=== block 1 ===
==> block_1/pdn.png <==
Pins as bars on the die edge. Tap cells in grey.
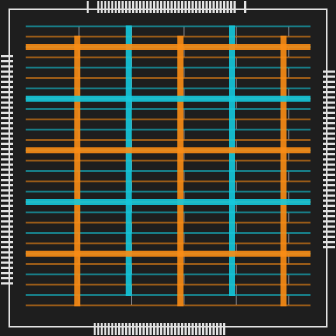
--- config.mk ---
export PLATFORM = sky130hd
export DESIGN_NAME = regfile_wb_arbiter
export DESIGN_NICKNAME = d
export VERILOG_FILES = /design/src/rtl/regfile_wb_arbiter.sv
export SDC_FILE = /design/constraint.sdc
export NUM_CORES = 1
export LEC_CHECK = 0
export CORE_MARGIN = 4
export CORE_UTILIZATION = 35
export CTS_BUF_LIST = sky130_fd_sc_hd__clkbuf_16
export CTS_CLUSTER_SIZE = 14
export DETAILED_ROUTE_END_ITERATION = 12
export PLACE_DENSITY = 0.85
export SETUP_SLACK_MARGIN = 0.05
export SLEW_MARGIN = 15
export SYNTH_ARGS = -nofsm -noshare
export SYNTH_HDL_FRONTEND = slang
export SYNTH_SLANG_ARGS = --single-unit
--- constraint.sdc ---
create_clock -name clk -period 3.49 [get_ports clk]
set_clock_uncertainty 0.2 [all_clocks]
set_input_delay 0.698 -clock clk [delete_from_list [all_inputs] [get_ports clk]]
set_output_delay 0.698 -clock clk [all_outputs]
set_load 0.02 [all_outputs]
--- src/rtl/regfile_wb_arbiter.sv ---
// regfile_wb_arbiter: round-robin owner of the register-file write port.
// Ports: clk/rst (sync, active-high); req_valid/addr/data in, req_ready out
// (one-hot grant); wb_stall in; wb_addr/wb_data/wb_src/err_drop registered out.
module regfile_wb_arbiter #(
  parameter int NREGS    = 19,
  parameter int DSP_BASE = 16
) (
  input  logic        clk,
  input  logic        rst,
  input  logic [2:0]  req_valid,
  input  logic [14:0] req_addr,
  input  logic [95:0] req_data,
  output logic [2:0]  req_ready,
  input  logic        wb_stall,
  output logic [4:0]  wb_addr,
  output logic [31:0] wb_data,
  output logic [1:0]  wb_src,
  output logic        err_drop
);

  localparam logic [1:0]  DSP_ID   = 2'd2;
  localparam logic [31:0] NREGS_U  = 32'(NREGS);
  localparam logic [31:0] DSPB_U   = 32'(DSP_BASE);

  logic [1:0]  last_grant_q, last_grant_d;
  logic [4:0]  wb_addr_q, wb_addr_d;
  logic [31:0] wb_data_q, wb_data_d;
  logic [1:0]  wb_src_q, wb_src_d;
  logic        err_drop_q, err_drop_d;

  logic [4:0]  addr0, addr1, addr2;
  logic [31:0] data0, data1, data2;
  logic [1:0]  p0, p1, p2;
  logic [2:0]  grant;
  logic        hs;
  logic [1:0]  sel;
  logic [4:0]  sel_addr;
  logic [31:0] sel_data;
  logic [31:0] sel_addr_w;
  logic        out_of_range;
  logic        dsp_owned;
  logic        illegal;

  function automatic logic [1:0] nxt(input logic [1:0] i);
    return (i == 2'd2) ? 2'd0 : i + 2'd1;
  endfunction

  always_comb begin
    addr0 = req_addr[4:0];
    addr1 = req_addr[9:5];
    addr2 = req_addr[14:10];
    data0 = req_data[31:0];
    data1 = req_data[63:32];
    data2 = req_data[95:64];
  end

  // Priority rotates: the requester after the last winner is searched first.
  always_comb begin
    p0    = nxt(last_grant_q);
    p1    = nxt(p0);
    p2    = nxt(p1);
    grant = 3'b000;
    if (!rst && !wb_stall) begin
      if (req_valid[p0])
        grant[p0] = 1'b1;
      else if (req_valid[p1])
        grant[p1] = 1'b1;
      else if (req_valid[p2])
        grant[p2] = 1'b1;
    end
  end

  always_comb begin
    sel      = 2'd0;
    sel_addr = addr0;
    sel_data = data0;
    unique case (1'b1)
      grant[0]: begin
        sel      = 2'd0;
        sel_addr = addr0;
        sel_data = data0;
      end
      grant[1]: begin
        sel      = 2'd1;
        sel_addr = addr1;
        sel_data = data1;
      end
      grant[2]: begin
        sel      = 2'd2;
        sel_addr = addr2;
        sel_data = data2;
      end
      default: begin
        sel      = 2'd0;
        sel_addr = addr0;
        sel_data = data0;
      end
    endcase
  end

  // Illegal destinations are still consumed, but the write is dropped.
  always_comb begin
    sel_addr_w   = {27'd0, sel_addr};
    out_of_range = sel_addr_w >= NREGS_U;
    dsp_owned    = (sel_addr_w >= DSPB_U) && (sel != DSP_ID);
    illegal      = out_of_range || dsp_owned;
  end

  always_comb begin
    hs           = |grant;
    last_grant_d = hs ? sel : last_grant_q;
    wb_addr_d    = (hs && !illegal) ? sel_addr : 5'd0;
    wb_data_d    = hs ? sel_data : wb_data_q;
    wb_src_d     = hs ? sel : wb_src_q;
    err_drop_d   = hs && illegal;
  end

  always_ff @(posedge clk) begin
    if (rst) begin
      last_grant_q <= 2'd2;
      wb_addr_q    <= 5'd0;
      wb_data_q    <= 32'd0;
      wb_src_q     <= 2'd0;
      err_drop_q   <= 1'b0;
    end else begin
      last_grant_q <= last_grant_d;
      wb_addr_q    <= wb_addr_d;
      wb_data_q    <= wb_data_d;
      wb_src_q     <= wb_src_d;
      err_drop_q   <= err_drop_d;
    end
  end

  assign req_ready = grant;
  assign wb_addr   = wb_addr_q;
  assign wb_data   = wb_data_q;
  assign wb_src    = wb_src_q;
  assign err_drop  = err_drop_q;

endmodule

==> ci_impl_report.md <==
## PnR job results

| Metric | Value |
|---|---|
| Hold Crit Class | reg2reg |
| Status | completed |
| Largest net degree at the start of global routing | around 43 |
| FA/HA/MAJ Cells, Area Fraction | 0% |
| Top area cell types | dfxtp_1 41%, a221oi_1 15%, a21oi_1 9.4% |
| Clock root cell | clkbuf_16 |
| Most used flip-flop cell | dfxtp_1 |
| DR top layer | met4 |
| Buffers plus inverters on the worst setup path | 3 |
| Number of enable flip-flop cells | 0 |
| Final WS setup | around 260 ps |
| Routed wire length | 7520 um |
| Mux area share | 0% |
| Yosys stat cell total | roughly 240 |
| Layout cell share with drive strength beyond 1 | 6.63% |
| Die height | 83.2 um |
| Drt wl/cell | approximately 16 um |
| Met3 WL post-DR | 526 um |
| Flop count | 41 |
| Max-Cap Viols | 0 |
| First-pass GRT wire length | 12100 um |
| Top area contributor share | 41.5% |
| HPWL after DPL | 5490 um |
| Synth Cell Area | about 0.0020 mm^2 |
| Seq group | 512 uW |
| TritonCTS Buffers | 5 |
| Crit. End Element | output pin |
| Cell type with the largest total area | dfxtp_1 |
| Tap Count | 72 |
| Detailed Route Iter0 Violations | 96 |
| Worst r2r dst | wb_addr[2] |
| Detail Route Antenna Nets | 0 |
| Gr usage total | 20.9% |
| Initial Util | 35.9% |
| Slowest CP cell | clkdlybuf4s50_1 |
| Inverters excl. clock | 5 |
| Busiest grt layer | met2 |
| Main logic family | AND-OR/OR-AND gates |
| Crit path DRT | 2590 ps |
About block_1/pdn.png:
net	colour
VSS	orange
VDD	cyan
met4 straps	5
met1 rails	28
signal pins	160


=== block 2 ===
==> block_2/metal_stack.png <==
Scale bar: 50 um.
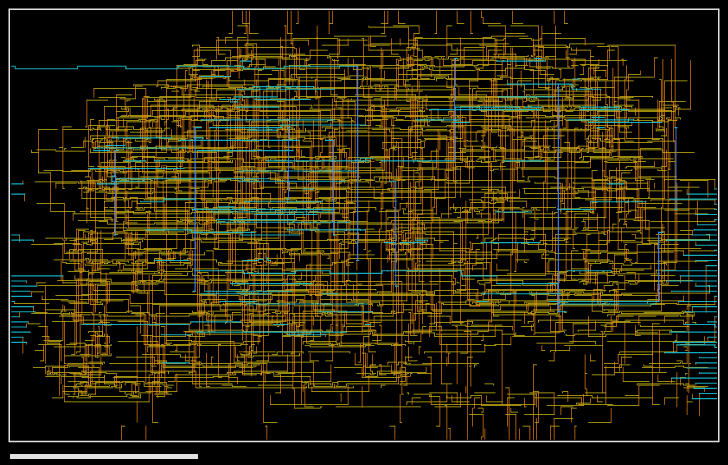
==> block_2/clock_map.png <==
Scale bar: 50 um.
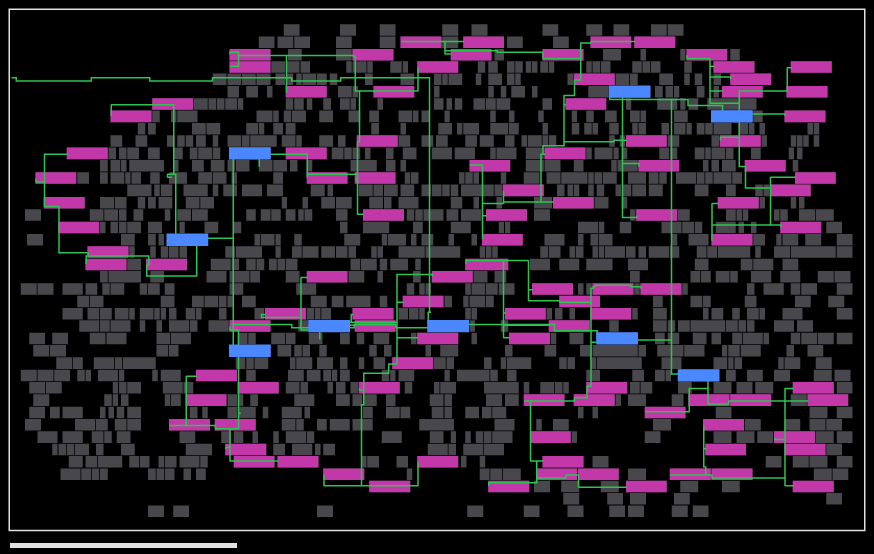
==> block_2/cell_classes.png <==
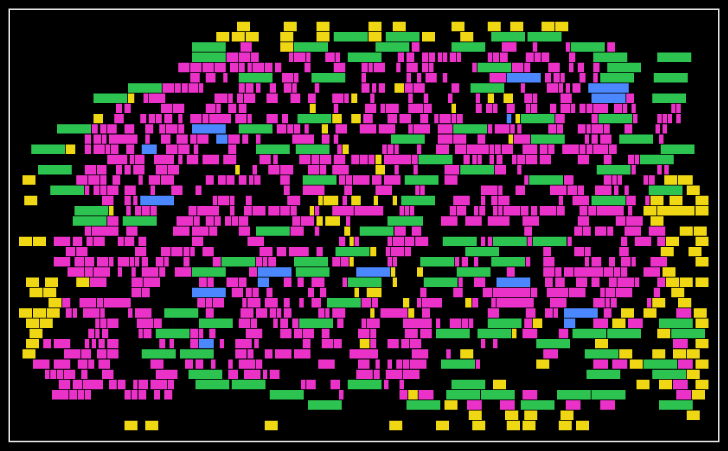
$ cat src/rtl/vram_rect_fill.sv
// Rectangle-fill engine: clips one fill command to the frame and streams one
// registered VRAM write per pixel in raster order, stalling while gnt is low.
module vram_rect_fill #(
    parameter int H_RES = 640,
    parameter int V_RES = 480,
    parameter int AW    = 19,
    parameter int DW    = 16
) (
    input  logic          clk,
    input  logic          rstn,
    input  logic          start,
    input  logic [9:0]    x0,
    input  logic [9:0]    y0,
    input  logic [9:0]    w,
    input  logic [9:0]    h,
    input  logic [DW-1:0] color,
    input  logic          gnt,
    output logic [AW-1:0] addr,
    output logic [DW-1:0] dwrite,
    output logic          wr,
    output logic          busy,
    output logic          done
);

    localparam logic [0:0]    ST_IDLE = 1'b0;
    localparam logic [0:0]    ST_FILL = 1'b1;
    localparam logic [10:0]   H_LIM   = 11'(H_RES);
    localparam logic [10:0]   V_LIM   = 11'(V_RES);
    localparam logic [AW-1:0] H_STEP  = AW'(H_RES);

    logic [0:0]    state_r;
    logic [9:0]    x_r;
    logic [9:0]    y_r;
    logic [9:0]    x0_r;
    logic [10:0]   x_end_r;
    logic [10:0]   y_end_r;
    logic [AW-1:0] row_base_r;

    logic [10:0]   x_sum_s;
    logic [10:0]   y_sum_s;
    logic [10:0]   x_end_s;
    logic [10:0]   y_end_s;
    logic          degenerate_s;
    logic [AW-1:0] y0_ext_s;
    logic [AW-1:0] row_start_s;
    logic [AW-1:0] row_next_s;
    logic          x_more_s;
    logic          y_more_s;

    // 11-bit sums cannot wrap, so the clip is a plain min against the frame size.
    assign x_sum_s      = {1'b0, x0} + {1'b0, w};
    assign y_sum_s      = {1'b0, y0} + {1'b0, h};
    assign x_end_s      = (x_sum_s > H_LIM) ? H_LIM : x_sum_s;
    assign y_end_s      = (y_sum_s > V_LIM) ? V_LIM : y_sum_s;
    assign degenerate_s = (w == 10'd0) || (h == 10'd0) ||
                          ({1'b0, x0} >= H_LIM) || ({1'b0, y0} >= V_LIM);

    // y0*640 as (y0<<9)+(y0<<7); only meaningful once y0 is known to be in frame.
    assign y0_ext_s     = AW'(y0);
    assign row_start_s  = (y0_ext_s << 9) + (y0_ext_s << 7);
    assign row_next_s   = row_base_r + H_STEP;

    assign x_more_s     = (11'(x_r) + 11'd1) < x_end_r;
    assign y_more_s     = (11'(y_r) + 11'd1) < y_end_r;

    // Command capture, raster walk and registered write-port outputs.
    always_ff @(posedge clk or negedge rstn) begin
        if (!rstn) begin
            state_r    <= ST_IDLE;
            x_r        <= 10'd0;
            y_r        <= 10'd0;
            x0_r       <= 10'd0;
            x_end_r    <= 11'd0;
            y_end_r    <= 11'd0;
            row_base_r <= '0;
            addr       <= '0;
            dwrite     <= '0;
            wr         <= 1'b0;
            busy       <= 1'b0;
            done       <= 1'b0;
        end else begin
            done <= 1'b0;
            case (state_r)
                ST_IDLE: begin
                    if (start) begin
                        dwrite <= color;
                        if (degenerate_s) begin
                            done <= 1'b1;
                        end else begin
                            state_r    <= ST_FILL;
                            busy       <= 1'b1;
                            wr         <= 1'b1;
                            x_r        <= x0;
                            y_r        <= y0;
                            x0_r       <= x0;
                            x_end_r    <= x_end_s;
                            y_end_r    <= y_end_s;
                            row_base_r <= row_start_s;
                            addr       <= row_start_s + AW'(x0);
                        end
                    end
                end
                ST_FILL: begin
                    // gnt low holds every output; the pixel is retried next cycle.
                    if (gnt) begin
                        if (x_more_s) begin
                            x_r  <= x_r + 10'd1;
                            addr <= addr + AW'(1);
                        end else if (y_more_s) begin
                            x_r        <= x0_r;
                            y_r        <= y_r + 10'd1;
                            row_base_r <= row_next_s;
                            addr       <= row_next_s + AW'(x0_r);
                        end else begin
                            state_r <= ST_IDLE;
                            wr      <= 1'b0;
                            busy    <= 1'b0;
                            done    <= 1'b1;
                        end
                    end
                end
                default: begin
                    state_r <= ST_IDLE;
                    wr      <= 1'b0;
                    busy    <= 1'b0;
                end
            endcase
        end
    end

endmodule

$ cat config.mk
export PLATFORM = sky130hd
export DESIGN_NAME = vram_rect_fill
export DESIGN_NICKNAME = d
export VERILOG_FILES = /design/src/rtl/vram_rect_fill.sv
export SDC_FILE = /design/constraint.sdc
export NUM_CORES = 1
export LEC_CHECK = 0
export ABC_CLOCK_PERIOD_IN_PS = 3550
export CAP_MARGIN = 20
export CORE_ASPECT_RATIO = 0.6
export CORE_MARGIN = 2
export CORE_UTILIZATION = 40
export CTS_CLUSTER_SIZE = 12
export DETAILED_ROUTE_END_ITERATION = 6
export GPL_TIMING_DRIVEN = 0
export HOLD_SLACK_MARGIN = 0.06
export PLACE_DENSITY = 0.59
export SLEW_MARGIN = 20
export SYNTH_ARGS = -nofsm -noshare
export SYNTH_HDL_FRONTEND = slang
export SYNTH_SLANG_ARGS = --single-unit
$ cat constraint.sdc
create_clock -name clk -period 3.55 [get_ports clk]
set_input_delay 0.355 -clock clk [delete_from_list [all_inputs] [get_ports clk]]
set_output_delay 0.355 -clock clk [all_outputs]
set_load 0.02 [all_outputs]
==> ci_impl_report.md <==
## PnR job results

| Metric | Value |
|---|---|
| Yosys stat cell total | about 910 |
| Detailed Route Iter0 Violations | 644 |
| Ys Warns | 0 |
| Postcts setup bufs | 0 |
| Count of non-CTS buffers in the layout | 143 |
| Clock Buffer Count | 10 |
| Final setup fails | 0 |
| TritonCTS Buffers | 9 |
| Post-synth top cells | 102 x dfrtp_1, 84 x nand2_1, 66 x nor2_1 |
| Max FO, Critical Path | 10 |
| Vias in the first global route | 6922 |
| Placed insts | 1285 |
| Heaviest power group | combinational logic |
| GR Util met3 | under 10% |
| XOR Share, Synth | 7.74% |
| Metal1 wirelength | approximately 14000 um |
| Crit Path Class | reg2reg |
| Buffers plus inverters on the worst setup path | 3 |
| Hold Vio Cnt, Final | 0 |
| Net Count, Synth | slightly above 1000 |
| Worst r2r dst | addr[2] |
| Slowest CP cell | dfrtp_1 |
| Clock buf/inv share | 3.11% |
| Met3 WL post-DR | about 1900 um |
| Hold Crit Class | in2async |
| PD cells | 511 mW/mm^2 |
| Comb power frac | between 40% and 50% |
| Sw Share | 40.2% |
| Clk buf depth | 2 |
| Layout cell share with drive strength beyond 1 | a little under an eighth |
| Main logic family | AND-OR/OR-AND gates |
| Most numerous logic cell after layout | dfrtp_1 |
| Post-synthesis average cell area | 8.92 um^2 |
| Highest Clock Rate | between 0.3 and 0.4 GHz |
| First-pass GRT wire length | 39900 um |
| Critical path launch point type | flip-flop |
| Via density | 5.69 |
| Routed wire length | 25600 um |
| Flop count | just over 100 |
| Most frequent cells in the layout | 101 x dfrtp_1, 96 x clkdlybuf4s50_1, 83 x nand2_1 |
| CTS sink cnt | 102 |
| Largest net degree at the start of global routing | 73 |
| CP cell instances | and3_1 > and3_1 > nand3_1 > xnor2_2 > ha_1 > a22oi_1 > nand2_1 > o21ai_4 > and2_4 > buf_6 > buf_6 > buf_2 > nand2_1 > a31oi_1 > a21oi_1 |
| VDD IR max | 299 uV |
| R2R setup slack | 230 ps |
| Final period utilization | between 90% and 100% |
| Max-Cap Viols | 0 |
| Top area cell types | dfrtp_1 31%, ha_1 9.1%, xnor2_1 4.6% |
| Clock power frac | 21.0% |
| Tool warnings | 26 |
| Headroom to the max-slew limit | 44.2% |
| Critical path arrival | around 3600 ps |
| Synth Cell Area | 0.00815 mm^2 |
| DP Worst Slack | -104 ps |
| Number of enable flip-flop cells | 0 |
| Status | completed |
| NonClk Buf Share | roughly an eighth |
| Most frequent cell after synthesis | dfrtp_1 |
| Largest Register | addr |
| Drt wl/cell | 19.6 um |
| Max reg flops | 19 |
| Worst Tran Pin Value | roughly 840 ps |
| Sequential cell area | 0.00255 mm^2 |
| Top Registers | addr x19, dwrite x16, row_base_r x12 |
| Initial Util | 40.8% |
| Layout area overhead | 21.4% |
Notes on block_2/metal_stack.png above:
layer	colour	wire length
met4	blue	318 um
met1	yellow	13600 um
met3	cyan	1930 um
met2	orange	9710 um

Notes on block_2/clock_map.png above:
[clock wires] green | length: 1520 um
[flip-flops] magenta | count: 102
[cells driving clock nets] blue | count: 9
flops lie	all over the die
routed clock nets	10
Clock Latency Late Sink: 370 ps
clk_skew: 16.1 ps

Notes on block_2/cell_classes.png above:
class	colour	cells	share of their area
clock drivers and dummy loads	blue	16	3.2%
other buffers and delay cells	yellow	143	13%
flip-flops	green	102	27%
all other logic	magenta	768	57%
Layout Cell Area excl Fill: 0.00989 mm^2
Core Region: 0.0200 mm^2
Core Util, Final: 49.5%
num rows: 40
Seq/total area: 25.8%


=== block 3 ===
==> block_3/pdn.png <==
Pins as bars on the die edge. Tap cells in grey.
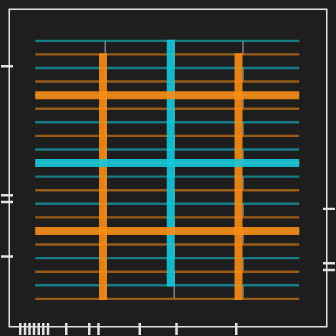
==> block_3/cell_classes.png <==
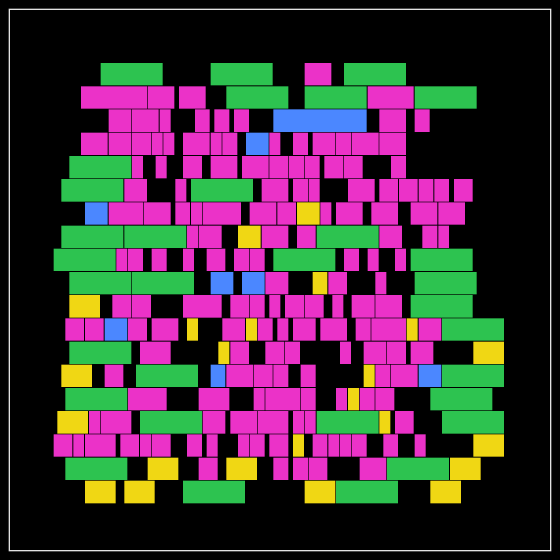
$ cat config.mk
export PLATFORM = sky130hd
export DESIGN_NAME = dcm_lock_ctrl
export DESIGN_NICKNAME = d
export VERILOG_FILES = /design/src/rtl/dcm_ctrl_pkg.sv /design/src/rtl/sync_2ff.sv /design/src/rtl/dcm_lock_ctrl.sv
export SDC_FILE = /design/constraint.sdc
export NUM_CORES = 1
export LEC_CHECK = 0
export CORE_MARGIN = 5
export CORE_UTILIZATION = 60
export CTS_BUF_LIST = sky130_fd_sc_hd__clkbuf_2 sky130_fd_sc_hd__clkbuf_4 sky130_fd_sc_hd__clkbuf_8
export DETAILED_ROUTE_END_ITERATION = 10
export GPL_TIMING_DRIVEN = 0
export PLACE_DENSITY_LB_ADDON = 0.05
export SYNTH_ARGS = -nofsm -noshare
export SYNTH_HDL_FRONTEND = slang
export SYNTH_SLANG_ARGS = --single-unit
$ cat constraint.sdc
create_clock -name clk_in -period 3.2 [get_ports clk_in]
set_clock_uncertainty 0.1 [all_clocks]
set_input_delay 0.32 -clock clk_in [delete_from_list [all_inputs] [get_ports clk_in]]
set_output_delay 0.32 -clock clk_in [all_outputs]
set_load 0.02 [all_outputs]
$ cat src/rtl/dcm_ctrl_pkg.sv
// dcm_ctrl_pkg: shared definitions for the DCM_SP reset/lock sequencer.
//   state_t              - sequencer states
//   STATUS_CLKFX_STOPPED - index of the "CLKFX stopped" bit in DCM STATUS
//   cnt_width()          - width of the shared down-counter
package dcm_ctrl_pkg;

    typedef enum logic [2:0] {
        RST_HOLD,
        WAIT_LOCK,
        STABLE,
        RUN,
        FAULT
    } state_t;

    localparam int STATUS_CLKFX_STOPPED = 2;

    // One counter serves every timed state, so it must hold the largest
    // reload value. The extra bit keeps an exact power of two representable.
    function automatic int cnt_width(input int a, input int b, input int c);
        int m;
        m = a;
        if (b > m) m = b;
        if (c > m) m = c;
        return $clog2(m) + 1;
    endfunction

endpackage

$ cat src/rtl/sync_2ff.sv
// sync_2ff: single-bit two-flop synchronizer with synchronous reset.
//   clk   - destination clock
//   reset - synchronous, active-high; clears both flops
//   d     - asynchronous input
//   q     - synchronized output, two clk edges after d
module sync_2ff (
    input  logic clk,
    input  logic reset,
    input  logic d,
    output logic q
);

    logic meta;

    // NOTE: non-blocking assignments let both flops sample on the same edge,
    // giving a true two-stage shift instead of collapsing into one flop.
    always_ff @(posedge clk) begin
        if (reset) begin
            meta <= 1'b0;
            q    <= 1'b0;
        end else begin
            meta <= d;
            q    <= meta;
        end
    end

endmodule

$ cat src/rtl/dcm_lock_ctrl.sv
// dcm_lock_ctrl: reset and lock sequencer for a DCM_SP.
//   clk_in    - DCM input clock (sole clock)
//   reset     - synchronous, active-high
//   locked    - DCM LOCKED (asynchronous)
//   status    - DCM STATUS (asynchronous); only the CLKFX-stopped bit is used
//   retry_req - pulse: leave FAULT and restart sequencing
//   dcm_reset - to DCM RST
//   clk_ok    - synthesised clock locked and stable
//   lock_lost - one-cycle pulse when lock or CLKFX is lost in RUN
//   fault     - retries exhausted
//   retry_cnt - failed attempts since the last fresh start
module dcm_lock_ctrl
    import dcm_ctrl_pkg::*;
#(
    parameter int RST_CYCLES    = 8,
    parameter int LOCK_TIMEOUT  = 40000,
    parameter int STABLE_CYCLES = 64,
    parameter int MAX_RETRY     = 7
) (
    input  logic       clk_in,
    input  logic       reset,
    input  logic       locked,
    input  logic [7:0] status,
    input  logic       retry_req,
    output logic       dcm_reset,
    output logic       clk_ok,
    output logic       lock_lost,
    output logic       fault,
    output logic [3:0] retry_cnt
);

    localparam int CW = cnt_width(RST_CYCLES, LOCK_TIMEOUT, STABLE_CYCLES);

    // Reload values are "cycles - 1": a state is left on the edge at which
    // the counter is already zero, so it lasts exactly the nominal count.
    localparam logic [CW-1:0] RST_LOAD    = CW'(RST_CYCLES - 1);
    localparam logic [CW-1:0] LOCK_LOAD   = CW'(LOCK_TIMEOUT - 1);
    localparam logic [CW-1:0] STABLE_LOAD = CW'(STABLE_CYCLES - 1);
    localparam logic [3:0]    RETRY_MAX   = 4'(MAX_RETRY);

    logic          locked_s;
    logic          fxstop_s;
    logic          good;
    logic          unused_status;

    state_t        state_q, state_d;
    logic [CW-1:0] cnt_q, cnt_d;
    logic [3:0]    retry_d;
    logic          lost_d;
    logic          fail;

    sync_2ff u_sync_locked (
        .clk   (clk_in),
        .reset (reset),
        .d     (locked),
        .q     (locked_s)
    );

    sync_2ff u_sync_fxstop (
        .clk   (clk_in),
        .reset (reset),
        .d     (status[STATUS_CLKFX_STOPPED]),
        .q     (fxstop_s)
    );

    assign good          = locked_s & ~fxstop_s;
    assign unused_status = ^{status[7:3], status[1:0]};

    function automatic logic [CW-1:0] entry_load(input state_t s);
        case (s)
            RST_HOLD:  return RST_LOAD;
            WAIT_LOCK: return LOCK_LOAD;
            STABLE:    return STABLE_LOAD;
            default:   return '0;
        endcase
    endfunction

    // NOTE: every signal written here gets a default first, so no path
    // through the case can leave one unassigned and infer a latch.
    always_comb begin
        state_d = state_q;
        retry_d = retry_cnt;
        lost_d  = 1'b0;
        fail    = 1'b0;

        case (state_q)
            RST_HOLD: begin
                if (cnt_q == '0) state_d = WAIT_LOCK;
            end
            WAIT_LOCK: begin
                // Good is tested first so a lock in the last cycle still counts.
                if (good)              state_d = STABLE;
                else if (cnt_q == '0)  fail    = 1'b1;
            end
            STABLE: begin
                if (!good)             fail    = 1'b1;
                else if (cnt_q == '0)  state_d = RUN;
            end
            RUN: begin
                // A loss after a good lock is a fresh start, not a failed attempt.
                if (!good) begin
                    lost_d  = 1'b1;
                    retry_d = 4'd0;
                    state_d = RST_HOLD;
                end
            end
            FAULT: begin
                if (retry_req) begin
                    retry_d = 4'd0;
                    state_d = RST_HOLD;
                end
            end
            default: state_d = RST_HOLD;
        endcase

        if (fail) begin
            if (retry_cnt == RETRY_MAX) begin
                state_d = FAULT;
            end else begin
                retry_d = retry_cnt + 4'd1;
                state_d = RST_HOLD;
            end
        end

        // Shared counter: reload on any state change, otherwise count down.
        if (state_d != state_q)  cnt_d = entry_load(state_d);
        else if (cnt_q != '0)    cnt_d = cnt_q - CW'(1);
        else                     cnt_d = cnt_q;
    end

    // Outputs are registered from the next state so they line up with the
    // state register; FAULT -> RST_HOLD keeps dcm_reset high without a gap.
    always_ff @(posedge clk_in) begin
        if (reset) begin
            state_q   <= RST_HOLD;
            cnt_q     <= RST_LOAD;
            retry_cnt <= 4'd0;
            dcm_reset <= 1'b1;
            clk_ok    <= 1'b0;
            lock_lost <= 1'b0;
            fault     <= 1'b0;
        end else begin
            state_q   <= state_d;
            cnt_q     <= cnt_d;
            retry_cnt <= retry_d;
            dcm_reset <= (state_d == RST_HOLD) || (state_d == FAULT);
            clk_ok    <= (state_d == RUN);
            lock_lost <= lost_d;
            fault     <= (state_d == FAULT);
        end
    end

endmodule

==> ci_impl_report.md <==
## PnR job results

| Metric | Value |
|---|---|
| Grt total ovfl | 0 |
| Reg-to-reg critical path startpoint | state_q[0] |
| Seq/total area | 33.0% |
| Clock power frac | about two fifths |
| RSZ-0062 raised after global routing | no |
| Met3 WL post-DR | between 300 and 400 um |
| Top area cell types | dfxtp_1 38%, xnor2_1 6.2%, nor3_1 3.8% |
| Async SR Flop Fraction | 0% |
| CP max stage delay | about 660 ps |
| Detail Route Antenna Nets | 0 |
| Area-dominant cell class after layout | combinational gates |
| Top Registers | cnt_q x17, retry_cnt x4, state_q x3 |
| Worst setup path startpoint | state_q[0] |
| Drt wl/cell | roughly 15 um |
| Flops after synth | 32 |
| CP cell instances | clkbuf_1 > nor4b_1 > nor2_1 > a221o_2 > buf_4 > nor2_1 > o21a_1 |
| NonClk Buf Share | 8.76% |
| Hold WS | roughly 350 ps |
| Most frequent cell after synthesis | dfxtp_1 |
| Hold path cells | 1 |
| Routed length on met2 | 1760 um |
| M1 GR Usage | 26.9% |
| R2r worst-path depth | 7 |
| Status | completed |
| Main logic family | simple AND/OR/NAND/NOR gates |
| Tool warnings | 34 |
| Metal1 wirelength | 1690 um |
| Number of I/O port buffers | 12 |
About block_3/pdn.png:
net	colour
VSS	orange
VDD	cyan
rows	19
met4 straps	3
die height: 63.3 um
VDD IR max: 332 uV
chip width: 63.3 um

About block_3/cell_classes.png:
class	colour	cells	share of their area
flip-flops	green	32	34%
other buffers and delay cells	yellow	23	8.9%
all other logic	magenta	157	53%
clock drivers and dummy loads	blue	8	4.2%
Core Util, Final: 71.1%
Core Region: 0.00273 mm^2
Layout Cell Area excl Fill: 0.00194 mm^2
num rows: 19


=== block 4 ===
==> block_4/pdn.png <==
Pins as bars on the die edge. Tap cells in grey.
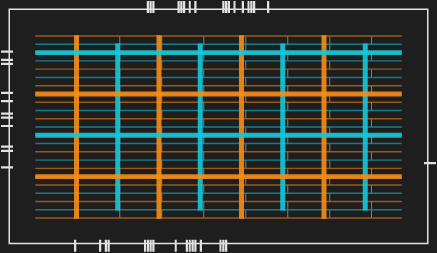
==> block_4/cell_classes.png <==
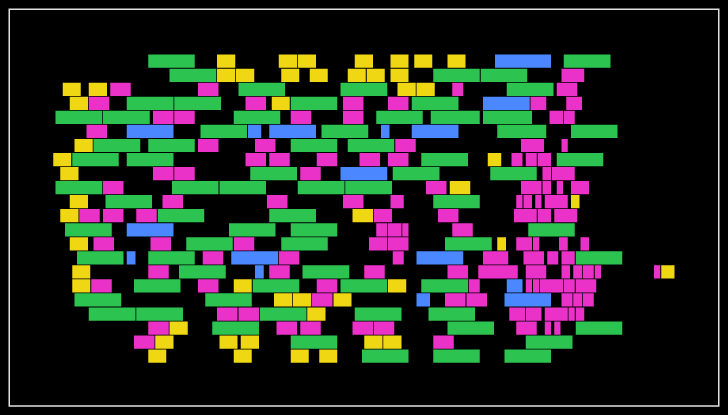
<file path="config.mk">
export PLATFORM = sky130hd
export DESIGN_NAME = spi_reg_bank_flat
export DESIGN_NICKNAME = d
export VERILOG_FILES = /design/src/rtl/spi_reg_bank_if.sv /design/src/rtl/spi_reg_bank.sv /design/src/flat_wrapper.sv
export SDC_FILE = /design/constraint.sdc
export NUM_CORES = 1
export LEC_CHECK = 0
export CAP_MARGIN = 20
export CORE_ASPECT_RATIO = 0.5
export CORE_MARGIN = 8
export CORE_UTILIZATION = 41
export DETAILED_ROUTE_END_ITERATION = 12
export GPL_TIMING_DRIVEN = 0
export SYNTH_ARGS = -nofsm -noshare
export SYNTH_HDL_FRONTEND = slang
export SYNTH_SLANG_ARGS = --single-unit
export TNS_END_PERCENT = 5
</file>
<file path="constraint.sdc">
create_clock -name clk -period 5.2 [get_ports clk]
set_input_delay 1.04 -clock clk [delete_from_list [all_inputs] [get_ports clk]]
set_output_delay 1.04 -clock clk [all_outputs]
set_load 0.005 [all_outputs]
</file>
<file path="src/rtl/spi_reg_bank_if.sv">
// SPI target pins for spi_reg_bank: mode-0 sclk, copi, active-low ncs, cipo.
interface spi_reg_bank_if;
  logic sclk;
  logic copi;
  logic ncs;
  logic cipo;

  modport master (
    output sclk,
    output copi,
    output ncs,
    input  cipo
  );

  modport slave (
    input  sclk,
    input  copi,
    input  ncs,
    output cipo
  );
endinterface

</file>
<file path="src/rtl/spi_reg_bank.sv">
// SPI-written bank of five 8-bit control registers (16-bit frames, MSB first).
// Define SPI_READBACK_EN to return the addressed register on cipo for read frames.
module spi_reg_bank (
  input  logic           clk,
  input  logic           rst,
  spi_reg_bank_if.slave  spi,
  output logic [7:0]     en_reg_out_7_0,
  output logic [7:0]     en_reg_out_15_8,
  output logic [7:0]     en_reg_pwm_7_0,
  output logic [7:0]     en_reg_pwm_15_8,
  output logic [7:0]     pwm_duty_cycle
);

  typedef enum logic [1:0] {
    ARM, IDLE, SHIFT, OVERRUN
  } state_t;

  state_t      r_state;
  logic [2:0]  r_sclk_s;
  logic [1:0]  r_copi_s;
  logic [2:0]  r_ncs_s;
  logic [1:0]  r_arm_cnt;
  logic [4:0]  r_cnt;
  logic [15:0] r_shift;
  logic [7:0]  r_reg0;
  logic [7:0]  r_reg1;
  logic [7:0]  r_reg2;
  logic [7:0]  r_reg3;
  logic [7:0]  r_reg4;

  logic w_ncs;
  logic w_sclk_rise;
  logic w_ncs_fall;
  logic w_ncs_rise;
  logic w_commit;

  assign w_ncs       = r_ncs_s[1];
  assign w_sclk_rise = r_sclk_s[1] & ~r_sclk_s[2];
  assign w_ncs_fall  = ~r_ncs_s[1] & r_ncs_s[2];
  assign w_ncs_rise  = r_ncs_s[1] & ~r_ncs_s[2];
  assign w_commit    = (r_cnt == 5'd16) && r_shift[15]
                     && (r_shift[14:8] <= 7'd4);

  assign en_reg_out_7_0  = r_reg0;
  assign en_reg_out_15_8 = r_reg1;
  assign en_reg_pwm_7_0  = r_reg2;
  assign en_reg_pwm_15_8 = r_reg3;
  assign pwm_duty_cycle  = r_reg4;

  always_ff @(posedge clk or posedge rst) begin
    if (rst) begin
      r_state   <= ARM;
      r_sclk_s  <= 3'b000;
      r_copi_s  <= 2'b00;
      r_ncs_s   <= 3'b111;
      r_arm_cnt <= 2'd0;
      r_cnt     <= 5'd0;
      r_shift   <= 16'h0000;
      r_reg0    <= 8'h00;
      r_reg1    <= 8'h00;
      r_reg2    <= 8'h00;
      r_reg3    <= 8'h00;
      r_reg4    <= 8'h00;
    end else begin
      r_sclk_s <= {r_sclk_s[1:0], spi.sclk};
      r_copi_s <= {r_copi_s[0], spi.copi};
      r_ncs_s  <= {r_ncs_s[1:0], spi.ncs};
      case (r_state)
        // Flush the reset-preset synchronizer before trusting ncs high.
        ARM: begin
          if (r_arm_cnt != 2'd3)
            r_arm_cnt <= r_arm_cnt + 2'd1;
          else if (w_ncs)
            r_state <= IDLE;
        end
        IDLE: begin
          if (w_ncs_fall) begin
            r_state <= SHIFT;
            r_cnt   <= 5'd0;
          end
        end
        SHIFT: begin
          if (w_ncs_rise) begin
            r_state <= IDLE;
            if (w_commit) begin
              case (r_shift[10:8])
                3'd0:    r_reg0 <= r_shift[7:0];
                3'd1:    r_reg1 <= r_shift[7:0];
                3'd2:    r_reg2 <= r_shift[7:0];
                3'd3:    r_reg3 <= r_shift[7:0];
                3'd4:    r_reg4 <= r_shift[7:0];
                default: ;
              endcase
            end
          end else if (w_sclk_rise && !w_ncs) begin
            if (r_cnt == 5'd16) begin
              r_state <= OVERRUN;
            end else begin
              r_shift <= {r_shift[14:0], r_copi_s[1]};
              r_cnt   <= r_cnt + 5'd1;
            end
          end
        end
        OVERRUN: begin
          if (w_ncs_rise)
            r_state <= IDLE;
        end
        default: r_state <= ARM;
      endcase
    end
  end

`ifdef SPI_READBACK_EN
  logic       w_sclk_fall;
  logic       w_rd_ok;
  logic [7:0] w_rd_sel;
  logic       r_cipo;
  logic [7:0] r_rd;

  assign w_sclk_fall = ~r_sclk_s[1] & r_sclk_s[2];
  assign w_rd_ok     = ~r_shift[7] && (r_shift[6:0] <= 7'd4);
  assign spi.cipo    = r_cipo;

  always_comb begin
    w_rd_sel = 8'h00;
    case (r_shift[2:0])
      3'd0:    w_rd_sel = r_reg0;
      3'd1:    w_rd_sel = r_reg1;
      3'd2:    w_rd_sel = r_reg2;
      3'd3:    w_rd_sel = r_reg3;
      3'd4:    w_rd_sel = r_reg4;
      default: w_rd_sel = 8'h00;
    endcase
  end

  // Header byte is complete after rising edge 8; data leaves on falls 8..15.
  always_ff @(posedge clk or posedge rst) begin
    if (rst) begin
      r_cipo <= 1'b0;
      r_rd   <= 8'h00;
    end else if (r_state != SHIFT || w_ncs) begin
      r_cipo <= 1'b0;
      r_rd   <= 8'h00;
    end else if (w_sclk_fall) begin
      if (r_cnt == 5'd8) begin
        r_cipo <= w_rd_ok & w_rd_sel[7];
        r_rd   <= w_rd_ok ? {w_rd_sel[6:0], 1'b0} : 8'h00;
      end else if (r_cnt > 5'd8 && r_cnt < 5'd16) begin
        r_cipo <= r_rd[7];
        r_rd   <= {r_rd[6:0], 1'b0};
      end else begin
        r_cipo <= 1'b0;
      end
    end
  end
`else
  assign spi.cipo = 1'b0;
`endif

endmodule

</file>
<file path="src/flat_wrapper.sv">
// flat-port wrapper written by rule: the top's interface ports become plain ports
module spi_reg_bank_flat 
  (clk, rst, en_reg_out_7_0, en_reg_out_15_8, en_reg_pwm_7_0, en_reg_pwm_15_8, pwm_duty_cycle, spi_sclk, spi_copi, spi_ncs, spi_cipo);
  spi_reg_bank_if spi_i ();
  input  logic clk;
  input  logic rst;
  output logic [7:0] en_reg_out_7_0;
  output logic [7:0] en_reg_out_15_8;
  output logic [7:0] en_reg_pwm_7_0;
  output logic [7:0] en_reg_pwm_15_8;
  output logic [7:0] pwm_duty_cycle;
  input wire logic [$bits(spi_i.sclk)-1:0] spi_sclk;
  input wire logic [$bits(spi_i.copi)-1:0] spi_copi;
  input wire logic [$bits(spi_i.ncs)-1:0] spi_ncs;
  output wire logic [$bits(spi_i.cipo)-1:0] spi_cipo;
  assign spi_i.sclk = spi_sclk;
  assign spi_i.copi = spi_copi;
  assign spi_i.ncs = spi_ncs;
  assign spi_cipo = spi_i.cipo;
  spi_reg_bank u_core (.clk(clk), .rst(rst), .spi(spi_i), .en_reg_out_7_0(en_reg_out_7_0), .en_reg_out_15_8(en_reg_out_15_8), .en_reg_pwm_7_0(en_reg_pwm_7_0), .en_reg_pwm_15_8(en_reg_pwm_15_8), .pwm_duty_cycle(pwm_duty_cycle));
endmodule
</file>
==> ci_impl_report.md <==
## PnR job results

| Metric | Value |
|---|---|
| Highest Clock Rate | 0.373 GHz |
| PD cells | 351 mW/mm^2 |
| Crit. End Element | flip-flop |
| R2r worst-path depth | 8 |
| Seq/total area | 47.4% |
| Clk_skew | 6.19 ps |
| Metal1 wirelength | between 2000 and 2500 um |
| Minimum clock period | about 2700 ps |
| Detail Route Antenna Nets | 0 |
| Routed length on met2 | 2850 um |
| Mux area share | 22.4% |
| Yosys stat cell total | 200 |
| R2R setup slack | 2520 ps |
| Slowest CP cell | or4b_4 |
| Core Region | 0.00721 mm^2 |
| Power share of the sequential group | approximately 45% |
| Clk buf depth | 2 |
| Heaviest power group | registers |
| Largest net degree at the start of global routing | 74 |
| Busiest grt layer | met2 |
| Worst Tran Pin Value | 887 ps |
| Flop count | 73 |
| CP max stage delay | 490 ps |
| Nets | 268 |
| Final period utilization | between 50 and 60% |
| Critical path launch point type | flip-flop |
| Via Count | 1764 |
| VDD IR max | approximately 230 uV |
| Max FO, Critical Path | 8 |
| Tool warnings | 31 |
| Logic share of the area | 28.4% |
| Comb. cell area | 0.00110 mm^2 |
| Postcts setup bufs | 0 |
| Status | completed |
| Routed wire length | between 5000 and 6000 um |
About block_4/pdn.png:
net	colour
VSS	orange
VDD	cyan
tap cells	96
met1 rails	23

About block_4/cell_classes.png:
class	colour	cells	share of their area
other buffers and delay cells	yellow	50	13%
flip-flops	green	73	49%
clock drivers and dummy loads	blue	16	7.9%
all other logic	magenta	121	30%


=== block 5 ===
==> block_5/pdn.png <==
Pins as bars on the die edge. Tap cells in grey.
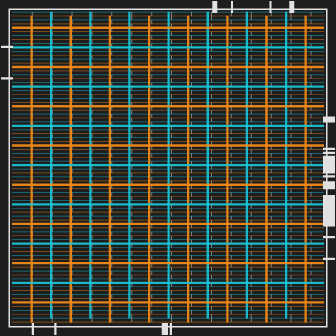
==> block_5/cell_classes.png <==
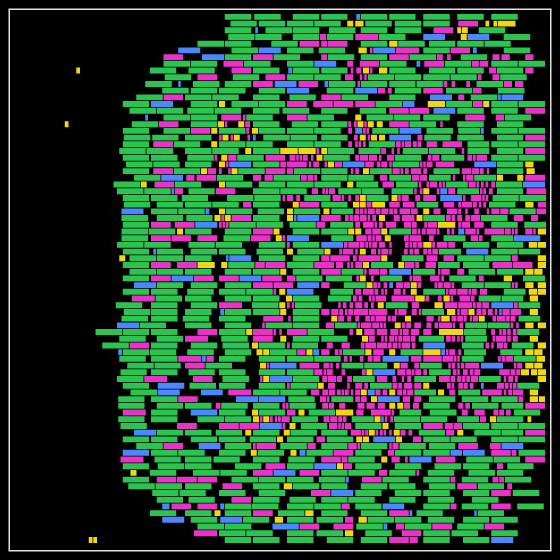
[config.mk]
export PLATFORM = sky130hd
export DESIGN_NAME = cipu_seq_flat
export DESIGN_NICKNAME = d
export VERILOG_FILES = /design/src/rtl/cipu_seq_pkg.sv /design/src/rtl/cipu_seq_if.sv /design/src/rtl/cipu_seq_thing.sv /design/src/rtl/cipu_seq.sv /design/src/flat_wrapper.sv
export SDC_FILE = /design/constraint.sdc
export NUM_CORES = 1
export LEC_CHECK = 0
export CORE_MARGIN = 1
export CORE_UTILIZATION = 55
export DETAILED_ROUTE_END_ITERATION = 10
export MAX_ROUTING_LAYER = met4
export PLACE_DENSITY = 0.82
export SETUP_SLACK_MARGIN = 0.5
export SYNTH_ARGS = -nofsm -noshare
export SYNTH_HDL_FRONTEND = slang
export SYNTH_HIERARCHICAL = 1
export SYNTH_SLANG_ARGS = --single-unit
export TNS_END_PERCENT = 10
[constraint.sdc]
create_clock -name clk -period 3.1 [get_ports clk]
set_input_delay 0.62 -clock clk [delete_from_list [all_inputs] [get_ports clk]]
set_output_delay 0.62 -clock clk [all_outputs]
set_load 0.02 [all_outputs]
[src/rtl/cipu_seq_pkg.sv]
// Shared types and constants for the CIPU sequencer: FSM state encodings,
// stream control characters and load-target selectors.
package cipu_seq_pkg;

  typedef enum logic [1:0] {
    ST_IDLE,
    ST_KICK,
    ST_RUN,
    ST_FIN
  } mainState_t;

  typedef enum logic [1:0] {
    T_SEND,
    T_HOLD,
    T_END
  } thingState_t;

  localparam logic [7:0] CH_DOLLAR = 8'h24;
  localparam logic [7:0] CH_SEMI   = 8'h3B;
  localparam logic [7:0] CH_NUL    = 8'h00;

  localparam logic [1:0] LD_PEOPLE = 2'd0;
  localparam logic [1:0] LD_THING  = 2'd1;
  localparam logic [1:0] LD_NUM    = 2'd2;

  localparam logic [4:0] CNT_MAX = 5'd31;

endpackage

[src/rtl/cipu_seq_if.sv]
// Host-load and CIPU-handshake bundle; slave is the sequencer, master is
// whoever drives loads and plays the CIPU.
interface cipu_seq_if;
  logic       ld_en;
  logic [1:0] ld_sel;
  logic [7:0] ld_data;
  logic       start;
  logic       busy;
  logic       done;
  logic       err_timeout;
  logic [4:0] fifo_cnt;
  logic [4:0] lifo_cnt;
  logic       ready_fifo;
  logic       ready_lifo;
  logic [7:0] people_thing_in;
  logic [7:0] thing_in;
  logic [3:0] thing_num;
  logic       valid_fifo;
  logic       valid_lifo;
  logic       done_thing;
  logic       done_fifo;
  logic       done_lifo;

  modport slave (
    input  ld_en, ld_sel, ld_data, start,
    input  valid_fifo, valid_lifo, done_thing, done_fifo, done_lifo,
    output busy, done, err_timeout, fifo_cnt, lifo_cnt,
    output ready_fifo, ready_lifo, people_thing_in, thing_in, thing_num
  );

  modport master (
    output ld_en, ld_sel, ld_data, start,
    output valid_fifo, valid_lifo, done_thing, done_fifo, done_lifo,
    input  busy, done, err_timeout, fifo_cnt, lifo_cnt,
    input  ready_fifo, ready_lifo, people_thing_in, thing_in, thing_num
  );
endinterface

[src/rtl/cipu_seq_thing.sv]
// Thing-stream generator: thing buffer, pop-count queue and the
// SEND/HOLD/END sub-FSM that pauses on ';' until the CIPU acknowledges.
module cipu_seq_thing
  import cipu_seq_pkg::*;
#(
  parameter int CHAR_DEPTH = 32,
  parameter int NUM_DEPTH  = 8
) (
  input  logic        clk,
  input  logic        rst,
  input  logic        i_idle,
  input  logic        i_ldEn,
  input  logic [1:0]  i_ldSel,
  input  logic [7:0]  i_ldData,
  input  logic        i_start,
  input  logic        i_step,
  input  logic        i_flush,
  input  logic        i_wpClear,
  input  logic        i_doneThing,
  output thingState_t o_state,
  output logic [7:0]  o_thingIn,
  output logic [3:0]  o_thingNum,
  output logic        o_empty
);
  localparam int AW  = $clog2(CHAR_DEPTH);
  localparam int PW  = $clog2(CHAR_DEPTH + 1);
  localparam int NAW = $clog2(NUM_DEPTH);
  localparam int NW  = $clog2(NUM_DEPTH + 1);

  logic [7:0]    r_thingMem [CHAR_DEPTH];
  logic [3:0]    r_numMem   [NUM_DEPTH];
  logic [PW-1:0] r_thingWp, r_thingRp;
  logic [NW-1:0] r_numWp, r_numRp;
  thingState_t   r_state;
  logic [7:0]    r_thing;
  logic [3:0]    r_num;

  logic       w_ldThing, w_ldNum, w_thingAvail, w_numAvail;
  logic [7:0] w_thingNext;
  logic [3:0] w_numCur;

  assign w_ldThing    = i_idle && i_ldEn && (i_ldSel == LD_THING) && (r_thingWp != PW'(CHAR_DEPTH));
  assign w_ldNum      = i_idle && i_ldEn && (i_ldSel == LD_NUM) && (r_numWp != NW'(NUM_DEPTH));
  assign w_thingAvail = r_thingRp < r_thingWp;
  assign w_numAvail   = r_numRp < r_numWp;
  // An exhausted thing buffer yields a single injected '$' to close the stream.
  assign w_thingNext  = w_thingAvail ? r_thingMem[r_thingRp[AW-1:0]] : CH_DOLLAR;
  assign w_numCur     = w_numAvail ? r_numMem[r_numRp[NAW-1:0]] : 4'd0;

  assign o_state    = r_state;
  assign o_thingIn  = r_thing;
  assign o_thingNum = r_num;
  assign o_empty    = (r_thingWp == '0);

  always_ff @(posedge clk) begin
    if (w_ldThing) r_thingMem[r_thingWp[AW-1:0]] <= i_ldData;
    if (w_ldNum)   r_numMem[r_numWp[NAW-1:0]]    <= i_ldData[3:0];
  end

  always_ff @(posedge clk or negedge rst) begin
    if (!rst) begin
      r_state   <= T_SEND;
      r_thing   <= CH_NUL;
      r_num     <= 4'd0;
      r_thingWp <= '0;
      r_thingRp <= '0;
      r_numWp   <= '0;
      r_numRp   <= '0;
    end else begin
      if (w_ldThing) r_thingWp <= r_thingWp + PW'(1);
      if (w_ldNum)   r_numWp   <= r_numWp + NW'(1);
      if (i_wpClear) begin
        r_thingWp <= '0;
        r_numWp   <= '0;
      end
      if (i_start) begin
        r_state   <= T_SEND;
        r_thing   <= CH_NUL;
        r_num     <= 4'd0;
        r_thingRp <= '0;
        r_numRp   <= '0;
      end else if (i_flush) begin
        r_thing <= CH_NUL;
        r_num   <= 4'd0;
      end else if (i_step) begin
        case (r_state)
          T_SEND: begin
            if (r_thing == CH_SEMI) begin
              r_state <= T_HOLD;
              r_thing <= CH_NUL;
              r_num   <= w_numCur;
            end else if (r_thing == CH_DOLLAR) begin
              r_state <= T_END;
              r_thing <= CH_NUL;
            end else begin
              r_thing <= w_thingNext;
              if (w_thingAvail) r_thingRp <= r_thingRp + PW'(1);
            end
          end
          T_HOLD: begin
            if (i_doneThing) begin
              r_state <= T_SEND;
              r_num   <= 4'd0;
              r_thing <= w_thingNext;
              if (w_thingAvail) r_thingRp <= r_thingRp + PW'(1);
              if (w_numAvail)   r_numRp   <= r_numRp + NW'(1);
            end
          end
          T_END:   r_thing <= CH_NUL;
          default: r_state <= T_SEND;
        endcase
      end
    end
  end

endmodule

[src/rtl/cipu_seq.sv]
// CIPU sequencer top: people buffer, main IDLE/KICK/RUN/FIN FSM, result
// counters and the handshake watchdog; the thing stream lives in cipu_seq_thing.
module cipu_seq
  import cipu_seq_pkg::*;
#(
  parameter int CHAR_DEPTH = 32,
  parameter int NUM_DEPTH  = 8,
  parameter int TIMEOUT    = 255
) (
  input logic       clk,
  input logic       rst,
  cipu_seq_if.slave bus
);
  localparam int AW = $clog2(CHAR_DEPTH);
  localparam int PW = $clog2(CHAR_DEPTH + 1);
  localparam int WW = $clog2(TIMEOUT + 1);

  mainState_t    r_state;
  logic [7:0]    r_peopleMem [CHAR_DEPTH];
  logic [PW-1:0] r_peopleWp, r_peopleRp;
  logic [7:0]    r_people;
  logic          r_peopleEnd;
  logic          r_busy, r_done, r_errTimeout, r_readyFifo, r_readyLifo;
  logic          r_doneFifo, r_doneLifo;
  logic [4:0]    r_fifoCnt, r_lifoCnt;
  logic [WW-1:0] r_waitCnt;

  thingState_t w_thingState;
  logic        w_idle, w_ldPeople, w_startOk, w_thingEmpty;
  logic        w_bothDone, w_waiting, w_timeoutHit, w_finNow, w_step;
  logic [7:0]  w_peopleNext, w_thingIn;
  logic [3:0]  w_thingNum;

  assign w_idle       = (r_state == ST_IDLE);
  assign w_ldPeople   = w_idle && bus.ld_en && (bus.ld_sel == LD_PEOPLE) && (r_peopleWp != PW'(CHAR_DEPTH));
  assign w_startOk    = w_idle && bus.start && !bus.ld_en && (r_peopleWp != '0) && !w_thingEmpty;
  assign w_bothDone   = r_doneFifo && r_doneLifo;
  // The watchdog covers both a stalled ';' handshake and a CIPU that never reports done.
  assign w_waiting    = (w_thingState == T_HOLD) || (r_peopleEnd && (w_thingState == T_END));
  assign w_timeoutHit = w_waiting && (r_waitCnt == WW'(TIMEOUT - 1));
  assign w_finNow     = (r_state == ST_RUN) && (w_bothDone || w_timeoutHit);
  assign w_step       = (r_state == ST_KICK) || ((r_state == ST_RUN) && !w_finNow);
  assign w_peopleNext = (r_peopleRp < r_peopleWp) ? r_peopleMem[r_peopleRp[AW-1:0]] : CH_DOLLAR;

  assign bus.busy            = r_busy;
  assign bus.done            = r_done;
  assign bus.err_timeout     = r_errTimeout;
  assign bus.fifo_cnt        = r_fifoCnt;
  assign bus.lifo_cnt        = r_lifoCnt;
  assign bus.ready_fifo      = r_readyFifo;
  assign bus.ready_lifo      = r_readyLifo;
  assign bus.people_thing_in = r_people;
  assign bus.thing_in        = w_thingIn;
  assign bus.thing_num       = w_thingNum;

  cipu_seq_thing #(
    .CHAR_DEPTH(CHAR_DEPTH),
    .NUM_DEPTH (NUM_DEPTH)
  ) u_thing (
    .clk        (clk),
    .rst        (rst),
    .i_idle     (w_idle),
    .i_ldEn     (bus.ld_en),
    .i_ldSel    (bus.ld_sel),
    .i_ldData   (bus.ld_data),
    .i_start    (w_startOk),
    .i_step     (w_step),
    .i_flush    (w_finNow),
    .i_wpClear  (r_state == ST_FIN),
    .i_doneThing(bus.done_thing),
    .o_state    (w_thingState),
    .o_thingIn  (w_thingIn),
    .o_thingNum (w_thingNum),
    .o_empty    (w_thingEmpty)
  );

  always_ff @(posedge clk) begin
    if (w_ldPeople) r_peopleMem[r_peopleWp[AW-1:0]] <= bus.ld_data;
  end

  always_ff @(posedge clk or negedge rst) begin
    if (!rst) begin
      r_state      <= ST_IDLE;
      r_busy       <= 1'b0;
      r_done       <= 1'b0;
      r_errTimeout <= 1'b0;
      r_readyFifo  <= 1'b0;
      r_readyLifo  <= 1'b0;
      r_people     <= CH_NUL;
      r_peopleEnd  <= 1'b0;
      r_peopleWp   <= '0;
      r_peopleRp   <= '0;
      r_doneFifo   <= 1'b0;
      r_doneLifo   <= 1'b0;
      r_fifoCnt    <= '0;
      r_lifoCnt    <= '0;
      r_waitCnt    <= '0;
    end else begin
      r_done      <= 1'b0;
      r_readyFifo <= 1'b0;
      r_readyLifo <= 1'b0;
      case (r_state)
        ST_IDLE: begin
          if (w_ldPeople) r_peopleWp <= r_peopleWp + PW'(1);
          if (w_startOk) begin
            r_state      <= ST_KICK;
            r_busy       <= 1'b1;
            r_readyFifo  <= 1'b1;
            r_readyLifo  <= 1'b1;
            r_errTimeout <= 1'b0;
            r_fifoCnt    <= '0;
            r_lifoCnt    <= '0;
            r_peopleRp   <= '0;
            r_peopleEnd  <= 1'b0;
            r_people     <= CH_NUL;
            r_doneFifo   <= 1'b0;
            r_doneLifo   <= 1'b0;
            r_waitCnt    <= '0;
          end
        end
        ST_KICK, ST_RUN: begin
          if (r_state == ST_RUN) begin
            if (bus.valid_fifo && (r_fifoCnt != CNT_MAX)) r_fifoCnt <= r_fifoCnt + 5'd1;
            if (bus.valid_lifo && (r_lifoCnt != CNT_MAX)) r_lifoCnt <= r_lifoCnt + 5'd1;
            r_doneFifo <= r_doneFifo | bus.done_fifo;
            r_doneLifo <= r_doneLifo | bus.done_lifo;
            r_waitCnt  <= w_waiting ? r_waitCnt + WW'(1) : '0;
          end
          if (w_finNow) begin
            r_state  <= ST_FIN;
            r_done   <= 1'b1;
            r_people <= CH_NUL;
            if (!w_bothDone) r_errTimeout <= 1'b1;
          end else begin
            r_state <= ST_RUN;
            if (r_peopleEnd) begin
              r_people <= CH_NUL;
            end else if (r_people == CH_DOLLAR) begin
              r_people    <= CH_NUL;
              r_peopleEnd <= 1'b1;
            end else begin
              r_people <= w_peopleNext;
              if (r_peopleRp < r_peopleWp) r_peopleRp <= r_peopleRp + PW'(1);
            end
          end
        end
        ST_FIN: begin
          r_state    <= ST_IDLE;
          r_busy     <= 1'b0;
          r_peopleWp <= '0;
        end
        default: r_state <= ST_IDLE;
      endcase
    end
  end

endmodule

[src/flat_wrapper.sv]
// flat-port wrapper written by rule: the top's interface ports become plain ports
module cipu_seq_flat import cipu_seq_pkg::*;
#(
  parameter int CHAR_DEPTH = 32,
  parameter int NUM_DEPTH  = 8,
  parameter int TIMEOUT    = 255
)
  (clk, rst, bus_ld_en, bus_ld_sel, bus_ld_data, bus_start, bus_valid_fifo, bus_valid_lifo, bus_done_thing, bus_done_fifo, bus_done_lifo, bus_busy, bus_done, bus_err_timeout, bus_fifo_cnt, bus_lifo_cnt, bus_ready_fifo, bus_ready_lifo, bus_people_thing_in, bus_thing_in, bus_thing_num);
  cipu_seq_if bus_i ();
  input logic clk;
  input logic rst;
  input wire logic [$bits(bus_i.ld_en)-1:0] bus_ld_en;
  input wire logic [$bits(bus_i.ld_sel)-1:0] bus_ld_sel;
  input wire logic [$bits(bus_i.ld_data)-1:0] bus_ld_data;
  input wire logic [$bits(bus_i.start)-1:0] bus_start;
  input wire logic [$bits(bus_i.valid_fifo)-1:0] bus_valid_fifo;
  input wire logic [$bits(bus_i.valid_lifo)-1:0] bus_valid_lifo;
  input wire logic [$bits(bus_i.done_thing)-1:0] bus_done_thing;
  input wire logic [$bits(bus_i.done_fifo)-1:0] bus_done_fifo;
  input wire logic [$bits(bus_i.done_lifo)-1:0] bus_done_lifo;
  output wire logic [$bits(bus_i.busy)-1:0] bus_busy;
  output wire logic [$bits(bus_i.done)-1:0] bus_done;
  output wire logic [$bits(bus_i.err_timeout)-1:0] bus_err_timeout;
  output wire logic [$bits(bus_i.fifo_cnt)-1:0] bus_fifo_cnt;
  output wire logic [$bits(bus_i.lifo_cnt)-1:0] bus_lifo_cnt;
  output wire logic [$bits(bus_i.ready_fifo)-1:0] bus_ready_fifo;
  output wire logic [$bits(bus_i.ready_lifo)-1:0] bus_ready_lifo;
  output wire logic [$bits(bus_i.people_thing_in)-1:0] bus_people_thing_in;
  output wire logic [$bits(bus_i.thing_in)-1:0] bus_thing_in;
  output wire logic [$bits(bus_i.thing_num)-1:0] bus_thing_num;
  assign bus_i.ld_en = bus_ld_en;
  assign bus_i.ld_sel = bus_ld_sel;
  assign bus_i.ld_data = bus_ld_data;
  assign bus_i.start = bus_start;
  assign bus_i.valid_fifo = bus_valid_fifo;
  assign bus_i.valid_lifo = bus_valid_lifo;
  assign bus_i.done_thing = bus_done_thing;
  assign bus_i.done_fifo = bus_done_fifo;
  assign bus_i.done_lifo = bus_done_lifo;
  assign bus_busy = bus_i.busy;
  assign bus_done = bus_i.done;
  assign bus_err_timeout = bus_i.err_timeout;
  assign bus_fifo_cnt = bus_i.fifo_cnt;
  assign bus_lifo_cnt = bus_i.lifo_cnt;
  assign bus_ready_fifo = bus_i.ready_fifo;
  assign bus_ready_lifo = bus_i.ready_lifo;
  assign bus_people_thing_in = bus_i.people_thing_in;
  assign bus_thing_in = bus_i.thing_in;
  assign bus_thing_num = bus_i.thing_num;
  cipu_seq #(.CHAR_DEPTH(CHAR_DEPTH), .NUM_DEPTH(NUM_DEPTH), .TIMEOUT(TIMEOUT)) u_core (.clk(clk), .rst(rst), .bus(bus_i));
endmodule
==> ci_impl_report.md <==
## PnR job results

| Metric | Value |
|---|---|
| Grt total ovfl | 0 |
| First-pass GRT wire length | approximately 90000 um |
| Yosys stat cell total | 1472 |
| Comb power frac | 29.1% |
| Post-synth top cells | 544 x edfxtp_1, 119 x mux4_2, 112 x nor2_1 |
| Critical path arrival | 3040 ps |
| CP max stage delay | 410 ps |
| Seq group | 10000 uW |
| Status | completed |
| Inverters excl. clock | 28 |
| Async SR Flop Fraction | around an eighth |
| R2r worst-path depth | 12 |
| Filler instances | roughly 2900 |
| Final setup fails | 0 |
| Post-synthesis average cell area | roughly 18 um^2 |
| Via density | about 6.5 |
| Critical path launch point type | flip-flop |
| H-tree levels | 2 |
| Leakage | 0.0102 uW |
| Final WS setup | around 540 ps |
| Initial antenna violation count | 1 |
| Post_cts resized | 6 |
| Core Util, Final | 64.7% |
| Via Count | 14946 |
| YS chip area | 0.0259 mm^2 |
| Area-dominant cell class after layout | flip-flops and latches |
| Worst Tran Pin Value | 1200 ps |
| Routed length on met2 | 29900 um |
| Power share of the sequential group | 41.2% |
| Number of enable flip-flop cells | 544 |
| Clk_skew | 18.5 ps |
| Sw Share | 30.7% |
| Number of I/O port buffers | between 50 and 60 |
| Placed Area | 0.0278 mm^2 |
| Crit Path Class | reg2reg |
| Comb. cell area | 0.00724 mm^2 |
| Boundary pin count | 54 |
| Headroom to the max-slew limit | 19.9% |
| Chip Area | 0.0480 mm^2 |
| Met3 WL post-DR | 5410 um |
| Main logic family | multiplexers |
| Crit. End Element | flip-flop |
| Clock Buffer Count | 71 |
| Sequential cell area | 0.0184 mm^2 |
| Max-Cap Viols | 0 |
## Picture notes: block_5/pdn.png
net	colour
VDD	cyan
VSS	orange
met5 straps	15
met4 straps	15
die height: 219 um
chip width: 219 um
VDD IR max: 633 uV
Core Region: 0.0465 mm^2

## Picture notes: block_5/cell_classes.png
class	colour	cells	share of their area
clock drivers and dummy loads	blue	105	6.6%
all other logic	magenta	782	25%
other buffers and delay cells	yellow	190	5.6%
flip-flops	green	625	63%


=== block 6 ===
==> block_6/pdn.png <==
Pins as bars on the die edge. Tap cells in grey.
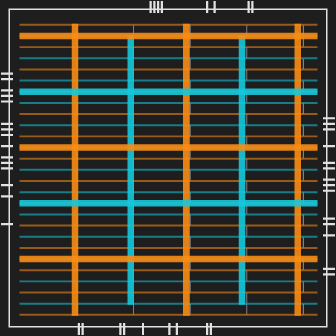
==> block_6/cell_classes.png <==
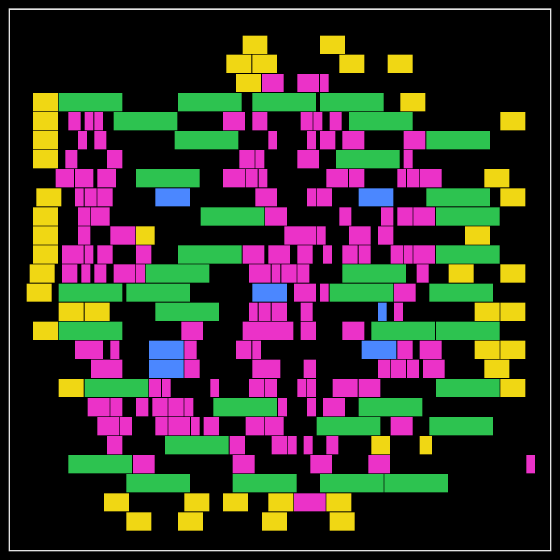
## src/rtl/request_unit.sv

```systemverilog
// request_unit
//   Sequences memory requests for the single-cycle MIPS datapath. It turns the
//   control unit's level decode signals into an instruction-fetch / data-access
//   handshake with the memory controller. It also produces the PC advance
//   strobe, latches halt, and counts stall cycles.
//
//   Optional feature macro: REQ_TIMEOUT_EN
//     When defined, a per-request watchdog forces HALT and sets a sticky
//     timeout flag after TIMEOUT_CYC cycles without the expected hit.
//     When undefined, timeout is tied to 0.
//
// Ports:
//   CLK        in   system clock, rising edge
//   nRST       in   asynchronous active-low reset
//   iread      in   instruction fetch wanted (0 on HALT opcode)
//   dread      in   load decoded
//   dwrite     in   store decoded
//   halt       in   halt decoded
//   ihit       in   instruction word valid this cycle
//   dhit       in   data access completed this cycle
//   imemREN    out  instruction read request (combinational)
//   dmemREN    out  data read request (registered)
//   dmemWEN    out  data write request (registered)
//   pc_en      out  one-cycle PC advance strobe (combinational)
//   halted     out  sticky halt indication
//   stall_cnt  out  saturating count of cycles spent waiting on ihit/dhit
//   timeout    out  sticky watchdog flag
module request_unit #(
    parameter int unsigned CNT_W       = 32,
    parameter int unsigned TIMEOUT_CYC = 1024
) (
    input  logic             CLK,
    input  logic             nRST,
    input  logic             iread,
    input  logic             dread,
    input  logic             dwrite,
    input  logic             halt,
    input  logic             ihit,
    input  logic             dhit,
    output logic             imemREN,
    output logic             dmemREN,
    output logic             dmemWEN,
    output logic             pc_en,
    output logic             halted,
    output logic [CNT_W-1:0] stall_cnt,
    output logic             timeout
);

    typedef enum logic [1:0] {
        FETCH = 2'd0,
        DATA  = 2'd1,
        HALT  = 2'd2
    } state_t;

    state_t           r_state;
    logic             r_dmem_ren;
    logic             r_dmem_wen;
    logic             r_halted;
    logic [CNT_W-1:0] r_stall_cnt;

    logic w_stall;
    logic w_wd_expire;

    if (TIMEOUT_CYC < 1) begin : g_cfg_check
        $error("request_unit: TIMEOUT_CYC must be at least 1");
    end

    // Waiting on the hit that matters in the current state.
    assign w_stall = ((r_state == FETCH) && !ihit) || ((r_state == DATA) && !dhit);

    // pc_en is gated by nRST so an async reset mid-access never yields a strobe.
    always_comb begin
        imemREN = (r_state == FETCH);
        pc_en   = nRST &&
                  (((r_state == FETCH) && ihit && iread && !halt && !dread && !dwrite) ||
                   ((r_state == DATA) && dhit));
    end

`ifdef REQ_TIMEOUT_EN
    localparam int unsigned WD_W = $clog2(TIMEOUT_CYC + 1);

    logic [WD_W-1:0] r_wdog;
    logic            r_timeout;

    // Any hit ends the current request, so it also restarts the watchdog;
    // this covers every state entry out of FETCH/DATA.
    assign w_wd_expire = w_stall && (r_wdog == WD_W'(TIMEOUT_CYC - 1));

    always_ff @(posedge CLK or negedge nRST) begin
        if (!nRST) begin
            r_wdog    <= '0;
            r_timeout <= 1'b0;
        end else if (r_state == HALT) begin
            r_wdog <= '0;
        end else if (w_stall) begin
            r_wdog <= r_wdog + 1'b1;
            if (w_wd_expire) begin
                r_timeout <= 1'b1;
            end
        end else begin
            r_wdog <= '0;
        end
    end

    assign timeout = r_timeout;
`else
    assign w_wd_expire = 1'b0;
    assign timeout     = 1'b0;
`endif

    always_ff @(posedge CLK or negedge nRST) begin
        if (!nRST) begin
            r_state     <= FETCH;
            r_dmem_ren  <= 1'b0;
            r_dmem_wen  <= 1'b0;
            r_halted    <= 1'b0;
            r_stall_cnt <= '0;
        end else begin
            if (w_stall && (r_stall_cnt != '1)) begin
                r_stall_cnt <= r_stall_cnt + 1'b1;
            end

            unique case (r_state)
                FETCH: begin
                    if (w_wd_expire) begin
                        r_state  <= HALT;
                        r_halted <= 1'b1;
                    end else if (ihit) begin
                        if (halt || !iread) begin
                            r_state  <= HALT;
                            r_halted <= 1'b1;
                        end else if (dread || dwrite) begin
                            // Write wins when both are decoded.
                            r_state    <= DATA;
                            r_dmem_wen <= dwrite;
                            r_dmem_ren <= dread && !dwrite;
                        end
                    end
                end
                DATA: begin
                    if (w_wd_expire) begin
                        r_state    <= HALT;
                        r_halted   <= 1'b1;
                        r_dmem_ren <= 1'b0;
                        r_dmem_wen <= 1'b0;
                    end else if (dhit) begin
                        r_state    <= FETCH;
                        r_dmem_ren <= 1'b0;
                        r_dmem_wen <= 1'b0;
                    end
                end
                HALT: begin
                    r_state <= HALT;
                end
                default: begin
                    r_state <= FETCH;
                end
            endcase
        end
    end

    assign dmemREN   = r_dmem_ren;
    assign dmemWEN   = r_dmem_wen;
    assign halted    = r_halted;
    assign stall_cnt = r_stall_cnt;

endmodule

```

## config.mk

```make
export PLATFORM = sky130hd
export DESIGN_NAME = request_unit
export DESIGN_NICKNAME = d
export VERILOG_FILES = /design/src/rtl/request_unit.sv
export SDC_FILE = /design/constraint.sdc
export NUM_CORES = 1
export LEC_CHECK = 0
export CAP_MARGIN = 15
export CORE_MARGIN = 2
export CORE_UTILIZATION = 35
export DETAILED_ROUTE_END_ITERATION = 12
export GPL_ROUTABILITY_DRIVEN = 0
export HOLD_SLACK_MARGIN = 0.08
export SYNTH_ARGS = -nofsm -noshare
export SYNTH_HDL_FRONTEND = slang
export SYNTH_SLANG_ARGS = --single-unit
```

## constraint.sdc

```tcl
create_clock -name CLK -period 3.9 [get_ports CLK]
set_input_delay 0.78 -clock CLK [delete_from_list [all_inputs] [get_ports CLK]]
set_output_delay 0.78 -clock CLK [all_outputs]
set_load 0.03 [all_outputs]
```

==> ci_impl_report.md <==
## PnR job results

| Metric | Value |
|---|---|
| Synth Cell Area | 0.00187 mm^2 |
| Comb. cell area | 890 um^2 |
| Crit. End Element | output pin |
| DP Worst Slack | 716 ps |
| Clock Latency Late Sink | 280 ps |
| Drt wl/cell | 13.3 um |
| Setup TNS | 0 ps |
| Max-Cap Viols | 0 |
| Chip Area | 0.00594 mm^2 |
| Crit-path most repeated cell | clkdlybuf4s50_1 |
| HPWL after DPL | 2950 um |
| Top cell family by delay on the critical path | buffers and inverters |
| Slew Viols, Final | 0 |
| 1st-pass router iterations | 4 |
| Status | completed |
| Routed length on met2 | 1790 um |
| DR top layer | met4 |
| Clock group | 268 uW |
| Count of non-CTS buffers in the layout | 46 |
| Hold Buf Count CTS | 0 |
| Worst Tran Pin Value | between 700 and 800 ps |
## Picture notes: block_6/pdn.png
net	colour
VSS	orange
VDD	cyan
signal pins	46
met1 rails	27
Core Region: 0.00514 mm^2
VDD IR max: 295 uV
die height: 77.1 um

## Picture notes: block_6/cell_classes.png
class	colour	cells	share of their area
other buffers and delay cells	yellow	46	19%
all other logic	magenta	143	38%
flip-flops	green	37	39%
clock drivers and dummy loads	blue	7	3.6%
Seq/total area: 37.6%
Layout Cell Area excl Fill: 0.00246 mm^2
num rows: 26
Core Util, Final: 47.9%


=== block 7 ===
==> block_7/pdn.png <==
Pins as bars on the die edge. Tap cells in grey.
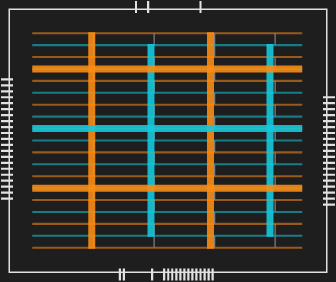
==> block_7/cell_classes.png <==
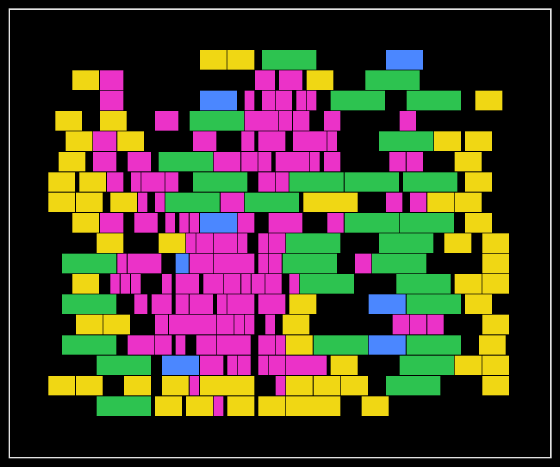
==> src/rtl/pipe_control.sv <==
// Pipelined control unit for the WISC-S25 core.
// Decodes the IF/ID instruction, carries control bits through the EX/MEM/WB
// stage registers, detects load-use hazards, squashes on taken branches and
// drains the pipeline on HLT before reporting halted.
module pipe_control #(
  parameter int          REG_W        = 4,
  parameter int          PIPE_DRAIN   = 3,
  parameter logic [15:0] FLAG_EN_MASK = 16'h0077,
  parameter logic [15:0] REGWR_MASK   = 16'h4DFF
) (
  input  logic             clk,
  input  logic             rst_n,
  input  logic [15:0]      id_instr,
  input  logic             id_valid,
  input  logic             branch_taken,
  output logic             id_rr1_sel,
  output logic             id_rr2_sel,
  output logic [1:0]       id_imm_sel,
  output logic             id_branch,
  output logic             id_branch_reg,
  output logic             stall,
  output logic             flush,
  output logic             pc_hold,
  output logic [3:0]       ex_alu_op,
  output logic             ex_alu_src,
  output logic             ex_flag_en,
  output logic             ex_pcs,
  output logic             ex_mem_read,
  output logic             ex_mem_write,
  output logic             ex_reg_write,
  output logic             ex_mem_to_reg,
  output logic [REG_W-1:0] ex_rd,
  output logic             mem_mem_read,
  output logic             mem_mem_write,
  output logic             mem_reg_write,
  output logic             mem_mem_to_reg,
  output logic [REG_W-1:0] mem_rd,
  output logic             wb_reg_write,
  output logic             wb_mem_to_reg,
  output logic [REG_W-1:0] wb_rd,
  output logic             halted
);

  localparam logic [1:0] ST_RUN    = 2'd0;
  localparam logic [1:0] ST_DRAIN  = 2'd1;
  localparam logic [1:0] ST_HALTED = 2'd2;

  localparam logic [3:0] OP_LW  = 4'h8;
  localparam logic [3:0] OP_SW  = 4'h9;
  localparam logic [3:0] OP_LLB = 4'hA;
  localparam logic [3:0] OP_LHB = 4'hB;
  localparam logic [3:0] OP_B   = 4'hC;
  localparam logic [3:0] OP_BR  = 4'hD;
  localparam logic [3:0] OP_PCS = 4'hE;
  localparam logic [3:0] OP_HLT = 4'hF;

  // Drain counter wide enough to hold PIPE_DRAIN-1 (at least one bit).
  localparam int                CNT_W    = (PIPE_DRAIN > 1) ? $clog2(PIPE_DRAIN) : 1;
  localparam logic [CNT_W-1:0]  CNT_INIT = CNT_W'(PIPE_DRAIN - 1);

  // Instruction fields
  logic [3:0]       op;
  logic [REG_W-1:0] f_rd;
  logic [REG_W-1:0] f_rs;
  logic [REG_W-1:0] f_rt;

  assign op   = id_instr[15:12];
  assign f_rd = id_instr[8 +: REG_W];
  assign f_rs = id_instr[4 +: REG_W];
  assign f_rt = id_instr[0 +: REG_W];

  // FSM state
  logic [1:0]       state_q, state_d;
  logic [CNT_W-1:0] cnt_q, cnt_d;

  // EX stage control
  logic [3:0]       ex_alu_op_q, ex_alu_op_d;
  logic             ex_alu_src_q, ex_alu_src_d;
  logic             ex_flag_en_q, ex_flag_en_d;
  logic             ex_pcs_q, ex_pcs_d;
  logic             ex_mem_read_q, ex_mem_read_d;
  logic             ex_mem_write_q, ex_mem_write_d;
  logic             ex_reg_write_q, ex_reg_write_d;
  logic             ex_mem_to_reg_q, ex_mem_to_reg_d;
  logic [REG_W-1:0] ex_rd_q, ex_rd_d;

  // MEM stage control
  logic             mem_mem_read_q, mem_mem_read_d;
  logic             mem_mem_write_q, mem_mem_write_d;
  logic             mem_reg_write_q, mem_reg_write_d;
  logic             mem_mem_to_reg_q, mem_mem_to_reg_d;
  logic [REG_W-1:0] mem_rd_q, mem_rd_d;

  // WB stage control
  logic             wb_reg_write_q, wb_reg_write_d;
  logic             wb_mem_to_reg_q, wb_mem_to_reg_d;
  logic [REG_W-1:0] wb_rd_q, wb_rd_d;

  // Hazard / sequencing terms
  logic             eff_valid;
  logic             is_hlt;
  logic             is_branch_op;
  logic             halt_accept;
  logic             issue;
  logic [2:0]       src_used;
  logic [2:0]       src_hit;
  logic [REG_W-1:0] src_reg [3];

  // Only a real instruction seen while running is allowed to decode.
  assign eff_valid = id_valid & (state_q == ST_RUN);
  assign is_hlt    = (op == OP_HLT);
  assign is_branch_op = (op == OP_B) | (op == OP_BR);

  // Which instruction fields are read as source registers by this opcode.
  always_comb begin
    src_used    = 3'b000;
    src_used[0] = (op <= 4'd9) | (op == OP_BR);
    src_used[1] = (op == 4'd0) | (op == 4'd1) | (op == 4'd2) | (op == 4'd3) | (op == 4'd7);
    src_used[2] = (op == OP_SW) | (op == OP_LLB) | (op == OP_LHB);
  end

  assign src_reg[0] = f_rs;
  assign src_reg[1] = f_rt;
  assign src_reg[2] = f_rd;

  // Per-source comparison against the load currently in EX (r0 included).
  generate
    for (genvar gi = 0; gi < 3; gi++) begin : g_src_hit
      assign src_hit[gi] = src_used[gi] & (src_reg[gi] == ex_rd_q);
    end
  endgenerate

  assign stall       = eff_valid & ex_mem_read_q & (|src_hit);
  assign halt_accept = eff_valid & ~stall & is_hlt;
  assign issue       = eff_valid & ~stall & ~is_hlt;

  // ID-stage steering and branch outputs
  assign id_rr1_sel    = eff_valid & ((op == OP_LLB) | (op == OP_LHB));
  assign id_rr2_sel    = eff_valid & (op == OP_SW);
  assign id_branch     = eff_valid & (op == OP_B);
  assign id_branch_reg = eff_valid & (op == OP_BR);
  assign flush         = eff_valid & ~stall & is_branch_op & branch_taken;
  assign pc_hold       = stall | (state_q != ST_RUN) | halt_accept;

  // Immediate format select for the ID-stage extender.
  always_comb begin
    id_imm_sel = 2'b00;
    if (eff_valid) begin
      if ((op == OP_LW) | (op == OP_SW)) begin
        id_imm_sel = 2'b01;
      end else if ((op == OP_LLB) | (op == OP_LHB)) begin
        id_imm_sel = 2'b10;
      end
    end
  end

  // Next EX control: decoded bits on issue, otherwise an all-zero bubble.
  always_comb begin
    ex_alu_op_d     = 4'h0;
    ex_alu_src_d    = 1'b0;
    ex_flag_en_d    = 1'b0;
    ex_pcs_d        = 1'b0;
    ex_mem_read_d   = 1'b0;
    ex_mem_write_d  = 1'b0;
    ex_reg_write_d  = 1'b0;
    ex_mem_to_reg_d = 1'b0;
    ex_rd_d         = '0;
    if (issue) begin
      ex_alu_op_d     = op;
      ex_alu_src_d    = (op == 4'd4) | (op == 4'd5) | (op == 4'd6) |
                        (op == OP_LW) | (op == OP_SW) | (op == OP_LLB) | (op == OP_LHB);
      ex_flag_en_d    = FLAG_EN_MASK[op];
      ex_pcs_d        = (op == OP_PCS);
      ex_mem_read_d   = (op == OP_LW);
      ex_mem_write_d  = (op == OP_SW);
      ex_reg_write_d  = REGWR_MASK[op];
      ex_mem_to_reg_d = (op == OP_LW);
      ex_rd_d         = f_rd;
    end
  end

  // MEM and WB simply take the previous stage every cycle.
  always_comb begin
    mem_mem_read_d   = ex_mem_read_q;
    mem_mem_write_d  = ex_mem_write_q;
    mem_reg_write_d  = ex_reg_write_q;
    mem_mem_to_reg_d = ex_mem_to_reg_q;
    mem_rd_d         = ex_rd_q;
    wb_reg_write_d   = mem_reg_write_q;
    wb_mem_to_reg_d  = mem_mem_to_reg_q;
    wb_rd_d          = mem_rd_q;
  end

  // HLT sequencing: RUN -> DRAIN (count down) -> HALTED until reset.
  always_comb begin
    state_d = state_q;
    cnt_d   = cnt_q;
    case (state_q)
      ST_RUN: begin
        if (halt_accept) begin
          state_d = ST_DRAIN;
          cnt_d   = CNT_INIT;
        end
      end
      ST_DRAIN: begin
        if (cnt_q == '0) begin
          state_d = ST_HALTED;
        end else begin
          cnt_d = cnt_q - CNT_W'(1);
        end
      end
      ST_HALTED: begin
        state_d = ST_HALTED;
      end
      default: begin
        state_d = ST_RUN;
        cnt_d   = '0;
      end
    endcase
  end

  // State and stage registers with synchronous active-low reset.
  always_ff @(posedge clk) begin
    if (!rst_n) begin
      state_q          <= ST_RUN;
      cnt_q            <= '0;
      ex_alu_op_q      <= 4'h0;
      ex_alu_src_q     <= 1'b0;
      ex_flag_en_q     <= 1'b0;
      ex_pcs_q         <= 1'b0;
      ex_mem_read_q    <= 1'b0;
      ex_mem_write_q   <= 1'b0;
      ex_reg_write_q   <= 1'b0;
      ex_mem_to_reg_q  <= 1'b0;
      ex_rd_q          <= '0;
      mem_mem_read_q   <= 1'b0;
      mem_mem_write_q  <= 1'b0;
      mem_reg_write_q  <= 1'b0;
      mem_mem_to_reg_q <= 1'b0;
      mem_rd_q         <= '0;
      wb_reg_write_q   <= 1'b0;
      wb_mem_to_reg_q  <= 1'b0;
      wb_rd_q          <= '0;
    end else begin
      state_q          <= state_d;
      cnt_q            <= cnt_d;
      ex_alu_op_q      <= ex_alu_op_d;
      ex_alu_src_q     <= ex_alu_src_d;
      ex_flag_en_q     <= ex_flag_en_d;
      ex_pcs_q         <= ex_pcs_d;
      ex_mem_read_q    <= ex_mem_read_d;
      ex_mem_write_q   <= ex_mem_write_d;
      ex_reg_write_q   <= ex_reg_write_d;
      ex_mem_to_reg_q  <= ex_mem_to_reg_d;
      ex_rd_q          <= ex_rd_d;
      mem_mem_read_q   <= mem_mem_read_d;
      mem_mem_write_q  <= mem_mem_write_d;
      mem_reg_write_q  <= mem_reg_write_d;
      mem_mem_to_reg_q <= mem_mem_to_reg_d;
      mem_rd_q         <= mem_rd_d;
      wb_reg_write_q   <= wb_reg_write_d;
      wb_mem_to_reg_q  <= wb_mem_to_reg_d;
      wb_rd_q          <= wb_rd_d;
    end
  end

  assign ex_alu_op      = ex_alu_op_q;
  assign ex_alu_src     = ex_alu_src_q;
  assign ex_flag_en     = ex_flag_en_q;
  assign ex_pcs         = ex_pcs_q;
  assign ex_mem_read    = ex_mem_read_q;
  assign ex_mem_write   = ex_mem_write_q;
  assign ex_reg_write   = ex_reg_write_q;
  assign ex_mem_to_reg  = ex_mem_to_reg_q;
  assign ex_rd          = ex_rd_q;
  assign mem_mem_read   = mem_mem_read_q;
  assign mem_mem_write  = mem_mem_write_q;
  assign mem_reg_write  = mem_reg_write_q;
  assign mem_mem_to_reg = mem_mem_to_reg_q;
  assign mem_rd         = mem_rd_q;
  assign wb_reg_write   = wb_reg_write_q;
  assign wb_mem_to_reg  = wb_mem_to_reg_q;
  assign wb_rd          = wb_rd_q;
  assign halted         = (state_q == ST_HALTED);

endmodule

==> config.mk <==
export PLATFORM = sky130hd
export DESIGN_NAME = pipe_control
export DESIGN_NICKNAME = d
export VERILOG_FILES = /design/src/rtl/pipe_control.sv
export SDC_FILE = /design/constraint.sdc
export NUM_CORES = 1
export LEC_CHECK = 0
export CAP_MARGIN = 25
export CORE_ASPECT_RATIO = 0.8
export CORE_MARGIN = 5
export CORE_UTILIZATION = 45
export DETAILED_ROUTE_END_ITERATION = 10
export PLACE_DENSITY = 0.84
export SYNTH_ARGS = -nofsm -noshare
export SYNTH_HDL_FRONTEND = slang
export SYNTH_SLANG_ARGS = --single-unit
export TNS_END_PERCENT = 100
==> constraint.sdc <==
create_clock -name clk -period 4.1 [get_ports clk]
set_input_delay 0.82 -clock clk [delete_from_list [all_inputs] [get_ports clk]]
set_output_delay 0.82 -clock clk [all_outputs]
set_load 0.05 [all_outputs]
==> ci_impl_report.md <==
## PnR job results

| Metric | Value |
|---|---|
| Synth Cell Area | approximately 0.0014 mm^2 |
| Post-synthesis average cell area | 9.38 um^2 |
| Power Internal | 489 uW |
| Worst Tran Pin Value | 532 ps |
| FA/HA/MAJ Cells, Area Fraction | 4.32% |
| Drt wl/cell | 14.8 um |
| Top area cell types | dfxtp_1 45%, and2_1 5.9%, xnor2_1 5.7% |
| Busiest grt layer | met2 |
| Metal1 wirelength | 1450 um |
| TritonCTS clock tree | yes |
| Worst r2r dst | ex_rd[2] |
| Mux area share | 0.721% |
| Number of cells on the critical path | 6 |
| Layout area overhead | 48.8% |
| Yosys stat cell total | approximately 150 |
| Placed insts | between 200 and 250 |
| CP max stage delay | 650 ps |
| RSZ-0062 raised after global routing | no |
| R2r worst-path depth | 6 |
| Count of non-CTS buffers in the layout | 58 |
| Logic Gate Count | 99 |
| Hold Buf Count CTS | 0 |
| Minimum clock period | 3870 ps |
| YS chip area | ~0.0014 mm^2 |
| Highest Clock Rate | 0.258 GHz |
| Logic share of the area | 32.5% |
| Status | completed |
| TritonCTS Buffers | 5 |
| Cell type with the largest total area | dfxtp_1 |
| Register share after synthesis | 44.7% |
| Most used flip-flop cell | dfxtp_1 |
| R2R setup slack | about 2200 ps |
| Hold Crit Class | reg2reg |
| Sw Share | 26.5% |
| Hold Startpoint | mem_rd[1] |
| Final WS setup | 231 ps |
| Clock buf/inv share | ~4.2% |
| Layout cell share with drive strength beyond 1 | 8.42% |
| Sequential cell area | 621 um^2 |
| HPWL after DPL | 2810 um |
| Most frequent cells in the layout | 55 x clkdlybuf4s50_1, 31 x dfxtp_1, 14 x nor2_1 |
| Comb. cell area | roughly 670 um^2 |
| Main logic family | simple AND/OR/NAND/NOR gates |
| Tot Pwr | 666 uW |
| Ys Warns | 0 |
| Clock group | 236 uW |
| Routed length on met2 | 1650 um |
## Picture notes: block_7/pdn.png
net	colour
VDD	cyan
VSS	orange
met5 straps	3
tap cells	40
rows	18
chip width: 72.1 um
Core Region: 0.00302 mm^2
VDD IR max: 243 uV

## Picture notes: block_7/cell_classes.png
class	colour	cells	share of their area
flip-flops	green	31	31%
other buffers and delay cells	yellow	58	30%
all other logic	magenta	106	35%
clock drivers and dummy loads	blue	7	4.3%
Layout Cell Area excl Fill: 0.00207 mm^2
Core Util, Final: 68.5%
num rows: 18
Seq/total area: 30.0%


=== block 8 ===
`src/rtl/vga_timing_pkg.sv`:
```
// Shared 640x480@60 raster constants, coordinate/colour types and the window helper
// used by the timing generator and the pixel-colour generator.
package vga_timing_pkg;

    localparam int COORD_W = 10;
    localparam int RGB_W   = 12;

    typedef logic [COORD_W-1:0] coord_t;
    typedef logic [RGB_W-1:0]   rgb_t;

    localparam int VGA_CLK_DIV        = 4;
    localparam int VGA_H_TOTAL        = 800;
    localparam int VGA_H_SYNC         = 96;
    localparam int VGA_H_BRIGHT_START = 144;
    localparam int VGA_H_BRIGHT_END   = 784;
    localparam int VGA_V_TOTAL        = 525;
    localparam int VGA_V_SYNC         = 2;
    localparam int VGA_V_BRIGHT_START = 35;
    localparam int VGA_V_BRIGHT_END   = 515;

    localparam rgb_t BLACK = 12'h000;
    localparam rgb_t WHITE = 12'hfff;
    localparam rgb_t RED   = 12'hf00;
    localparam rgb_t GREEN = 12'h0f0;
    localparam rgb_t BLUE  = 12'h00f;

    // Half-open window test [lo, hi) on unsigned coordinates.
    function automatic logic in_window(input coord_t c, input coord_t lo, input coord_t hi);
        return (c >= lo) && (c < hi);
    endfunction

endpackage

```
`src/rtl/vga_timing_gen_pix_tick_div.sv`:
```
// Pixel-rate divider: adv is the combinational advance enable (last clk of the period),
// pix_tick is the registered pulse aligned with that same clk.
module pix_tick_div #(
    parameter int CLK_DIV = 4
) (
    input  logic clk,
    input  logic reset,
    output logic adv,
    output logic pix_tick
);

    generate
        if (CLK_DIV == 1) begin : g_nodiv
            assign adv = 1'b1;
            always_ff @(posedge clk) begin
                pix_tick <= !reset;
            end
        end else begin : g_div
            localparam int DIV_W = $clog2(CLK_DIV);
            localparam logic [DIV_W-1:0] LAST = DIV_W'(CLK_DIV - 1);

            logic [DIV_W-1:0] div_cnt_reg;
            logic [DIV_W-1:0] div_cnt_next;

            always_comb begin
                div_cnt_next = (div_cnt_reg == LAST) ? '0 : div_cnt_reg + 1'b1;
            end

            // pix_tick is decoded from the next count so it lines up with div_cnt == LAST.
            always_ff @(posedge clk) begin
                if (reset) begin
                    div_cnt_reg <= '0;
                    pix_tick    <= 1'b0;
                end else begin
                    div_cnt_reg <= div_cnt_next;
                    pix_tick    <= (div_cnt_next == LAST);
                end
            end

            assign adv = (div_cnt_reg == LAST);
        end
    endgenerate

endmodule

```
`src/rtl/vga_timing_gen.sv`:
```
// VGA raster timing generator: counters, syncs and bright all registered and aligned.
// Optional frame_start/frame_count ports are enabled by defining VGA_FRAME_STROBE_EN.
module vga_timing_gen
    import vga_timing_pkg::*;
#(
    parameter int CLK_DIV        = VGA_CLK_DIV,
    parameter int H_TOTAL        = VGA_H_TOTAL,
    parameter int H_SYNC         = VGA_H_SYNC,
    parameter int H_BRIGHT_START = VGA_H_BRIGHT_START,
    parameter int H_BRIGHT_END   = VGA_H_BRIGHT_END,
    parameter int V_TOTAL        = VGA_V_TOTAL,
    parameter int V_SYNC         = VGA_V_SYNC,
    parameter int V_BRIGHT_START = VGA_V_BRIGHT_START,
    parameter int V_BRIGHT_END   = VGA_V_BRIGHT_END
) (
    input  logic               clk,
    input  logic               reset,
    output logic [COORD_W-1:0] hCount,
    output logic [COORD_W-1:0] vCount,
    output logic               bright,
    output logic               hSync,
    output logic               vSync,
`ifdef VGA_FRAME_STROBE_EN
    output logic               frame_start,
    output logic [7:0]         frame_count,
`endif
    output logic               pix_tick
);

    localparam coord_t H_LAST = coord_t'(H_TOTAL - 1);
    localparam coord_t V_LAST = coord_t'(V_TOTAL - 1);
    localparam coord_t H_SW   = coord_t'(H_SYNC);
    localparam coord_t V_SW   = coord_t'(V_SYNC);
    localparam coord_t H_BS   = coord_t'(H_BRIGHT_START);
    localparam coord_t H_BE   = coord_t'(H_BRIGHT_END);
    localparam coord_t V_BS   = coord_t'(V_BRIGHT_START);
    localparam coord_t V_BE   = coord_t'(V_BRIGHT_END);

    logic   adv;
    logic   h_wrap;
    logic   v_wrap;
    coord_t h_next;
    coord_t v_next;

    pix_tick_div #(
        .CLK_DIV(CLK_DIV)
    ) u_div (
        .clk     (clk),
        .reset   (reset),
        .adv     (adv),
        .pix_tick(pix_tick)
    );

    always_comb begin
        h_wrap = (hCount == H_LAST);
        v_wrap = (vCount == V_LAST);
        h_next = hCount;
        v_next = vCount;
        if (adv) begin
            h_next = h_wrap ? '0 : hCount + 1'b1;
            if (h_wrap) begin
                v_next = v_wrap ? '0 : vCount + 1'b1;
            end
        end
    end

    // Decodes come from next-state counters so they land in the same cycle as the counts.
    always_ff @(posedge clk) begin
        if (reset) begin
            hCount <= '0;
            vCount <= '0;
            hSync  <= 1'b0;
            vSync  <= 1'b0;
            bright <= 1'b0;
        end else begin
            hCount <= h_next;
            vCount <= v_next;
            hSync  <= (h_next >= H_SW);
            vSync  <= (v_next >= V_SW);
            bright <= in_window(h_next, H_BS, H_BE) && in_window(v_next, V_BS, V_BE);
        end
    end

`ifdef VGA_FRAME_STROBE_EN
    logic frame_wrap;
    assign frame_wrap = adv && h_wrap && v_wrap;

    always_ff @(posedge clk) begin
        if (reset) begin
            frame_start <= 1'b0;
            frame_count <= '0;
        end else begin
            frame_start <= frame_wrap;
            if (frame_wrap) begin
                frame_count <= frame_count + 1'b1;
            end
        end
    end
`endif

endmodule

```
`config.mk`:
```
export PLATFORM = sky130hd
export DESIGN_NAME = vga_timing_gen
export DESIGN_NICKNAME = d
export VERILOG_FILES = /design/src/rtl/vga_timing_pkg.sv /design/src/rtl/vga_timing_gen_pix_tick_div.sv /design/src/rtl/vga_timing_gen.sv
export SDC_FILE = /design/constraint.sdc
export NUM_CORES = 1
export LEC_CHECK = 0
export ABC_AREA = 1
export CAP_MARGIN = 20
export CORE_UTILIZATION = 48
export DETAILED_ROUTE_END_ITERATION = 12
export GPL_ROUTABILITY_DRIVEN = 1
export GPL_TIMING_DRIVEN = 1
export PLACE_DENSITY = 0.79
export SYNTH_ARGS = -nofsm -noshare
export SYNTH_HDL_FRONTEND = slang
export SYNTH_SLANG_ARGS = --single-unit
```
`constraint.sdc`:
```
create_clock -name clk -period 1.7 [get_ports clk]
set_input_delay 0.34 -clock clk [delete_from_list [all_inputs] [get_ports clk]]
set_output_delay 0.34 -clock clk [all_outputs]
set_load 0.1 [all_outputs]
```
==> ci_impl_report.md <==
## PnR job results

| Metric | Value |
|---|---|
| Comb power | 109 uW |
| Area-dominant cell class after layout | combinational gates |
| Detail Route Antenna Nets | 0 |
| Initial antenna violation count | 0 |
| Flops after synth | 26 |
| Top area cell types | dfxtp_1 32%, nand2_1 12%, nor2_1 6.9% |
| Crit Path Class | reg2reg |
| Placed Area | 0.00243 mm^2 |
| DR top layer | met4 |
| XOR Share, Synth | between 2 and 3% |
| HPWL after DPL | roughly 3400 um |
| Final WS setup | -118 ps |
| TritonCTS Buffers | 3 |
| Top cell family by delay on the critical path | simple AND/OR/NAND/NOR gates |
| Status | finished, violations left |
| Reg-to-reg critical path startpoint | hCount[0] |
| 1st-pass router iterations | 7 |
| Failing checks | setup timing |
| Detailed Route Iter0 Violations | around 130 |
| Most frequent cell after synthesis | nand2_1 |
| Slowest CP cell | dfxtp_4 |
| Worst Tran Pin Value | about 340 ps |
| Async SR Flop Fraction | 0% |
| TritonCTS clock tree | yes |
| Headroom to the max-slew limit | 77.1% |
| Chip width | a little over 60 um |
| Worst r2r dst | bright |
| RSZ-0062 raised after global routing | yes |
| Buffers plus inverters on the worst setup path | 2 |
| Net Count, Synth | 243 |
| R2R setup slack | -120 ps |
| Nets | 295 |
| Post_cts resized | 7 |
| Grt total ovfl | 0 |
| Chip Area | 0.00366 mm^2 |
| Hold Startpoint | u_div.g_div.div_cnt_reg[1] |
| Critical path launch point type | flip-flop |
| Yosys stat cell total | 236 |
| Routed length on met2 | 2250 um |
| Drt wl/cell | about 13 um |
| Clock root cell | clkbuf_4 |
| Final setup fails | 2 |
| CP max stage delay | 390 ps |
| Clock group | 279 uW |
| Residual DRC | 0 |
| Area fraction in compound gates | 6.02% |
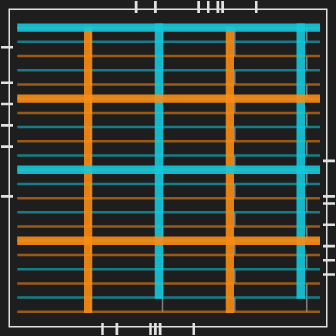
(block_8/pdn.png)
Pins as bars on the die edge. Tap cells in grey.
net	colour
VSS	orange
VDD	cyan
tap cells	44
met5 straps	4
signal pins	26
rows	20

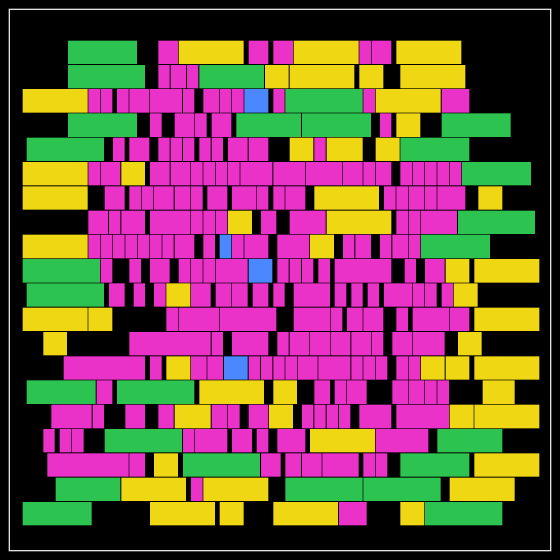
(block_8/cell_classes.png)
class	colour	cells	share of their area
flip-flops	green	26	23%
all other logic	magenta	205	47%
clock drivers and dummy loads	blue	4	1.0%
other buffers and delay cells	yellow	52	28%


=== block 9 ===
==> block_9/pdn.png <==
Pins as bars on the die edge. Tap cells in grey.
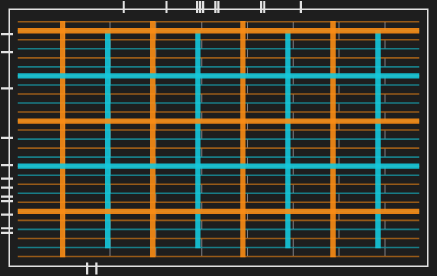
==> block_9/cell_classes.png <==
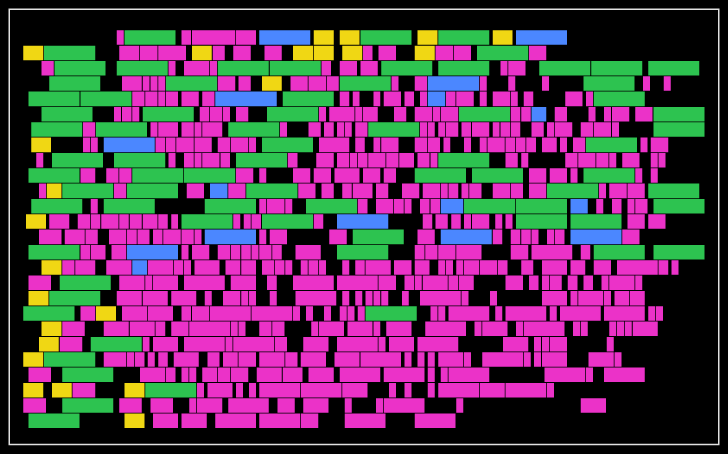
==> config.mk <==
export PLATFORM = sky130hd
export DESIGN_NAME = sonar_echo_responder
export DESIGN_NICKNAME = d
export VERILOG_FILES = /design/src/rtl/sonar_echo_responder.sv
export SDC_FILE = /design/constraint.sdc
export NUM_CORES = 1
export LEC_CHECK = 0
export CORE_ASPECT_RATIO = 0.6
export CORE_MARGIN = 2
export CORE_UTILIZATION = 65
export CTS_CLUSTER_DIAMETER = 150
export DETAILED_ROUTE_END_ITERATION = 7
export PLACE_DENSITY = 0.85
export SYNTH_ARGS = -nofsm -noshare
export SYNTH_HDL_FRONTEND = slang
export SYNTH_SLANG_ARGS = --single-unit
==> constraint.sdc <==
create_clock -name clk -period 7.95 [get_ports clk]
set_clock_uncertainty 0.05 [all_clocks]
set_input_delay 1.1925 -clock clk [delete_from_list [all_inputs] [get_ports clk]]
set_output_delay 1.1925 -clock clk [all_outputs]
set_load 0.02 [all_outputs]
==> src/rtl/sonar_echo_responder.sv <==
// rtl/sonar_echo_responder.sv - ultrasonic ranging sensor emulator: trig in, distance-encoded echo out
module sonar_echo_responder #(
    parameter int TRIG_MIN_CYC    = 1000,
    parameter int BURST_DELAY_CYC = 20000,
    parameter int CYC_PER_CM      = 5882,
    parameter int MAX_CM          = 400,
    parameter int TIMEOUT_CYC     = 3800000,
    parameter int HOLDOFF_CYC     = 2000000
) (
    input  logic       clk,
    input  logic       rst,
    input  logic       trig,
    input  logic [8:0] dist_cm,
    input  logic       object_present,
    output logic       echo,
    output logic       busy,
    output logic       err_short_trig,
    output logic [7:0] meas_count
);

    localparam int CW = 23;
    localparam logic [CW-1:0] TRIG_MIN_L = CW'(TRIG_MIN_CYC);
    localparam logic [CW-1:0] BURST_L    = CW'(BURST_DELAY_CYC);
    localparam logic [CW-1:0] CPC_L      = CW'(CYC_PER_CM);
    localparam logic [CW-1:0] TIMEOUT_L  = CW'(TIMEOUT_CYC);
    localparam logic [CW-1:0] HOLDOFF_L  = CW'(HOLDOFF_CYC);
    localparam logic [9:0]    MAX_CM_L   = 10'(MAX_CM);

    typedef enum logic [2:0] {
        IDLE,
        TRIG_HIGH,
        BURST,
        ECHO,
        HOLDOFF
    } state_t;

    state_t state;
    state_t next_state;

    logic          sync_s1;
    logic          sync_s2;
    logic          sync_s3;
    logic [1:0]    sync_ok;
    logic          armed;
    logic          rise_q;
    logic          fall_q;
    logic [CW-1:0] cnt;
    logic [8:0]    dist_q;
    logic          obj_q;
    logic [CW-1:0] width_q;
    logic [8:0]    dist_eff;
    logic [CW-1:0] width_next;
    logic          accept;
    logic          reject;

    // sync_ok marks when sync_s2 holds a real sample rather than its reset value,
    // so a trig held high across reset is never mistaken for a fresh low-to-high edge.
    always_ff @(posedge clk or posedge rst) begin
        if (rst) begin
            sync_s1 <= 1'b0;
            sync_s2 <= 1'b0;
            sync_s3 <= 1'b0;
            sync_ok <= 2'b00;
            armed   <= 1'b0;
            rise_q  <= 1'b0;
            fall_q  <= 1'b0;
        end else begin
            sync_s1 <= trig;
            sync_s2 <= sync_s1;
            sync_s3 <= sync_s2;
            sync_ok <= {sync_ok[0], 1'b1};
            armed   <= armed | (sync_ok[1] & ~sync_s2);
            rise_q  <= armed & sync_s2 & ~sync_s3;
            fall_q  <= sync_s3 & ~sync_s2;
        end
    end

    always_ff @(posedge clk or posedge rst) begin
        if (rst) begin
            state <= IDLE;
        end else begin
            state <= next_state;
        end
    end

    always_comb begin
        next_state = state;
        accept     = 1'b0;
        reject     = 1'b0;
        case (state)
            IDLE: begin
                if (rise_q) begin
                    next_state = TRIG_HIGH;
                end
            end
            TRIG_HIGH: begin
                if (fall_q) begin
                    if (cnt >= TRIG_MIN_L) begin
                        next_state = BURST;
                        accept     = 1'b1;
                    end else begin
                        next_state = IDLE;
                        reject     = 1'b1;
                    end
                end
            end
            BURST: begin
                if (cnt == BURST_L) begin
                    next_state = ECHO;
                end
            end
            ECHO: begin
                if (cnt == width_q) begin
                    next_state = HOLDOFF;
                end
            end
            HOLDOFF: begin
                if (cnt == HOLDOFF_L) begin
                    next_state = IDLE;
                end
            end
            default: begin
                next_state = IDLE;
            end
        endcase
    end

    // One shared counter: loads 1 on every state entry so that in each timed state
    // it equals the number of cycles spent there, saturating instead of wrapping.
    always_ff @(posedge clk or posedge rst) begin
        if (rst) begin
            cnt <= '0;
        end else if (next_state != state) begin
            cnt <= CW'(1);
        end else if (state == IDLE) begin
            cnt <= '0;
        end else if (cnt != {CW{1'b1}}) begin
            cnt <= cnt + CW'(1);
        end
    end

    always_comb begin
        dist_eff   = (dist_q < 9'd2) ? 9'd2 : dist_q;
        width_next = CW'(dist_eff) * CPC_L;
        if (!obj_q || ({1'b0, dist_q} > MAX_CM_L)) begin
            width_next = TIMEOUT_L;
        end
    end

    always_ff @(posedge clk or posedge rst) begin
        if (rst) begin
            dist_q  <= '0;
            obj_q   <= 1'b0;
            width_q <= '0;
        end else begin
            if (accept) begin
                dist_q <= dist_cm;
                obj_q  <= object_present;
            end
            if (state == BURST) begin
                width_q <= width_next;
            end
        end
    end

    always_ff @(posedge clk or posedge rst) begin
        if (rst) begin
            echo           <= 1'b0;
            err_short_trig <= 1'b0;
            meas_count     <= '0;
        end else begin
            echo           <= (next_state == ECHO);
            err_short_trig <= reject;
            if (state == ECHO && next_state == HOLDOFF) begin
                meas_count <= meas_count + 8'd1;
            end
        end
    end

    assign busy = (state != IDLE);

endmodule

==> ci_impl_report.md <==
## PnR job results

| Metric | Value |
|---|---|
| Clock root cell | clkbuf_16 |
| Via Count | 4391 |
| Reg-to-reg critical path startpoint | dist_q[7] |
| Hold Vio Cnt, Final | 0 |
| Hold Startpoint | sync_ok[0] |
| Post-Syn Instances | 590 |
| Status | completed |
| Minimum clock period | 5960 ps |
| Inverters excl. clock | 77 |
| Headroom to the max-slew limit | between 20 and 25% |
| Clock Latency Late Sink | 340 ps |
| Critical path launch point type | flip-flop |
| Area-dominant cell class after layout | combinational gates |
| Highest Clock Rate | 0.168 GHz |
| Hold Buf Count CTS | 0 |
| Comb. cell area | 0.00350 mm^2 |
| R2R setup slack | 1990 ps |
| Leakage | approximately 0.0031 uW |
| NonClk Buf Share | 3.74% |
| Cell type with the largest total area | dfrtp_1 |
| TritonCTS Buffers | 9 |
| Distinct cells, synth | 57 |
| Post_cts resized | 0 |
| Metal1 wirelength | 6010 um |
| RD Place Congestion | 0.994 |
| Tool warnings | 33 |
| Flops after synth | 75 |
## Picture notes: block_9/pdn.png
net	colour
VSS	orange
VDD	cyan
met1 rails	27
rows	26
met4 straps	8
met5 straps	5
signal pins	24
chip width: 126 um
VDD IR max: 193 uV
die height: 77.0 um
Core Region: 0.00856 mm^2

## Picture notes: block_9/cell_classes.png
class	colour	cells	share of their area
clock drivers and dummy loads	blue	16	5.0%
flip-flops	green	75	30%
all other logic	magenta	499	61%
other buffers and delay cells	yellow	24	3.8%


=== block 10 ===
==> block_10/pdn.png <==
Pins as bars on the die edge. Tap cells in grey.
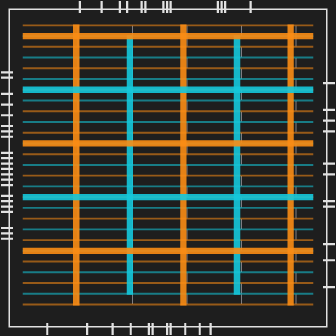
==> block_10/cell_classes.png <==
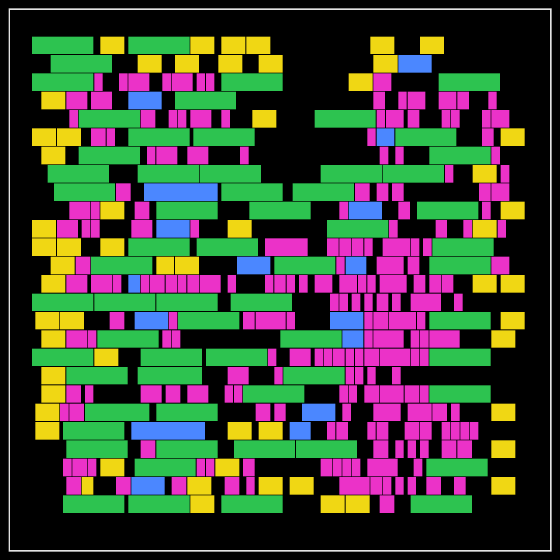
==> block_10/clock_map.png <==
Scale bar: 20 um.
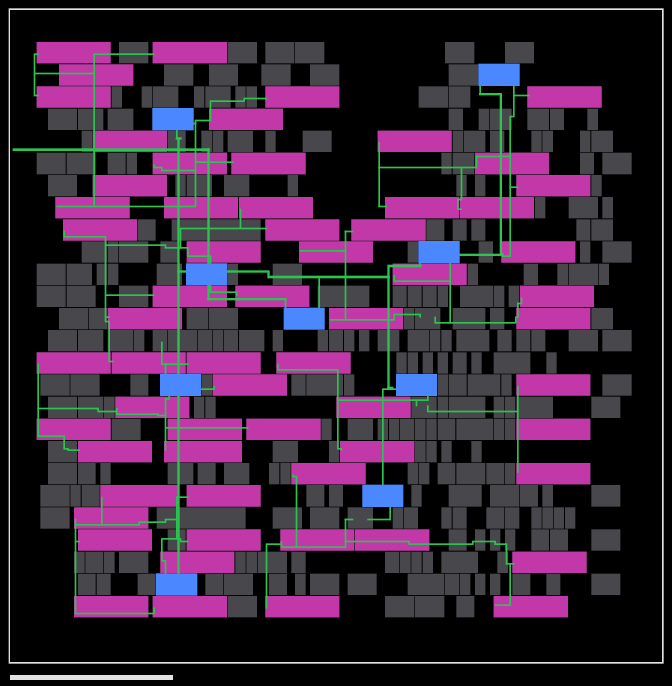
==> src/rtl/spi_slave.sv <==
// SPI mode-0 slave that decodes a cmd/addr/payload frame into parallel fields.
// Every SPI input is resynchronised into sysclk, and sclk edges are detected
// on the synchronised copy. For a read command the slave returns i_tx_payload
// on miso while the master is clocking in the payload field.
module spi_slave #(
   parameter int unsigned CMD_BITS     = 4,
   parameter int unsigned ADDR_BITS    = 4,
   parameter int unsigned PAYLOAD_BITS = 8,
   parameter int unsigned FRAME_BITS   = CMD_BITS + ADDR_BITS + PAYLOAD_BITS,
   parameter int unsigned CMD_NOP      = 0,
   parameter int unsigned CMD_LED_SET  = 1,
   parameter int unsigned CMD_LED_READ = 2,
   parameter int unsigned PAYLOAD_NONE = 0
) (
   input  logic                    sysclk,
   input  logic                    rst_n,
   input  logic                    sclk,
   input  logic                    cs,
   input  logic                    mosi,
   input  logic [PAYLOAD_BITS-1:0] i_tx_payload,
   output logic                    miso,
   output logic [CMD_BITS-1:0]     o_cmd,
   output logic [ADDR_BITS-1:0]    o_addr,
   output logic [PAYLOAD_BITS-1:0] o_payload,
   output logic                    rx_dv,
   output logic                    rd_bypass,
   output logic                    rx_addr_dv,
   output logic [FRAME_BITS-1:0]   o_shift_reg_debug,
   output logic                    o_serial_debug,
   output logic [4:0]              o_bit_rx_cnt_debug,
   output logic [1:0]              o_debug_stage
);

   // Command codes must be distinct, otherwise a read cannot be told apart.
   if (CMD_LED_READ == CMD_LED_SET || CMD_LED_READ == CMD_NOP || CMD_LED_SET == CMD_NOP)
   begin : g_bad_cmd_codes
      $error("spi_slave: command codes must be distinct");
   end

   typedef enum logic [1:0] {
      StIdle    = 2'd0,
      StCmdAddr = 2'd1,
      StPayload = 2'd2,
      StDone    = 2'd3
   } state_t;

   localparam logic [4:0] HdrBits   = 5'(CMD_BITS + ADDR_BITS);
   localparam logic [4:0] FrameBits = 5'(FRAME_BITS);

   // Synchroniser and edge-detect state
   logic sclk_meta_q, sclk_sync_q, sclk_prev_q;
   logic cs_meta_q, cs_sync_q;
   logic mosi_meta_q, mosi_sync_q;
   logic sclk_rise, sclk_fall;

   // Cycles since reset release; the cs synchroniser holds its reset value until 2
   logic [1:0] settle_q;
   // Set once a genuine cs-high has been seen; a frame may only start when armed
   logic       armed_q;

   state_t                  state_q;
   logic [FRAME_BITS-1:0]   shift_q;
   logic [FRAME_BITS-1:0]   shift_nxt;
   logic [4:0]              bit_cnt_q;
   logic [PAYLOAD_BITS-1:0] tx_q;
   logic                    tx_load_q;
   logic                    miso_q;
   logic [CMD_BITS-1:0]     cmd_q;
   logic [ADDR_BITS-1:0]    addr_q;
   logic [PAYLOAD_BITS-1:0] payload_q;
   logic                    rx_dv_q;
   logic                    rd_bypass_q;
   logic                    rx_addr_dv_q;

   assign sclk_rise = sclk_sync_q & ~sclk_prev_q;
   assign sclk_fall = ~sclk_sync_q & sclk_prev_q;
   assign shift_nxt = {shift_q[FRAME_BITS-2:0], mosi_sync_q};

   // Two-flop synchronisers for the SPI pins plus the sclk edge-detect delay
   always_ff @(posedge sysclk or negedge rst_n) begin
      if (!rst_n) begin
         sclk_meta_q <= 1'b0;
         sclk_sync_q <= 1'b0;
         sclk_prev_q <= 1'b0;
         cs_meta_q   <= 1'b1;
         cs_sync_q   <= 1'b1;
         mosi_meta_q <= 1'b0;
         mosi_sync_q <= 1'b0;
      end else begin
         sclk_meta_q <= sclk;
         sclk_sync_q <= sclk_meta_q;
         sclk_prev_q <= sclk_sync_q;
         cs_meta_q   <= cs;
         cs_sync_q   <= cs_meta_q;
         mosi_meta_q <= mosi;
         mosi_sync_q <= mosi_meta_q;
      end
   end

   // Count out the synchroniser flush after reset so its reset value is not taken as cs-high
   always_ff @(posedge sysclk or negedge rst_n) begin
      if (!rst_n) begin
         settle_q <= 2'd0;
      end else if (settle_q != 2'd2) begin
         settle_q <= settle_q + 2'd1;
      end
   end

   // Frame FSM: shifts mosi in, latches decoded fields and drives miso for reads
   always_ff @(posedge sysclk or negedge rst_n) begin
      if (!rst_n) begin
         state_q      <= StIdle;
         armed_q      <= 1'b0;
         shift_q      <= '0;
         bit_cnt_q    <= 5'd0;
         tx_q         <= '0;
         tx_load_q    <= 1'b0;
         miso_q       <= 1'b0;
         cmd_q        <= CMD_BITS'(CMD_NOP);
         addr_q       <= '0;
         payload_q    <= PAYLOAD_BITS'(PAYLOAD_NONE);
         rx_dv_q      <= 1'b0;
         rd_bypass_q  <= 1'b0;
         rx_addr_dv_q <= 1'b0;
      end else begin
         rx_dv_q <= 1'b0;
         if (cs_sync_q) begin
            // Deselect ends or aborts any frame
            state_q      <= StIdle;
            armed_q      <= (settle_q == 2'd2);
            bit_cnt_q    <= 5'd0;
            tx_load_q    <= 1'b0;
            miso_q       <= 1'b0;
            rd_bypass_q  <= 1'b0;
            rx_addr_dv_q <= 1'b0;
         end else begin
            unique case (state_q)
               StIdle: begin
                  if (armed_q) begin
                     state_q   <= StCmdAddr;
                     armed_q   <= 1'b0;
                     shift_q   <= '0;
                     bit_cnt_q <= 5'd0;
                  end
               end
               StCmdAddr: begin
                  if (sclk_rise) begin
                     shift_q   <= shift_nxt;
                     bit_cnt_q <= bit_cnt_q + 5'd1;
                     if (bit_cnt_q + 5'd1 == HdrBits) begin
                        state_q      <= StPayload;
                        cmd_q        <= shift_nxt[CMD_BITS+ADDR_BITS-1 -: CMD_BITS];
                        addr_q       <= shift_nxt[ADDR_BITS-1:0];
                        rx_addr_dv_q <= 1'b1;
                        rd_bypass_q  <= (shift_nxt[CMD_BITS+ADDR_BITS-1 -: CMD_BITS]
                                         == CMD_BITS'(CMD_LED_READ));
                        tx_load_q    <= (shift_nxt[CMD_BITS+ADDR_BITS-1 -: CMD_BITS]
                                         == CMD_BITS'(CMD_LED_READ));
                     end
                  end
               end
               StPayload: begin
                  // Load one cycle after o_addr updates so upstream can decode the new address
                  if (tx_load_q) begin
                     tx_q      <= i_tx_payload;
                     tx_load_q <= 1'b0;
                  end else if (sclk_fall && rd_bypass_q) begin
                     miso_q <= tx_q[PAYLOAD_BITS-1];
                     tx_q   <= {tx_q[PAYLOAD_BITS-2:0], 1'b0};
                  end
                  if (sclk_rise) begin
                     shift_q   <= shift_nxt;
                     bit_cnt_q <= bit_cnt_q + 5'd1;
                     if (bit_cnt_q + 5'd1 == FrameBits) begin
                        state_q   <= StDone;
                        payload_q <= shift_nxt[PAYLOAD_BITS-1:0];
                        rx_dv_q   <= 1'b1;
                        miso_q    <= 1'b0;
                     end
                  end
               end
               StDone: begin
                  // Extra bits in this cs-low period are ignored
                  miso_q <= 1'b0;
               end
               default: state_q <= StIdle;
            endcase
         end
      end
   end

   assign miso               = miso_q;
   assign o_cmd              = cmd_q;
   assign o_addr             = addr_q;
   assign o_payload          = payload_q;
   assign rx_dv              = rx_dv_q;
   assign rd_bypass          = rd_bypass_q;
   assign rx_addr_dv         = rx_addr_dv_q;
   assign o_shift_reg_debug  = shift_q;
   assign o_serial_debug     = mosi_sync_q;
   assign o_bit_rx_cnt_debug = bit_cnt_q;
   assign o_debug_stage      = state_q;

endmodule

==> config.mk <==
export PLATFORM = sky130hd
export DESIGN_NAME = spi_slave
export DESIGN_NICKNAME = d
export VERILOG_FILES = /design/src/rtl/spi_slave.sv
export SDC_FILE = /design/constraint.sdc
export NUM_CORES = 1
export LEC_CHECK = 0
export ABC_AREA = 1
export ABC_CLOCK_PERIOD_IN_PS = 4960
export CORE_MARGIN = 3
export CORE_UTILIZATION = 50
export CTS_CLUSTER_SIZE = 10
export DETAILED_ROUTE_END_ITERATION = 7
export PLACE_DENSITY = 0.79
export SLEW_MARGIN = 20
export SYNTH_ARGS = -nofsm -noshare
export SYNTH_HDL_FRONTEND = slang
export SYNTH_SLANG_ARGS = --single-unit
==> constraint.sdc <==
create_clock -name sysclk -period 4.96 [get_ports sysclk]
set_input_delay 1.488 -clock sysclk [delete_from_list [all_inputs] [get_ports sysclk]]
set_output_delay 1.488 -clock sysclk [all_outputs]
set_load 0.01 [all_outputs]
==> ci_impl_report.md <==
## PnR job results

| Metric | Value |
|---|---|
| Layout cell share with drive strength beyond 1 | between 15 and 20% |
| Comb power frac | 20.5% |
| Via Count | ~2000 |
| Logic Gate Count | between 150 and 200 |
| Placed Area | 0.00333 mm^2 |
| Final setup fails | 0 |
| N_diodes | 0 |
| Detail Route Antenna Nets | 0 |
| Slew Viols, Final | 0 |
| Max reg flops | 16 |
| Tot Pwr | 1330 uW |
| Synth Cell Area | around 0.0027 mm^2 |
| Hold WS | 357 ps |
| Crit path DRT | 3470 ps |
| Critical path launch point type | flip-flop |
| Most used flip-flop cell | dfrtp_1 |
| Routed length on met2 | between 2000 and 3000 um |
| Clock group | 489 uW |
| CP max stage delay | about 590 ps |
| Clock slew at reported path FFs | around 70 ps |
| Ys Warns | 0 |
| RSZ-0062 raised after global routing | no |
| Drt wl/cell | 13.6 um |
| Tool warnings | 30 |
| Status | completed |
| Inverters excl. clock | 44 |
| Tap Count | 70 |
| Metal1 wirelength | around 2500 um |
| FA/HA/MAJ Cells, Area Fraction | about 3.2% |
| Grt met2 use | between 30% and 40% |
| Cell type with the largest total area | dfrtp_1 |
| Post-synthesis average cell area | 9.97 um^2 |
| Distinct cells, synth | 28 |
Notes on block_10/pdn.png above:
net	colour
VSS	orange
VDD	cyan
rows	26
signal pins	57
die height: 80.0 um
VDD IR max: 235 uV
chip width: 80.0 um
Core Region: 0.00520 mm^2

Notes on block_10/cell_classes.png above:
class	colour	cells	share of their area
flip-flops	green	62	45%
clock drivers and dummy loads	blue	16	6.4%
other buffers and delay cells	yellow	57	16%
all other logic	magenta	205	33%
Layout Cell Area excl Fill: 0.00356 mm^2
Seq/total area: 43.7%
num rows: 26

Notes on block_10/clock_map.png above:
[flip-flops] magenta | count: 62
[clock wires] green | length: 743 um
[cells driving clock nets] blue | count: 9
routed clock nets	10
flops lie	all over the die


=== block 11 ===
File: config.mk
export PLATFORM = sky130hd
export DESIGN_NAME = addr_seq_arb
export DESIGN_NICKNAME = d
export VERILOG_FILES = /design/src/rtl/addr_seq_arb.sv
export SDC_FILE = /design/constraint.sdc
export NUM_CORES = 1
export LEC_CHECK = 0
export CAP_MARGIN = 15
export CORE_ASPECT_RATIO = 2
export CORE_MARGIN = 2
export CORE_UTILIZATION = 43
export CTS_BUF_LIST = sky130_fd_sc_hd__clkbuf_4 sky130_fd_sc_hd__clkbuf_8 sky130_fd_sc_hd__clkbuf_16
export CTS_CLUSTER_SIZE = 20
export DETAILED_ROUTE_END_ITERATION = 7
export PLACE_DENSITY_LB_ADDON = 0.2
export SYNTH_ARGS = -nofsm -noshare
export SYNTH_HDL_FRONTEND = slang
export SYNTH_SLANG_ARGS = --single-unit
File: constraint.sdc
create_clock -name clk -period 1.5 [get_ports clk]
set_input_delay 0.3 -clock clk [delete_from_list [all_inputs] [get_ports clk]]
set_output_delay 0.3 -clock clk [all_outputs]
set_load 0.005 [all_outputs]
File: src/rtl/addr_seq_arb.sv
// addr_seq_arb: round-robin two-port sequencer feeding NBYTES-wide adds through one shared byte adder.
// Optional OVERFLOW_FLAG_EN adds a two's-complement overflow output ovf.
module addr_seq_arb #(
  parameter int NBYTES = 4
) (
  input  logic                  clk,
  input  logic                  rst_n,
  input  logic                  req0,
  input  logic [8*NBYTES-1:0]   a0,
  input  logic [8*NBYTES-1:0]   b0,
  input  logic                  cin0,
  input  logic                  req1,
  input  logic [8*NBYTES-1:0]   a1,
  input  logic [8*NBYTES-1:0]   b1,
  input  logic                  cin1,
  output logic                  gnt0,
  output logic                  gnt1,
  output logic                  busy,
  output logic                  done,
  output logic                  done_id,
  output logic [8*NBYTES-1:0]   result,
  output logic                  cout,
`ifdef OVERFLOW_FLAG_EN
  output logic                  ovf,
`endif
  output logic [7:0]            add_a,
  output logic [7:0]            add_b,
  output logic                  add_cin,
  input  logic [7:0]            add_sum,
  input  logic                  add_cout
);
  localparam int W  = 8 * NBYTES;
  localparam int IW = $clog2(NBYTES);
  localparam logic [IW-1:0] LAST = IW'(NBYTES - 1);
  typedef enum logic [1:0] {IDLE, RUN, DONE} state_t;
  state_t        state_q, state_d;
  logic [IW-1:0] idx_q, idx_d;
  logic [W-1:0]  opa_q, opa_d, opb_q, opb_d, res_q, res_d;
  logic          carry_q, carry_d, rr_q, rr_d, id_q, id_d, cout_q, cout_d;
  logic          win, run;
`ifdef OVERFLOW_FLAG_EN
  logic          sa_q, sa_d, sb_q, sb_d, ovf_q, ovf_d;
`endif
  // rr_q names the requester preferred on a tie
  assign win     = (req0 && req1) ? rr_q : req1;
  assign run     = state_q == RUN;
  assign busy    = state_q != IDLE;
  assign done    = state_q == DONE;
  assign gnt0    = run && idx_q == '0 && !id_q;
  assign gnt1    = run && idx_q == '0 && id_q;
  assign done_id = id_q;
  assign result  = res_q;
  assign cout    = cout_q;
  assign add_a   = run ? opa_q[7:0] : 8'd0;
  assign add_b   = run ? opb_q[7:0] : 8'd0;
  assign add_cin = run && carry_q;
`ifdef OVERFLOW_FLAG_EN
  assign ovf     = ovf_q;
`endif
  always_comb begin
    state_d = state_q;
    idx_d   = idx_q;
    opa_d   = opa_q;
    opb_d   = opb_q;
    res_d   = res_q;
    carry_d = carry_q;
    rr_d    = rr_q;
    id_d    = id_q;
    cout_d  = cout_q;
`ifdef OVERFLOW_FLAG_EN
    sa_d    = sa_q;
    sb_d    = sb_q;
    ovf_d   = ovf_q;
`endif
    case (state_q)
      IDLE: if (req0 || req1) begin
        state_d = RUN;
        idx_d   = '0;
        opa_d   = win ? a1 : a0;
        opb_d   = win ? b1 : b0;
        carry_d = win ? cin1 : cin0;
        id_d    = win;
        rr_d    = !win;
`ifdef OVERFLOW_FLAG_EN
        sa_d    = win ? a1[W-1] : a0[W-1];
        sb_d    = win ? b1[W-1] : b0[W-1];
`endif
      end
      // operands shift down and the result fills from the top, so byte idx is always at bit 0
      RUN: begin
        opa_d   = opa_q >> 8;
        opb_d   = opb_q >> 8;
        res_d   = {add_sum, res_q[W-1:8]};
        carry_d = add_cout;
        idx_d   = idx_q + 1'b1;
        if (idx_q == LAST) begin
          state_d = DONE;
          cout_d  = add_cout;
`ifdef OVERFLOW_FLAG_EN
          ovf_d   = (sa_q == sb_q) && (add_sum[7] != sa_q);
`endif
        end
      end
      default: state_d = IDLE;
    endcase
  end
  always_ff @(posedge clk or negedge rst_n) begin
    if (!rst_n) begin
      state_q <= IDLE;
      idx_q   <= '0;
      opa_q   <= '0;
      opb_q   <= '0;
      res_q   <= '0;
      carry_q <= 1'b0;
      rr_q    <= 1'b0;
      id_q    <= 1'b0;
      cout_q  <= 1'b0;
`ifdef OVERFLOW_FLAG_EN
      sa_q    <= 1'b0;
      sb_q    <= 1'b0;
      ovf_q   <= 1'b0;
`endif
    end else begin
      state_q <= state_d;
      idx_q   <= idx_d;
      opa_q   <= opa_d;
      opb_q   <= opb_d;
      res_q   <= res_d;
      carry_q <= carry_d;
      rr_q    <= rr_d;
      id_q    <= id_d;
      cout_q  <= cout_d;
`ifdef OVERFLOW_FLAG_EN
      sa_q    <= sa_d;
      sb_q    <= sb_d;
      ovf_q   <= ovf_d;
`endif
    end
  end
endmodule

==> ci_impl_report.md <==
## PnR job results

| Metric | Value |
|---|---|
| Simple-Gate Area Share | 12.7% |
| Comb power | 7800 uW |
| 1st-pass router iterations | 5 |
| Initial antenna violation count | 0 |
| Seq/total area | between 30 and 40% |
| Number of I/O port buffers | 197 |
| Flop count | 104 |
| Final setup fails | 33 |
| Layout area overhead | 64.3% |
| Most used flip-flop cell | dfrtp_1 |
| CTS sink cnt | 104 |
| Placed insts | 812 |
| Most numerous logic cell after layout | clkdlybuf4s50_1 |
| Status | finished, violations left |
| Nets | 855 |
| Filler instances | around 860 |
| Final WS setup | -227 ps |
| Power share of the sequential group | 33.1% |
| Failing checks | setup timing |
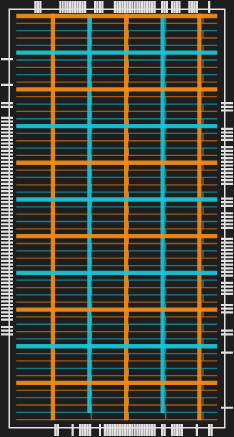
(block_11/pdn.png)
Pins as bars on the die edge. Tap cells in grey.
net	colour
VSS	orange
VDD	cyan
met5 straps	11
met1 rails	56
Core Region: 0.0111 mm^2
chip width: 79.3 um

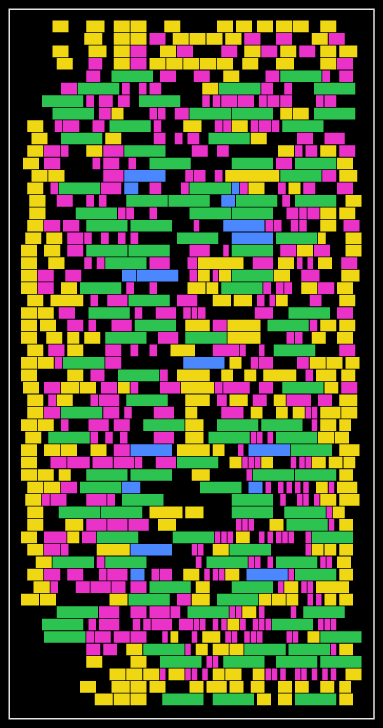
(block_11/cell_classes.png)
class	colour	cells	share of their area
clock drivers and dummy loads	blue	16	3.6%
other buffers and delay cells	yellow	258	34%
all other logic	magenta	337	29%
flip-flops	green	104	33%



==> layout pictures side by side <==
Routed clock nets over the placement.
(a)
Scale bar: 50 um.
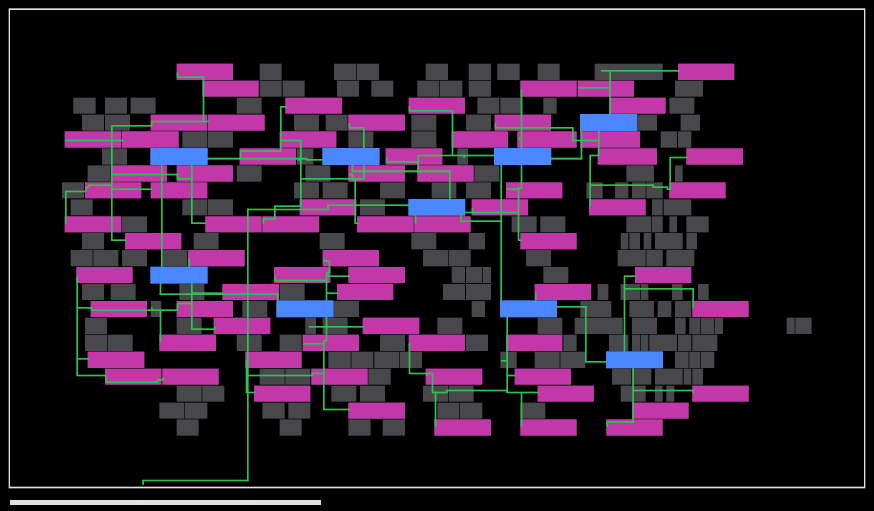
(b)
Scale bar: 20 um.
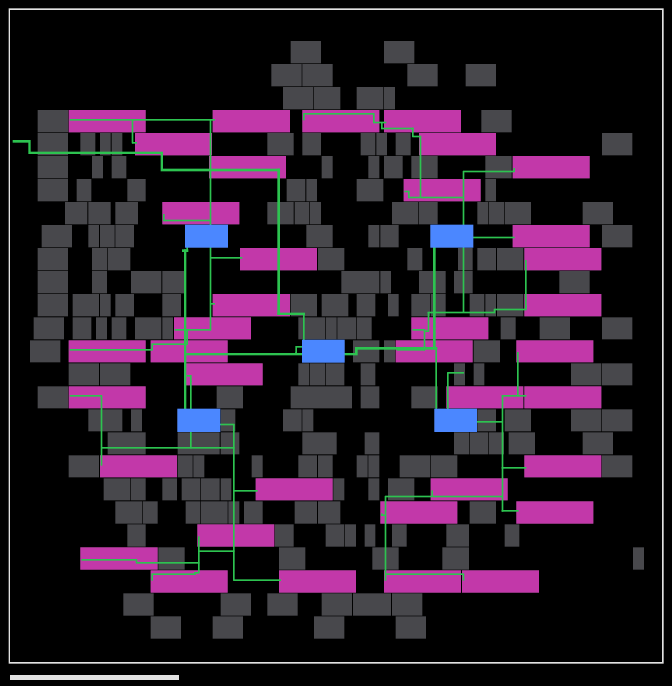
(c)
Scale bar: 20 um.
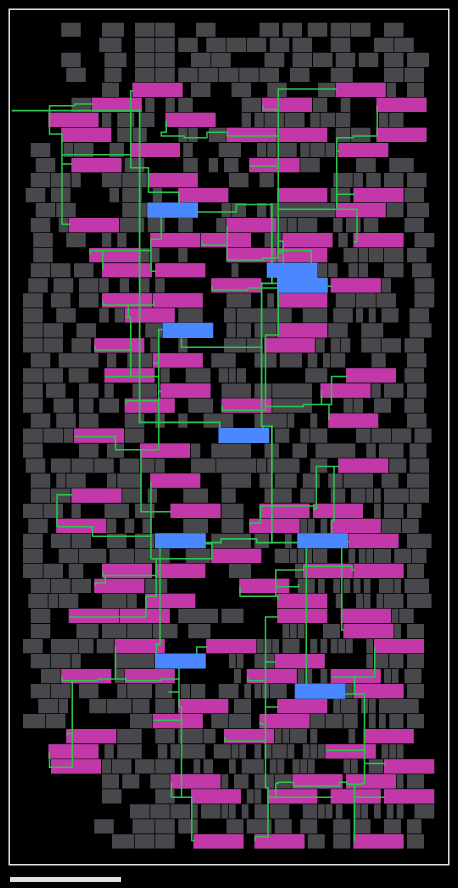
(d)
Scale bar: 50 um.
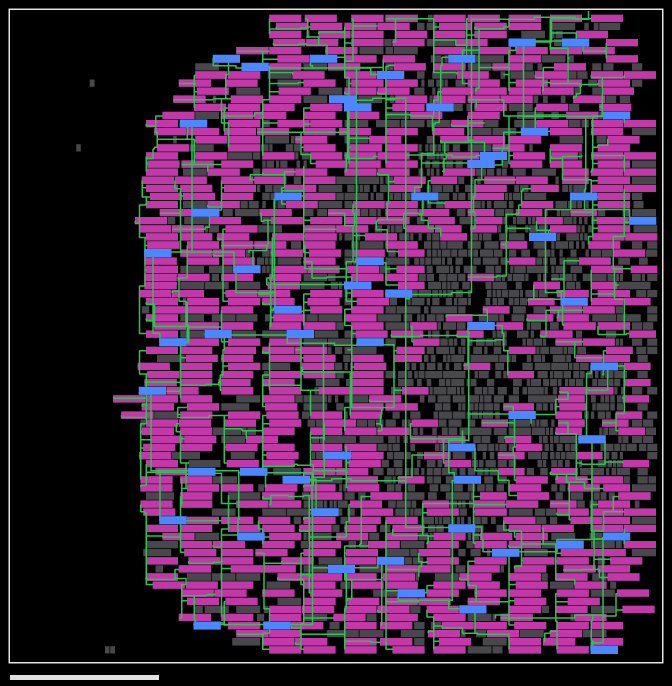
(e)
Scale bar: 20 um.
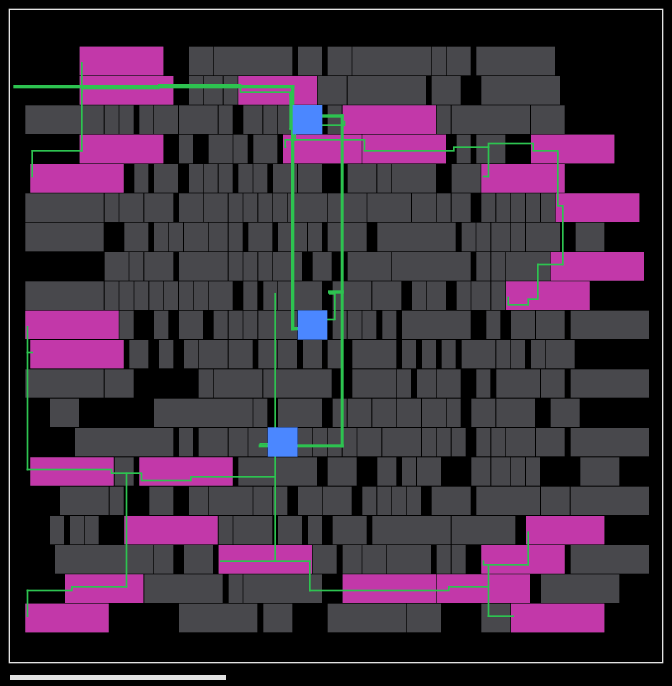
(f)
Scale bar: 20 um.
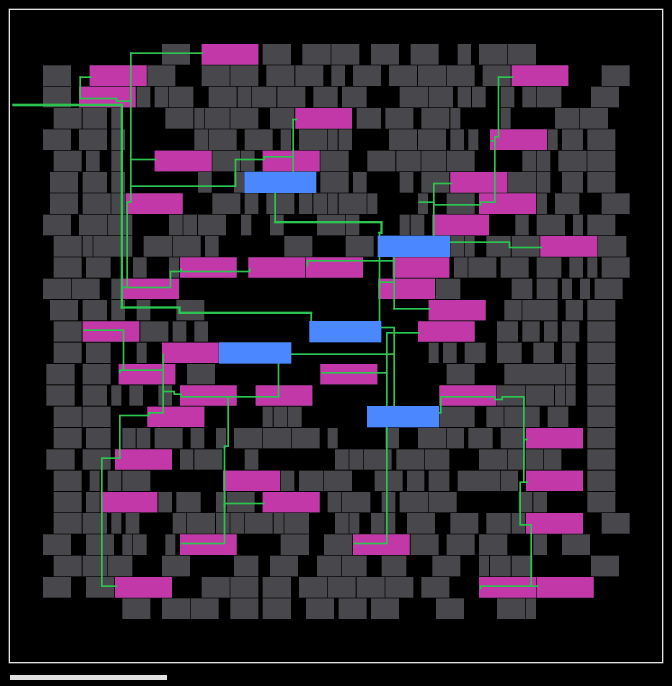
| from | picture |
|---|---|
| block 5 | (d) |
| block 4 | (a) |
| block 11 | (c) |
| block 8 | (e) |
| block 6 | (b) |
| block 1 | (f) |
- fewest sequential cells: (e)
- largest die: (d)


## Gallery

Routed clock nets over the placement.
Plate I
Scale bar: 50 um.
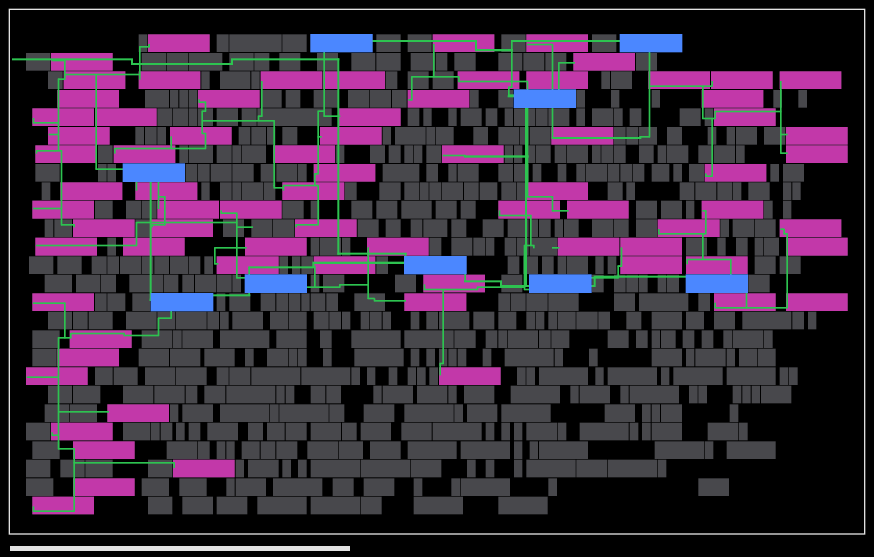
Plate II
Scale bar: 20 um.
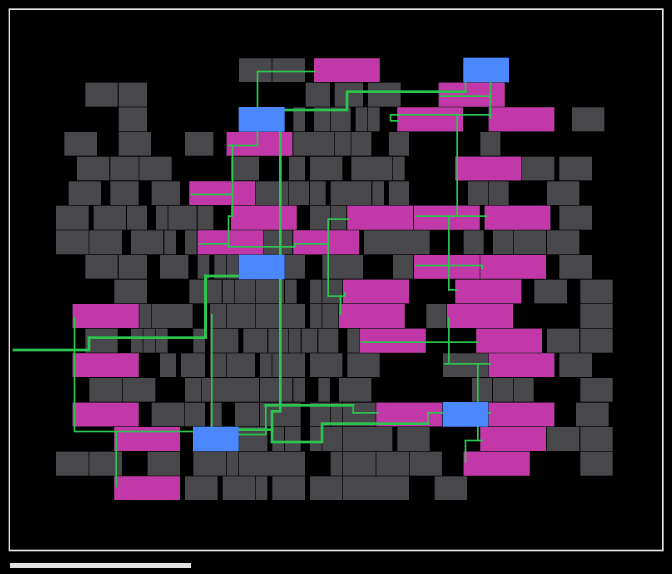
Plate III
Scale bar: 20 um.
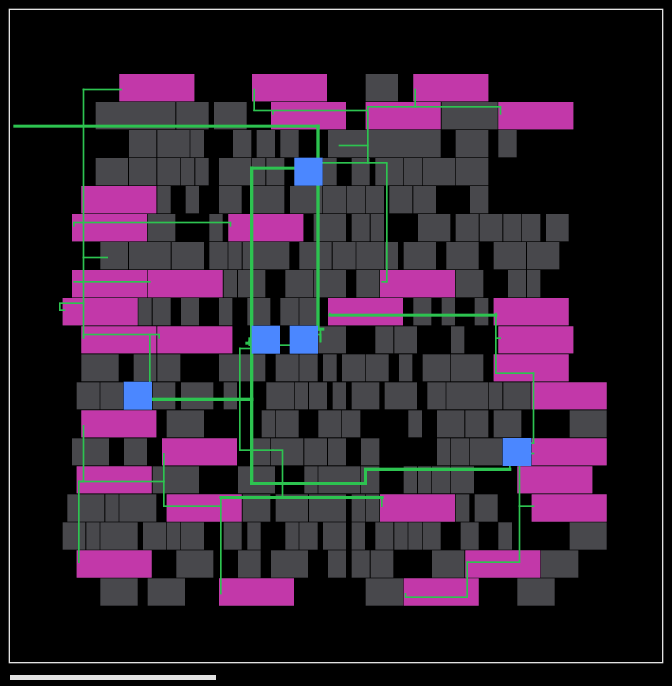
Of these, most sequential cells: Plate I
Plate II: block 7
Plate I: block 9
Plate III: block 3

No activity file was given, so power comes from the tool's default toggle rates.
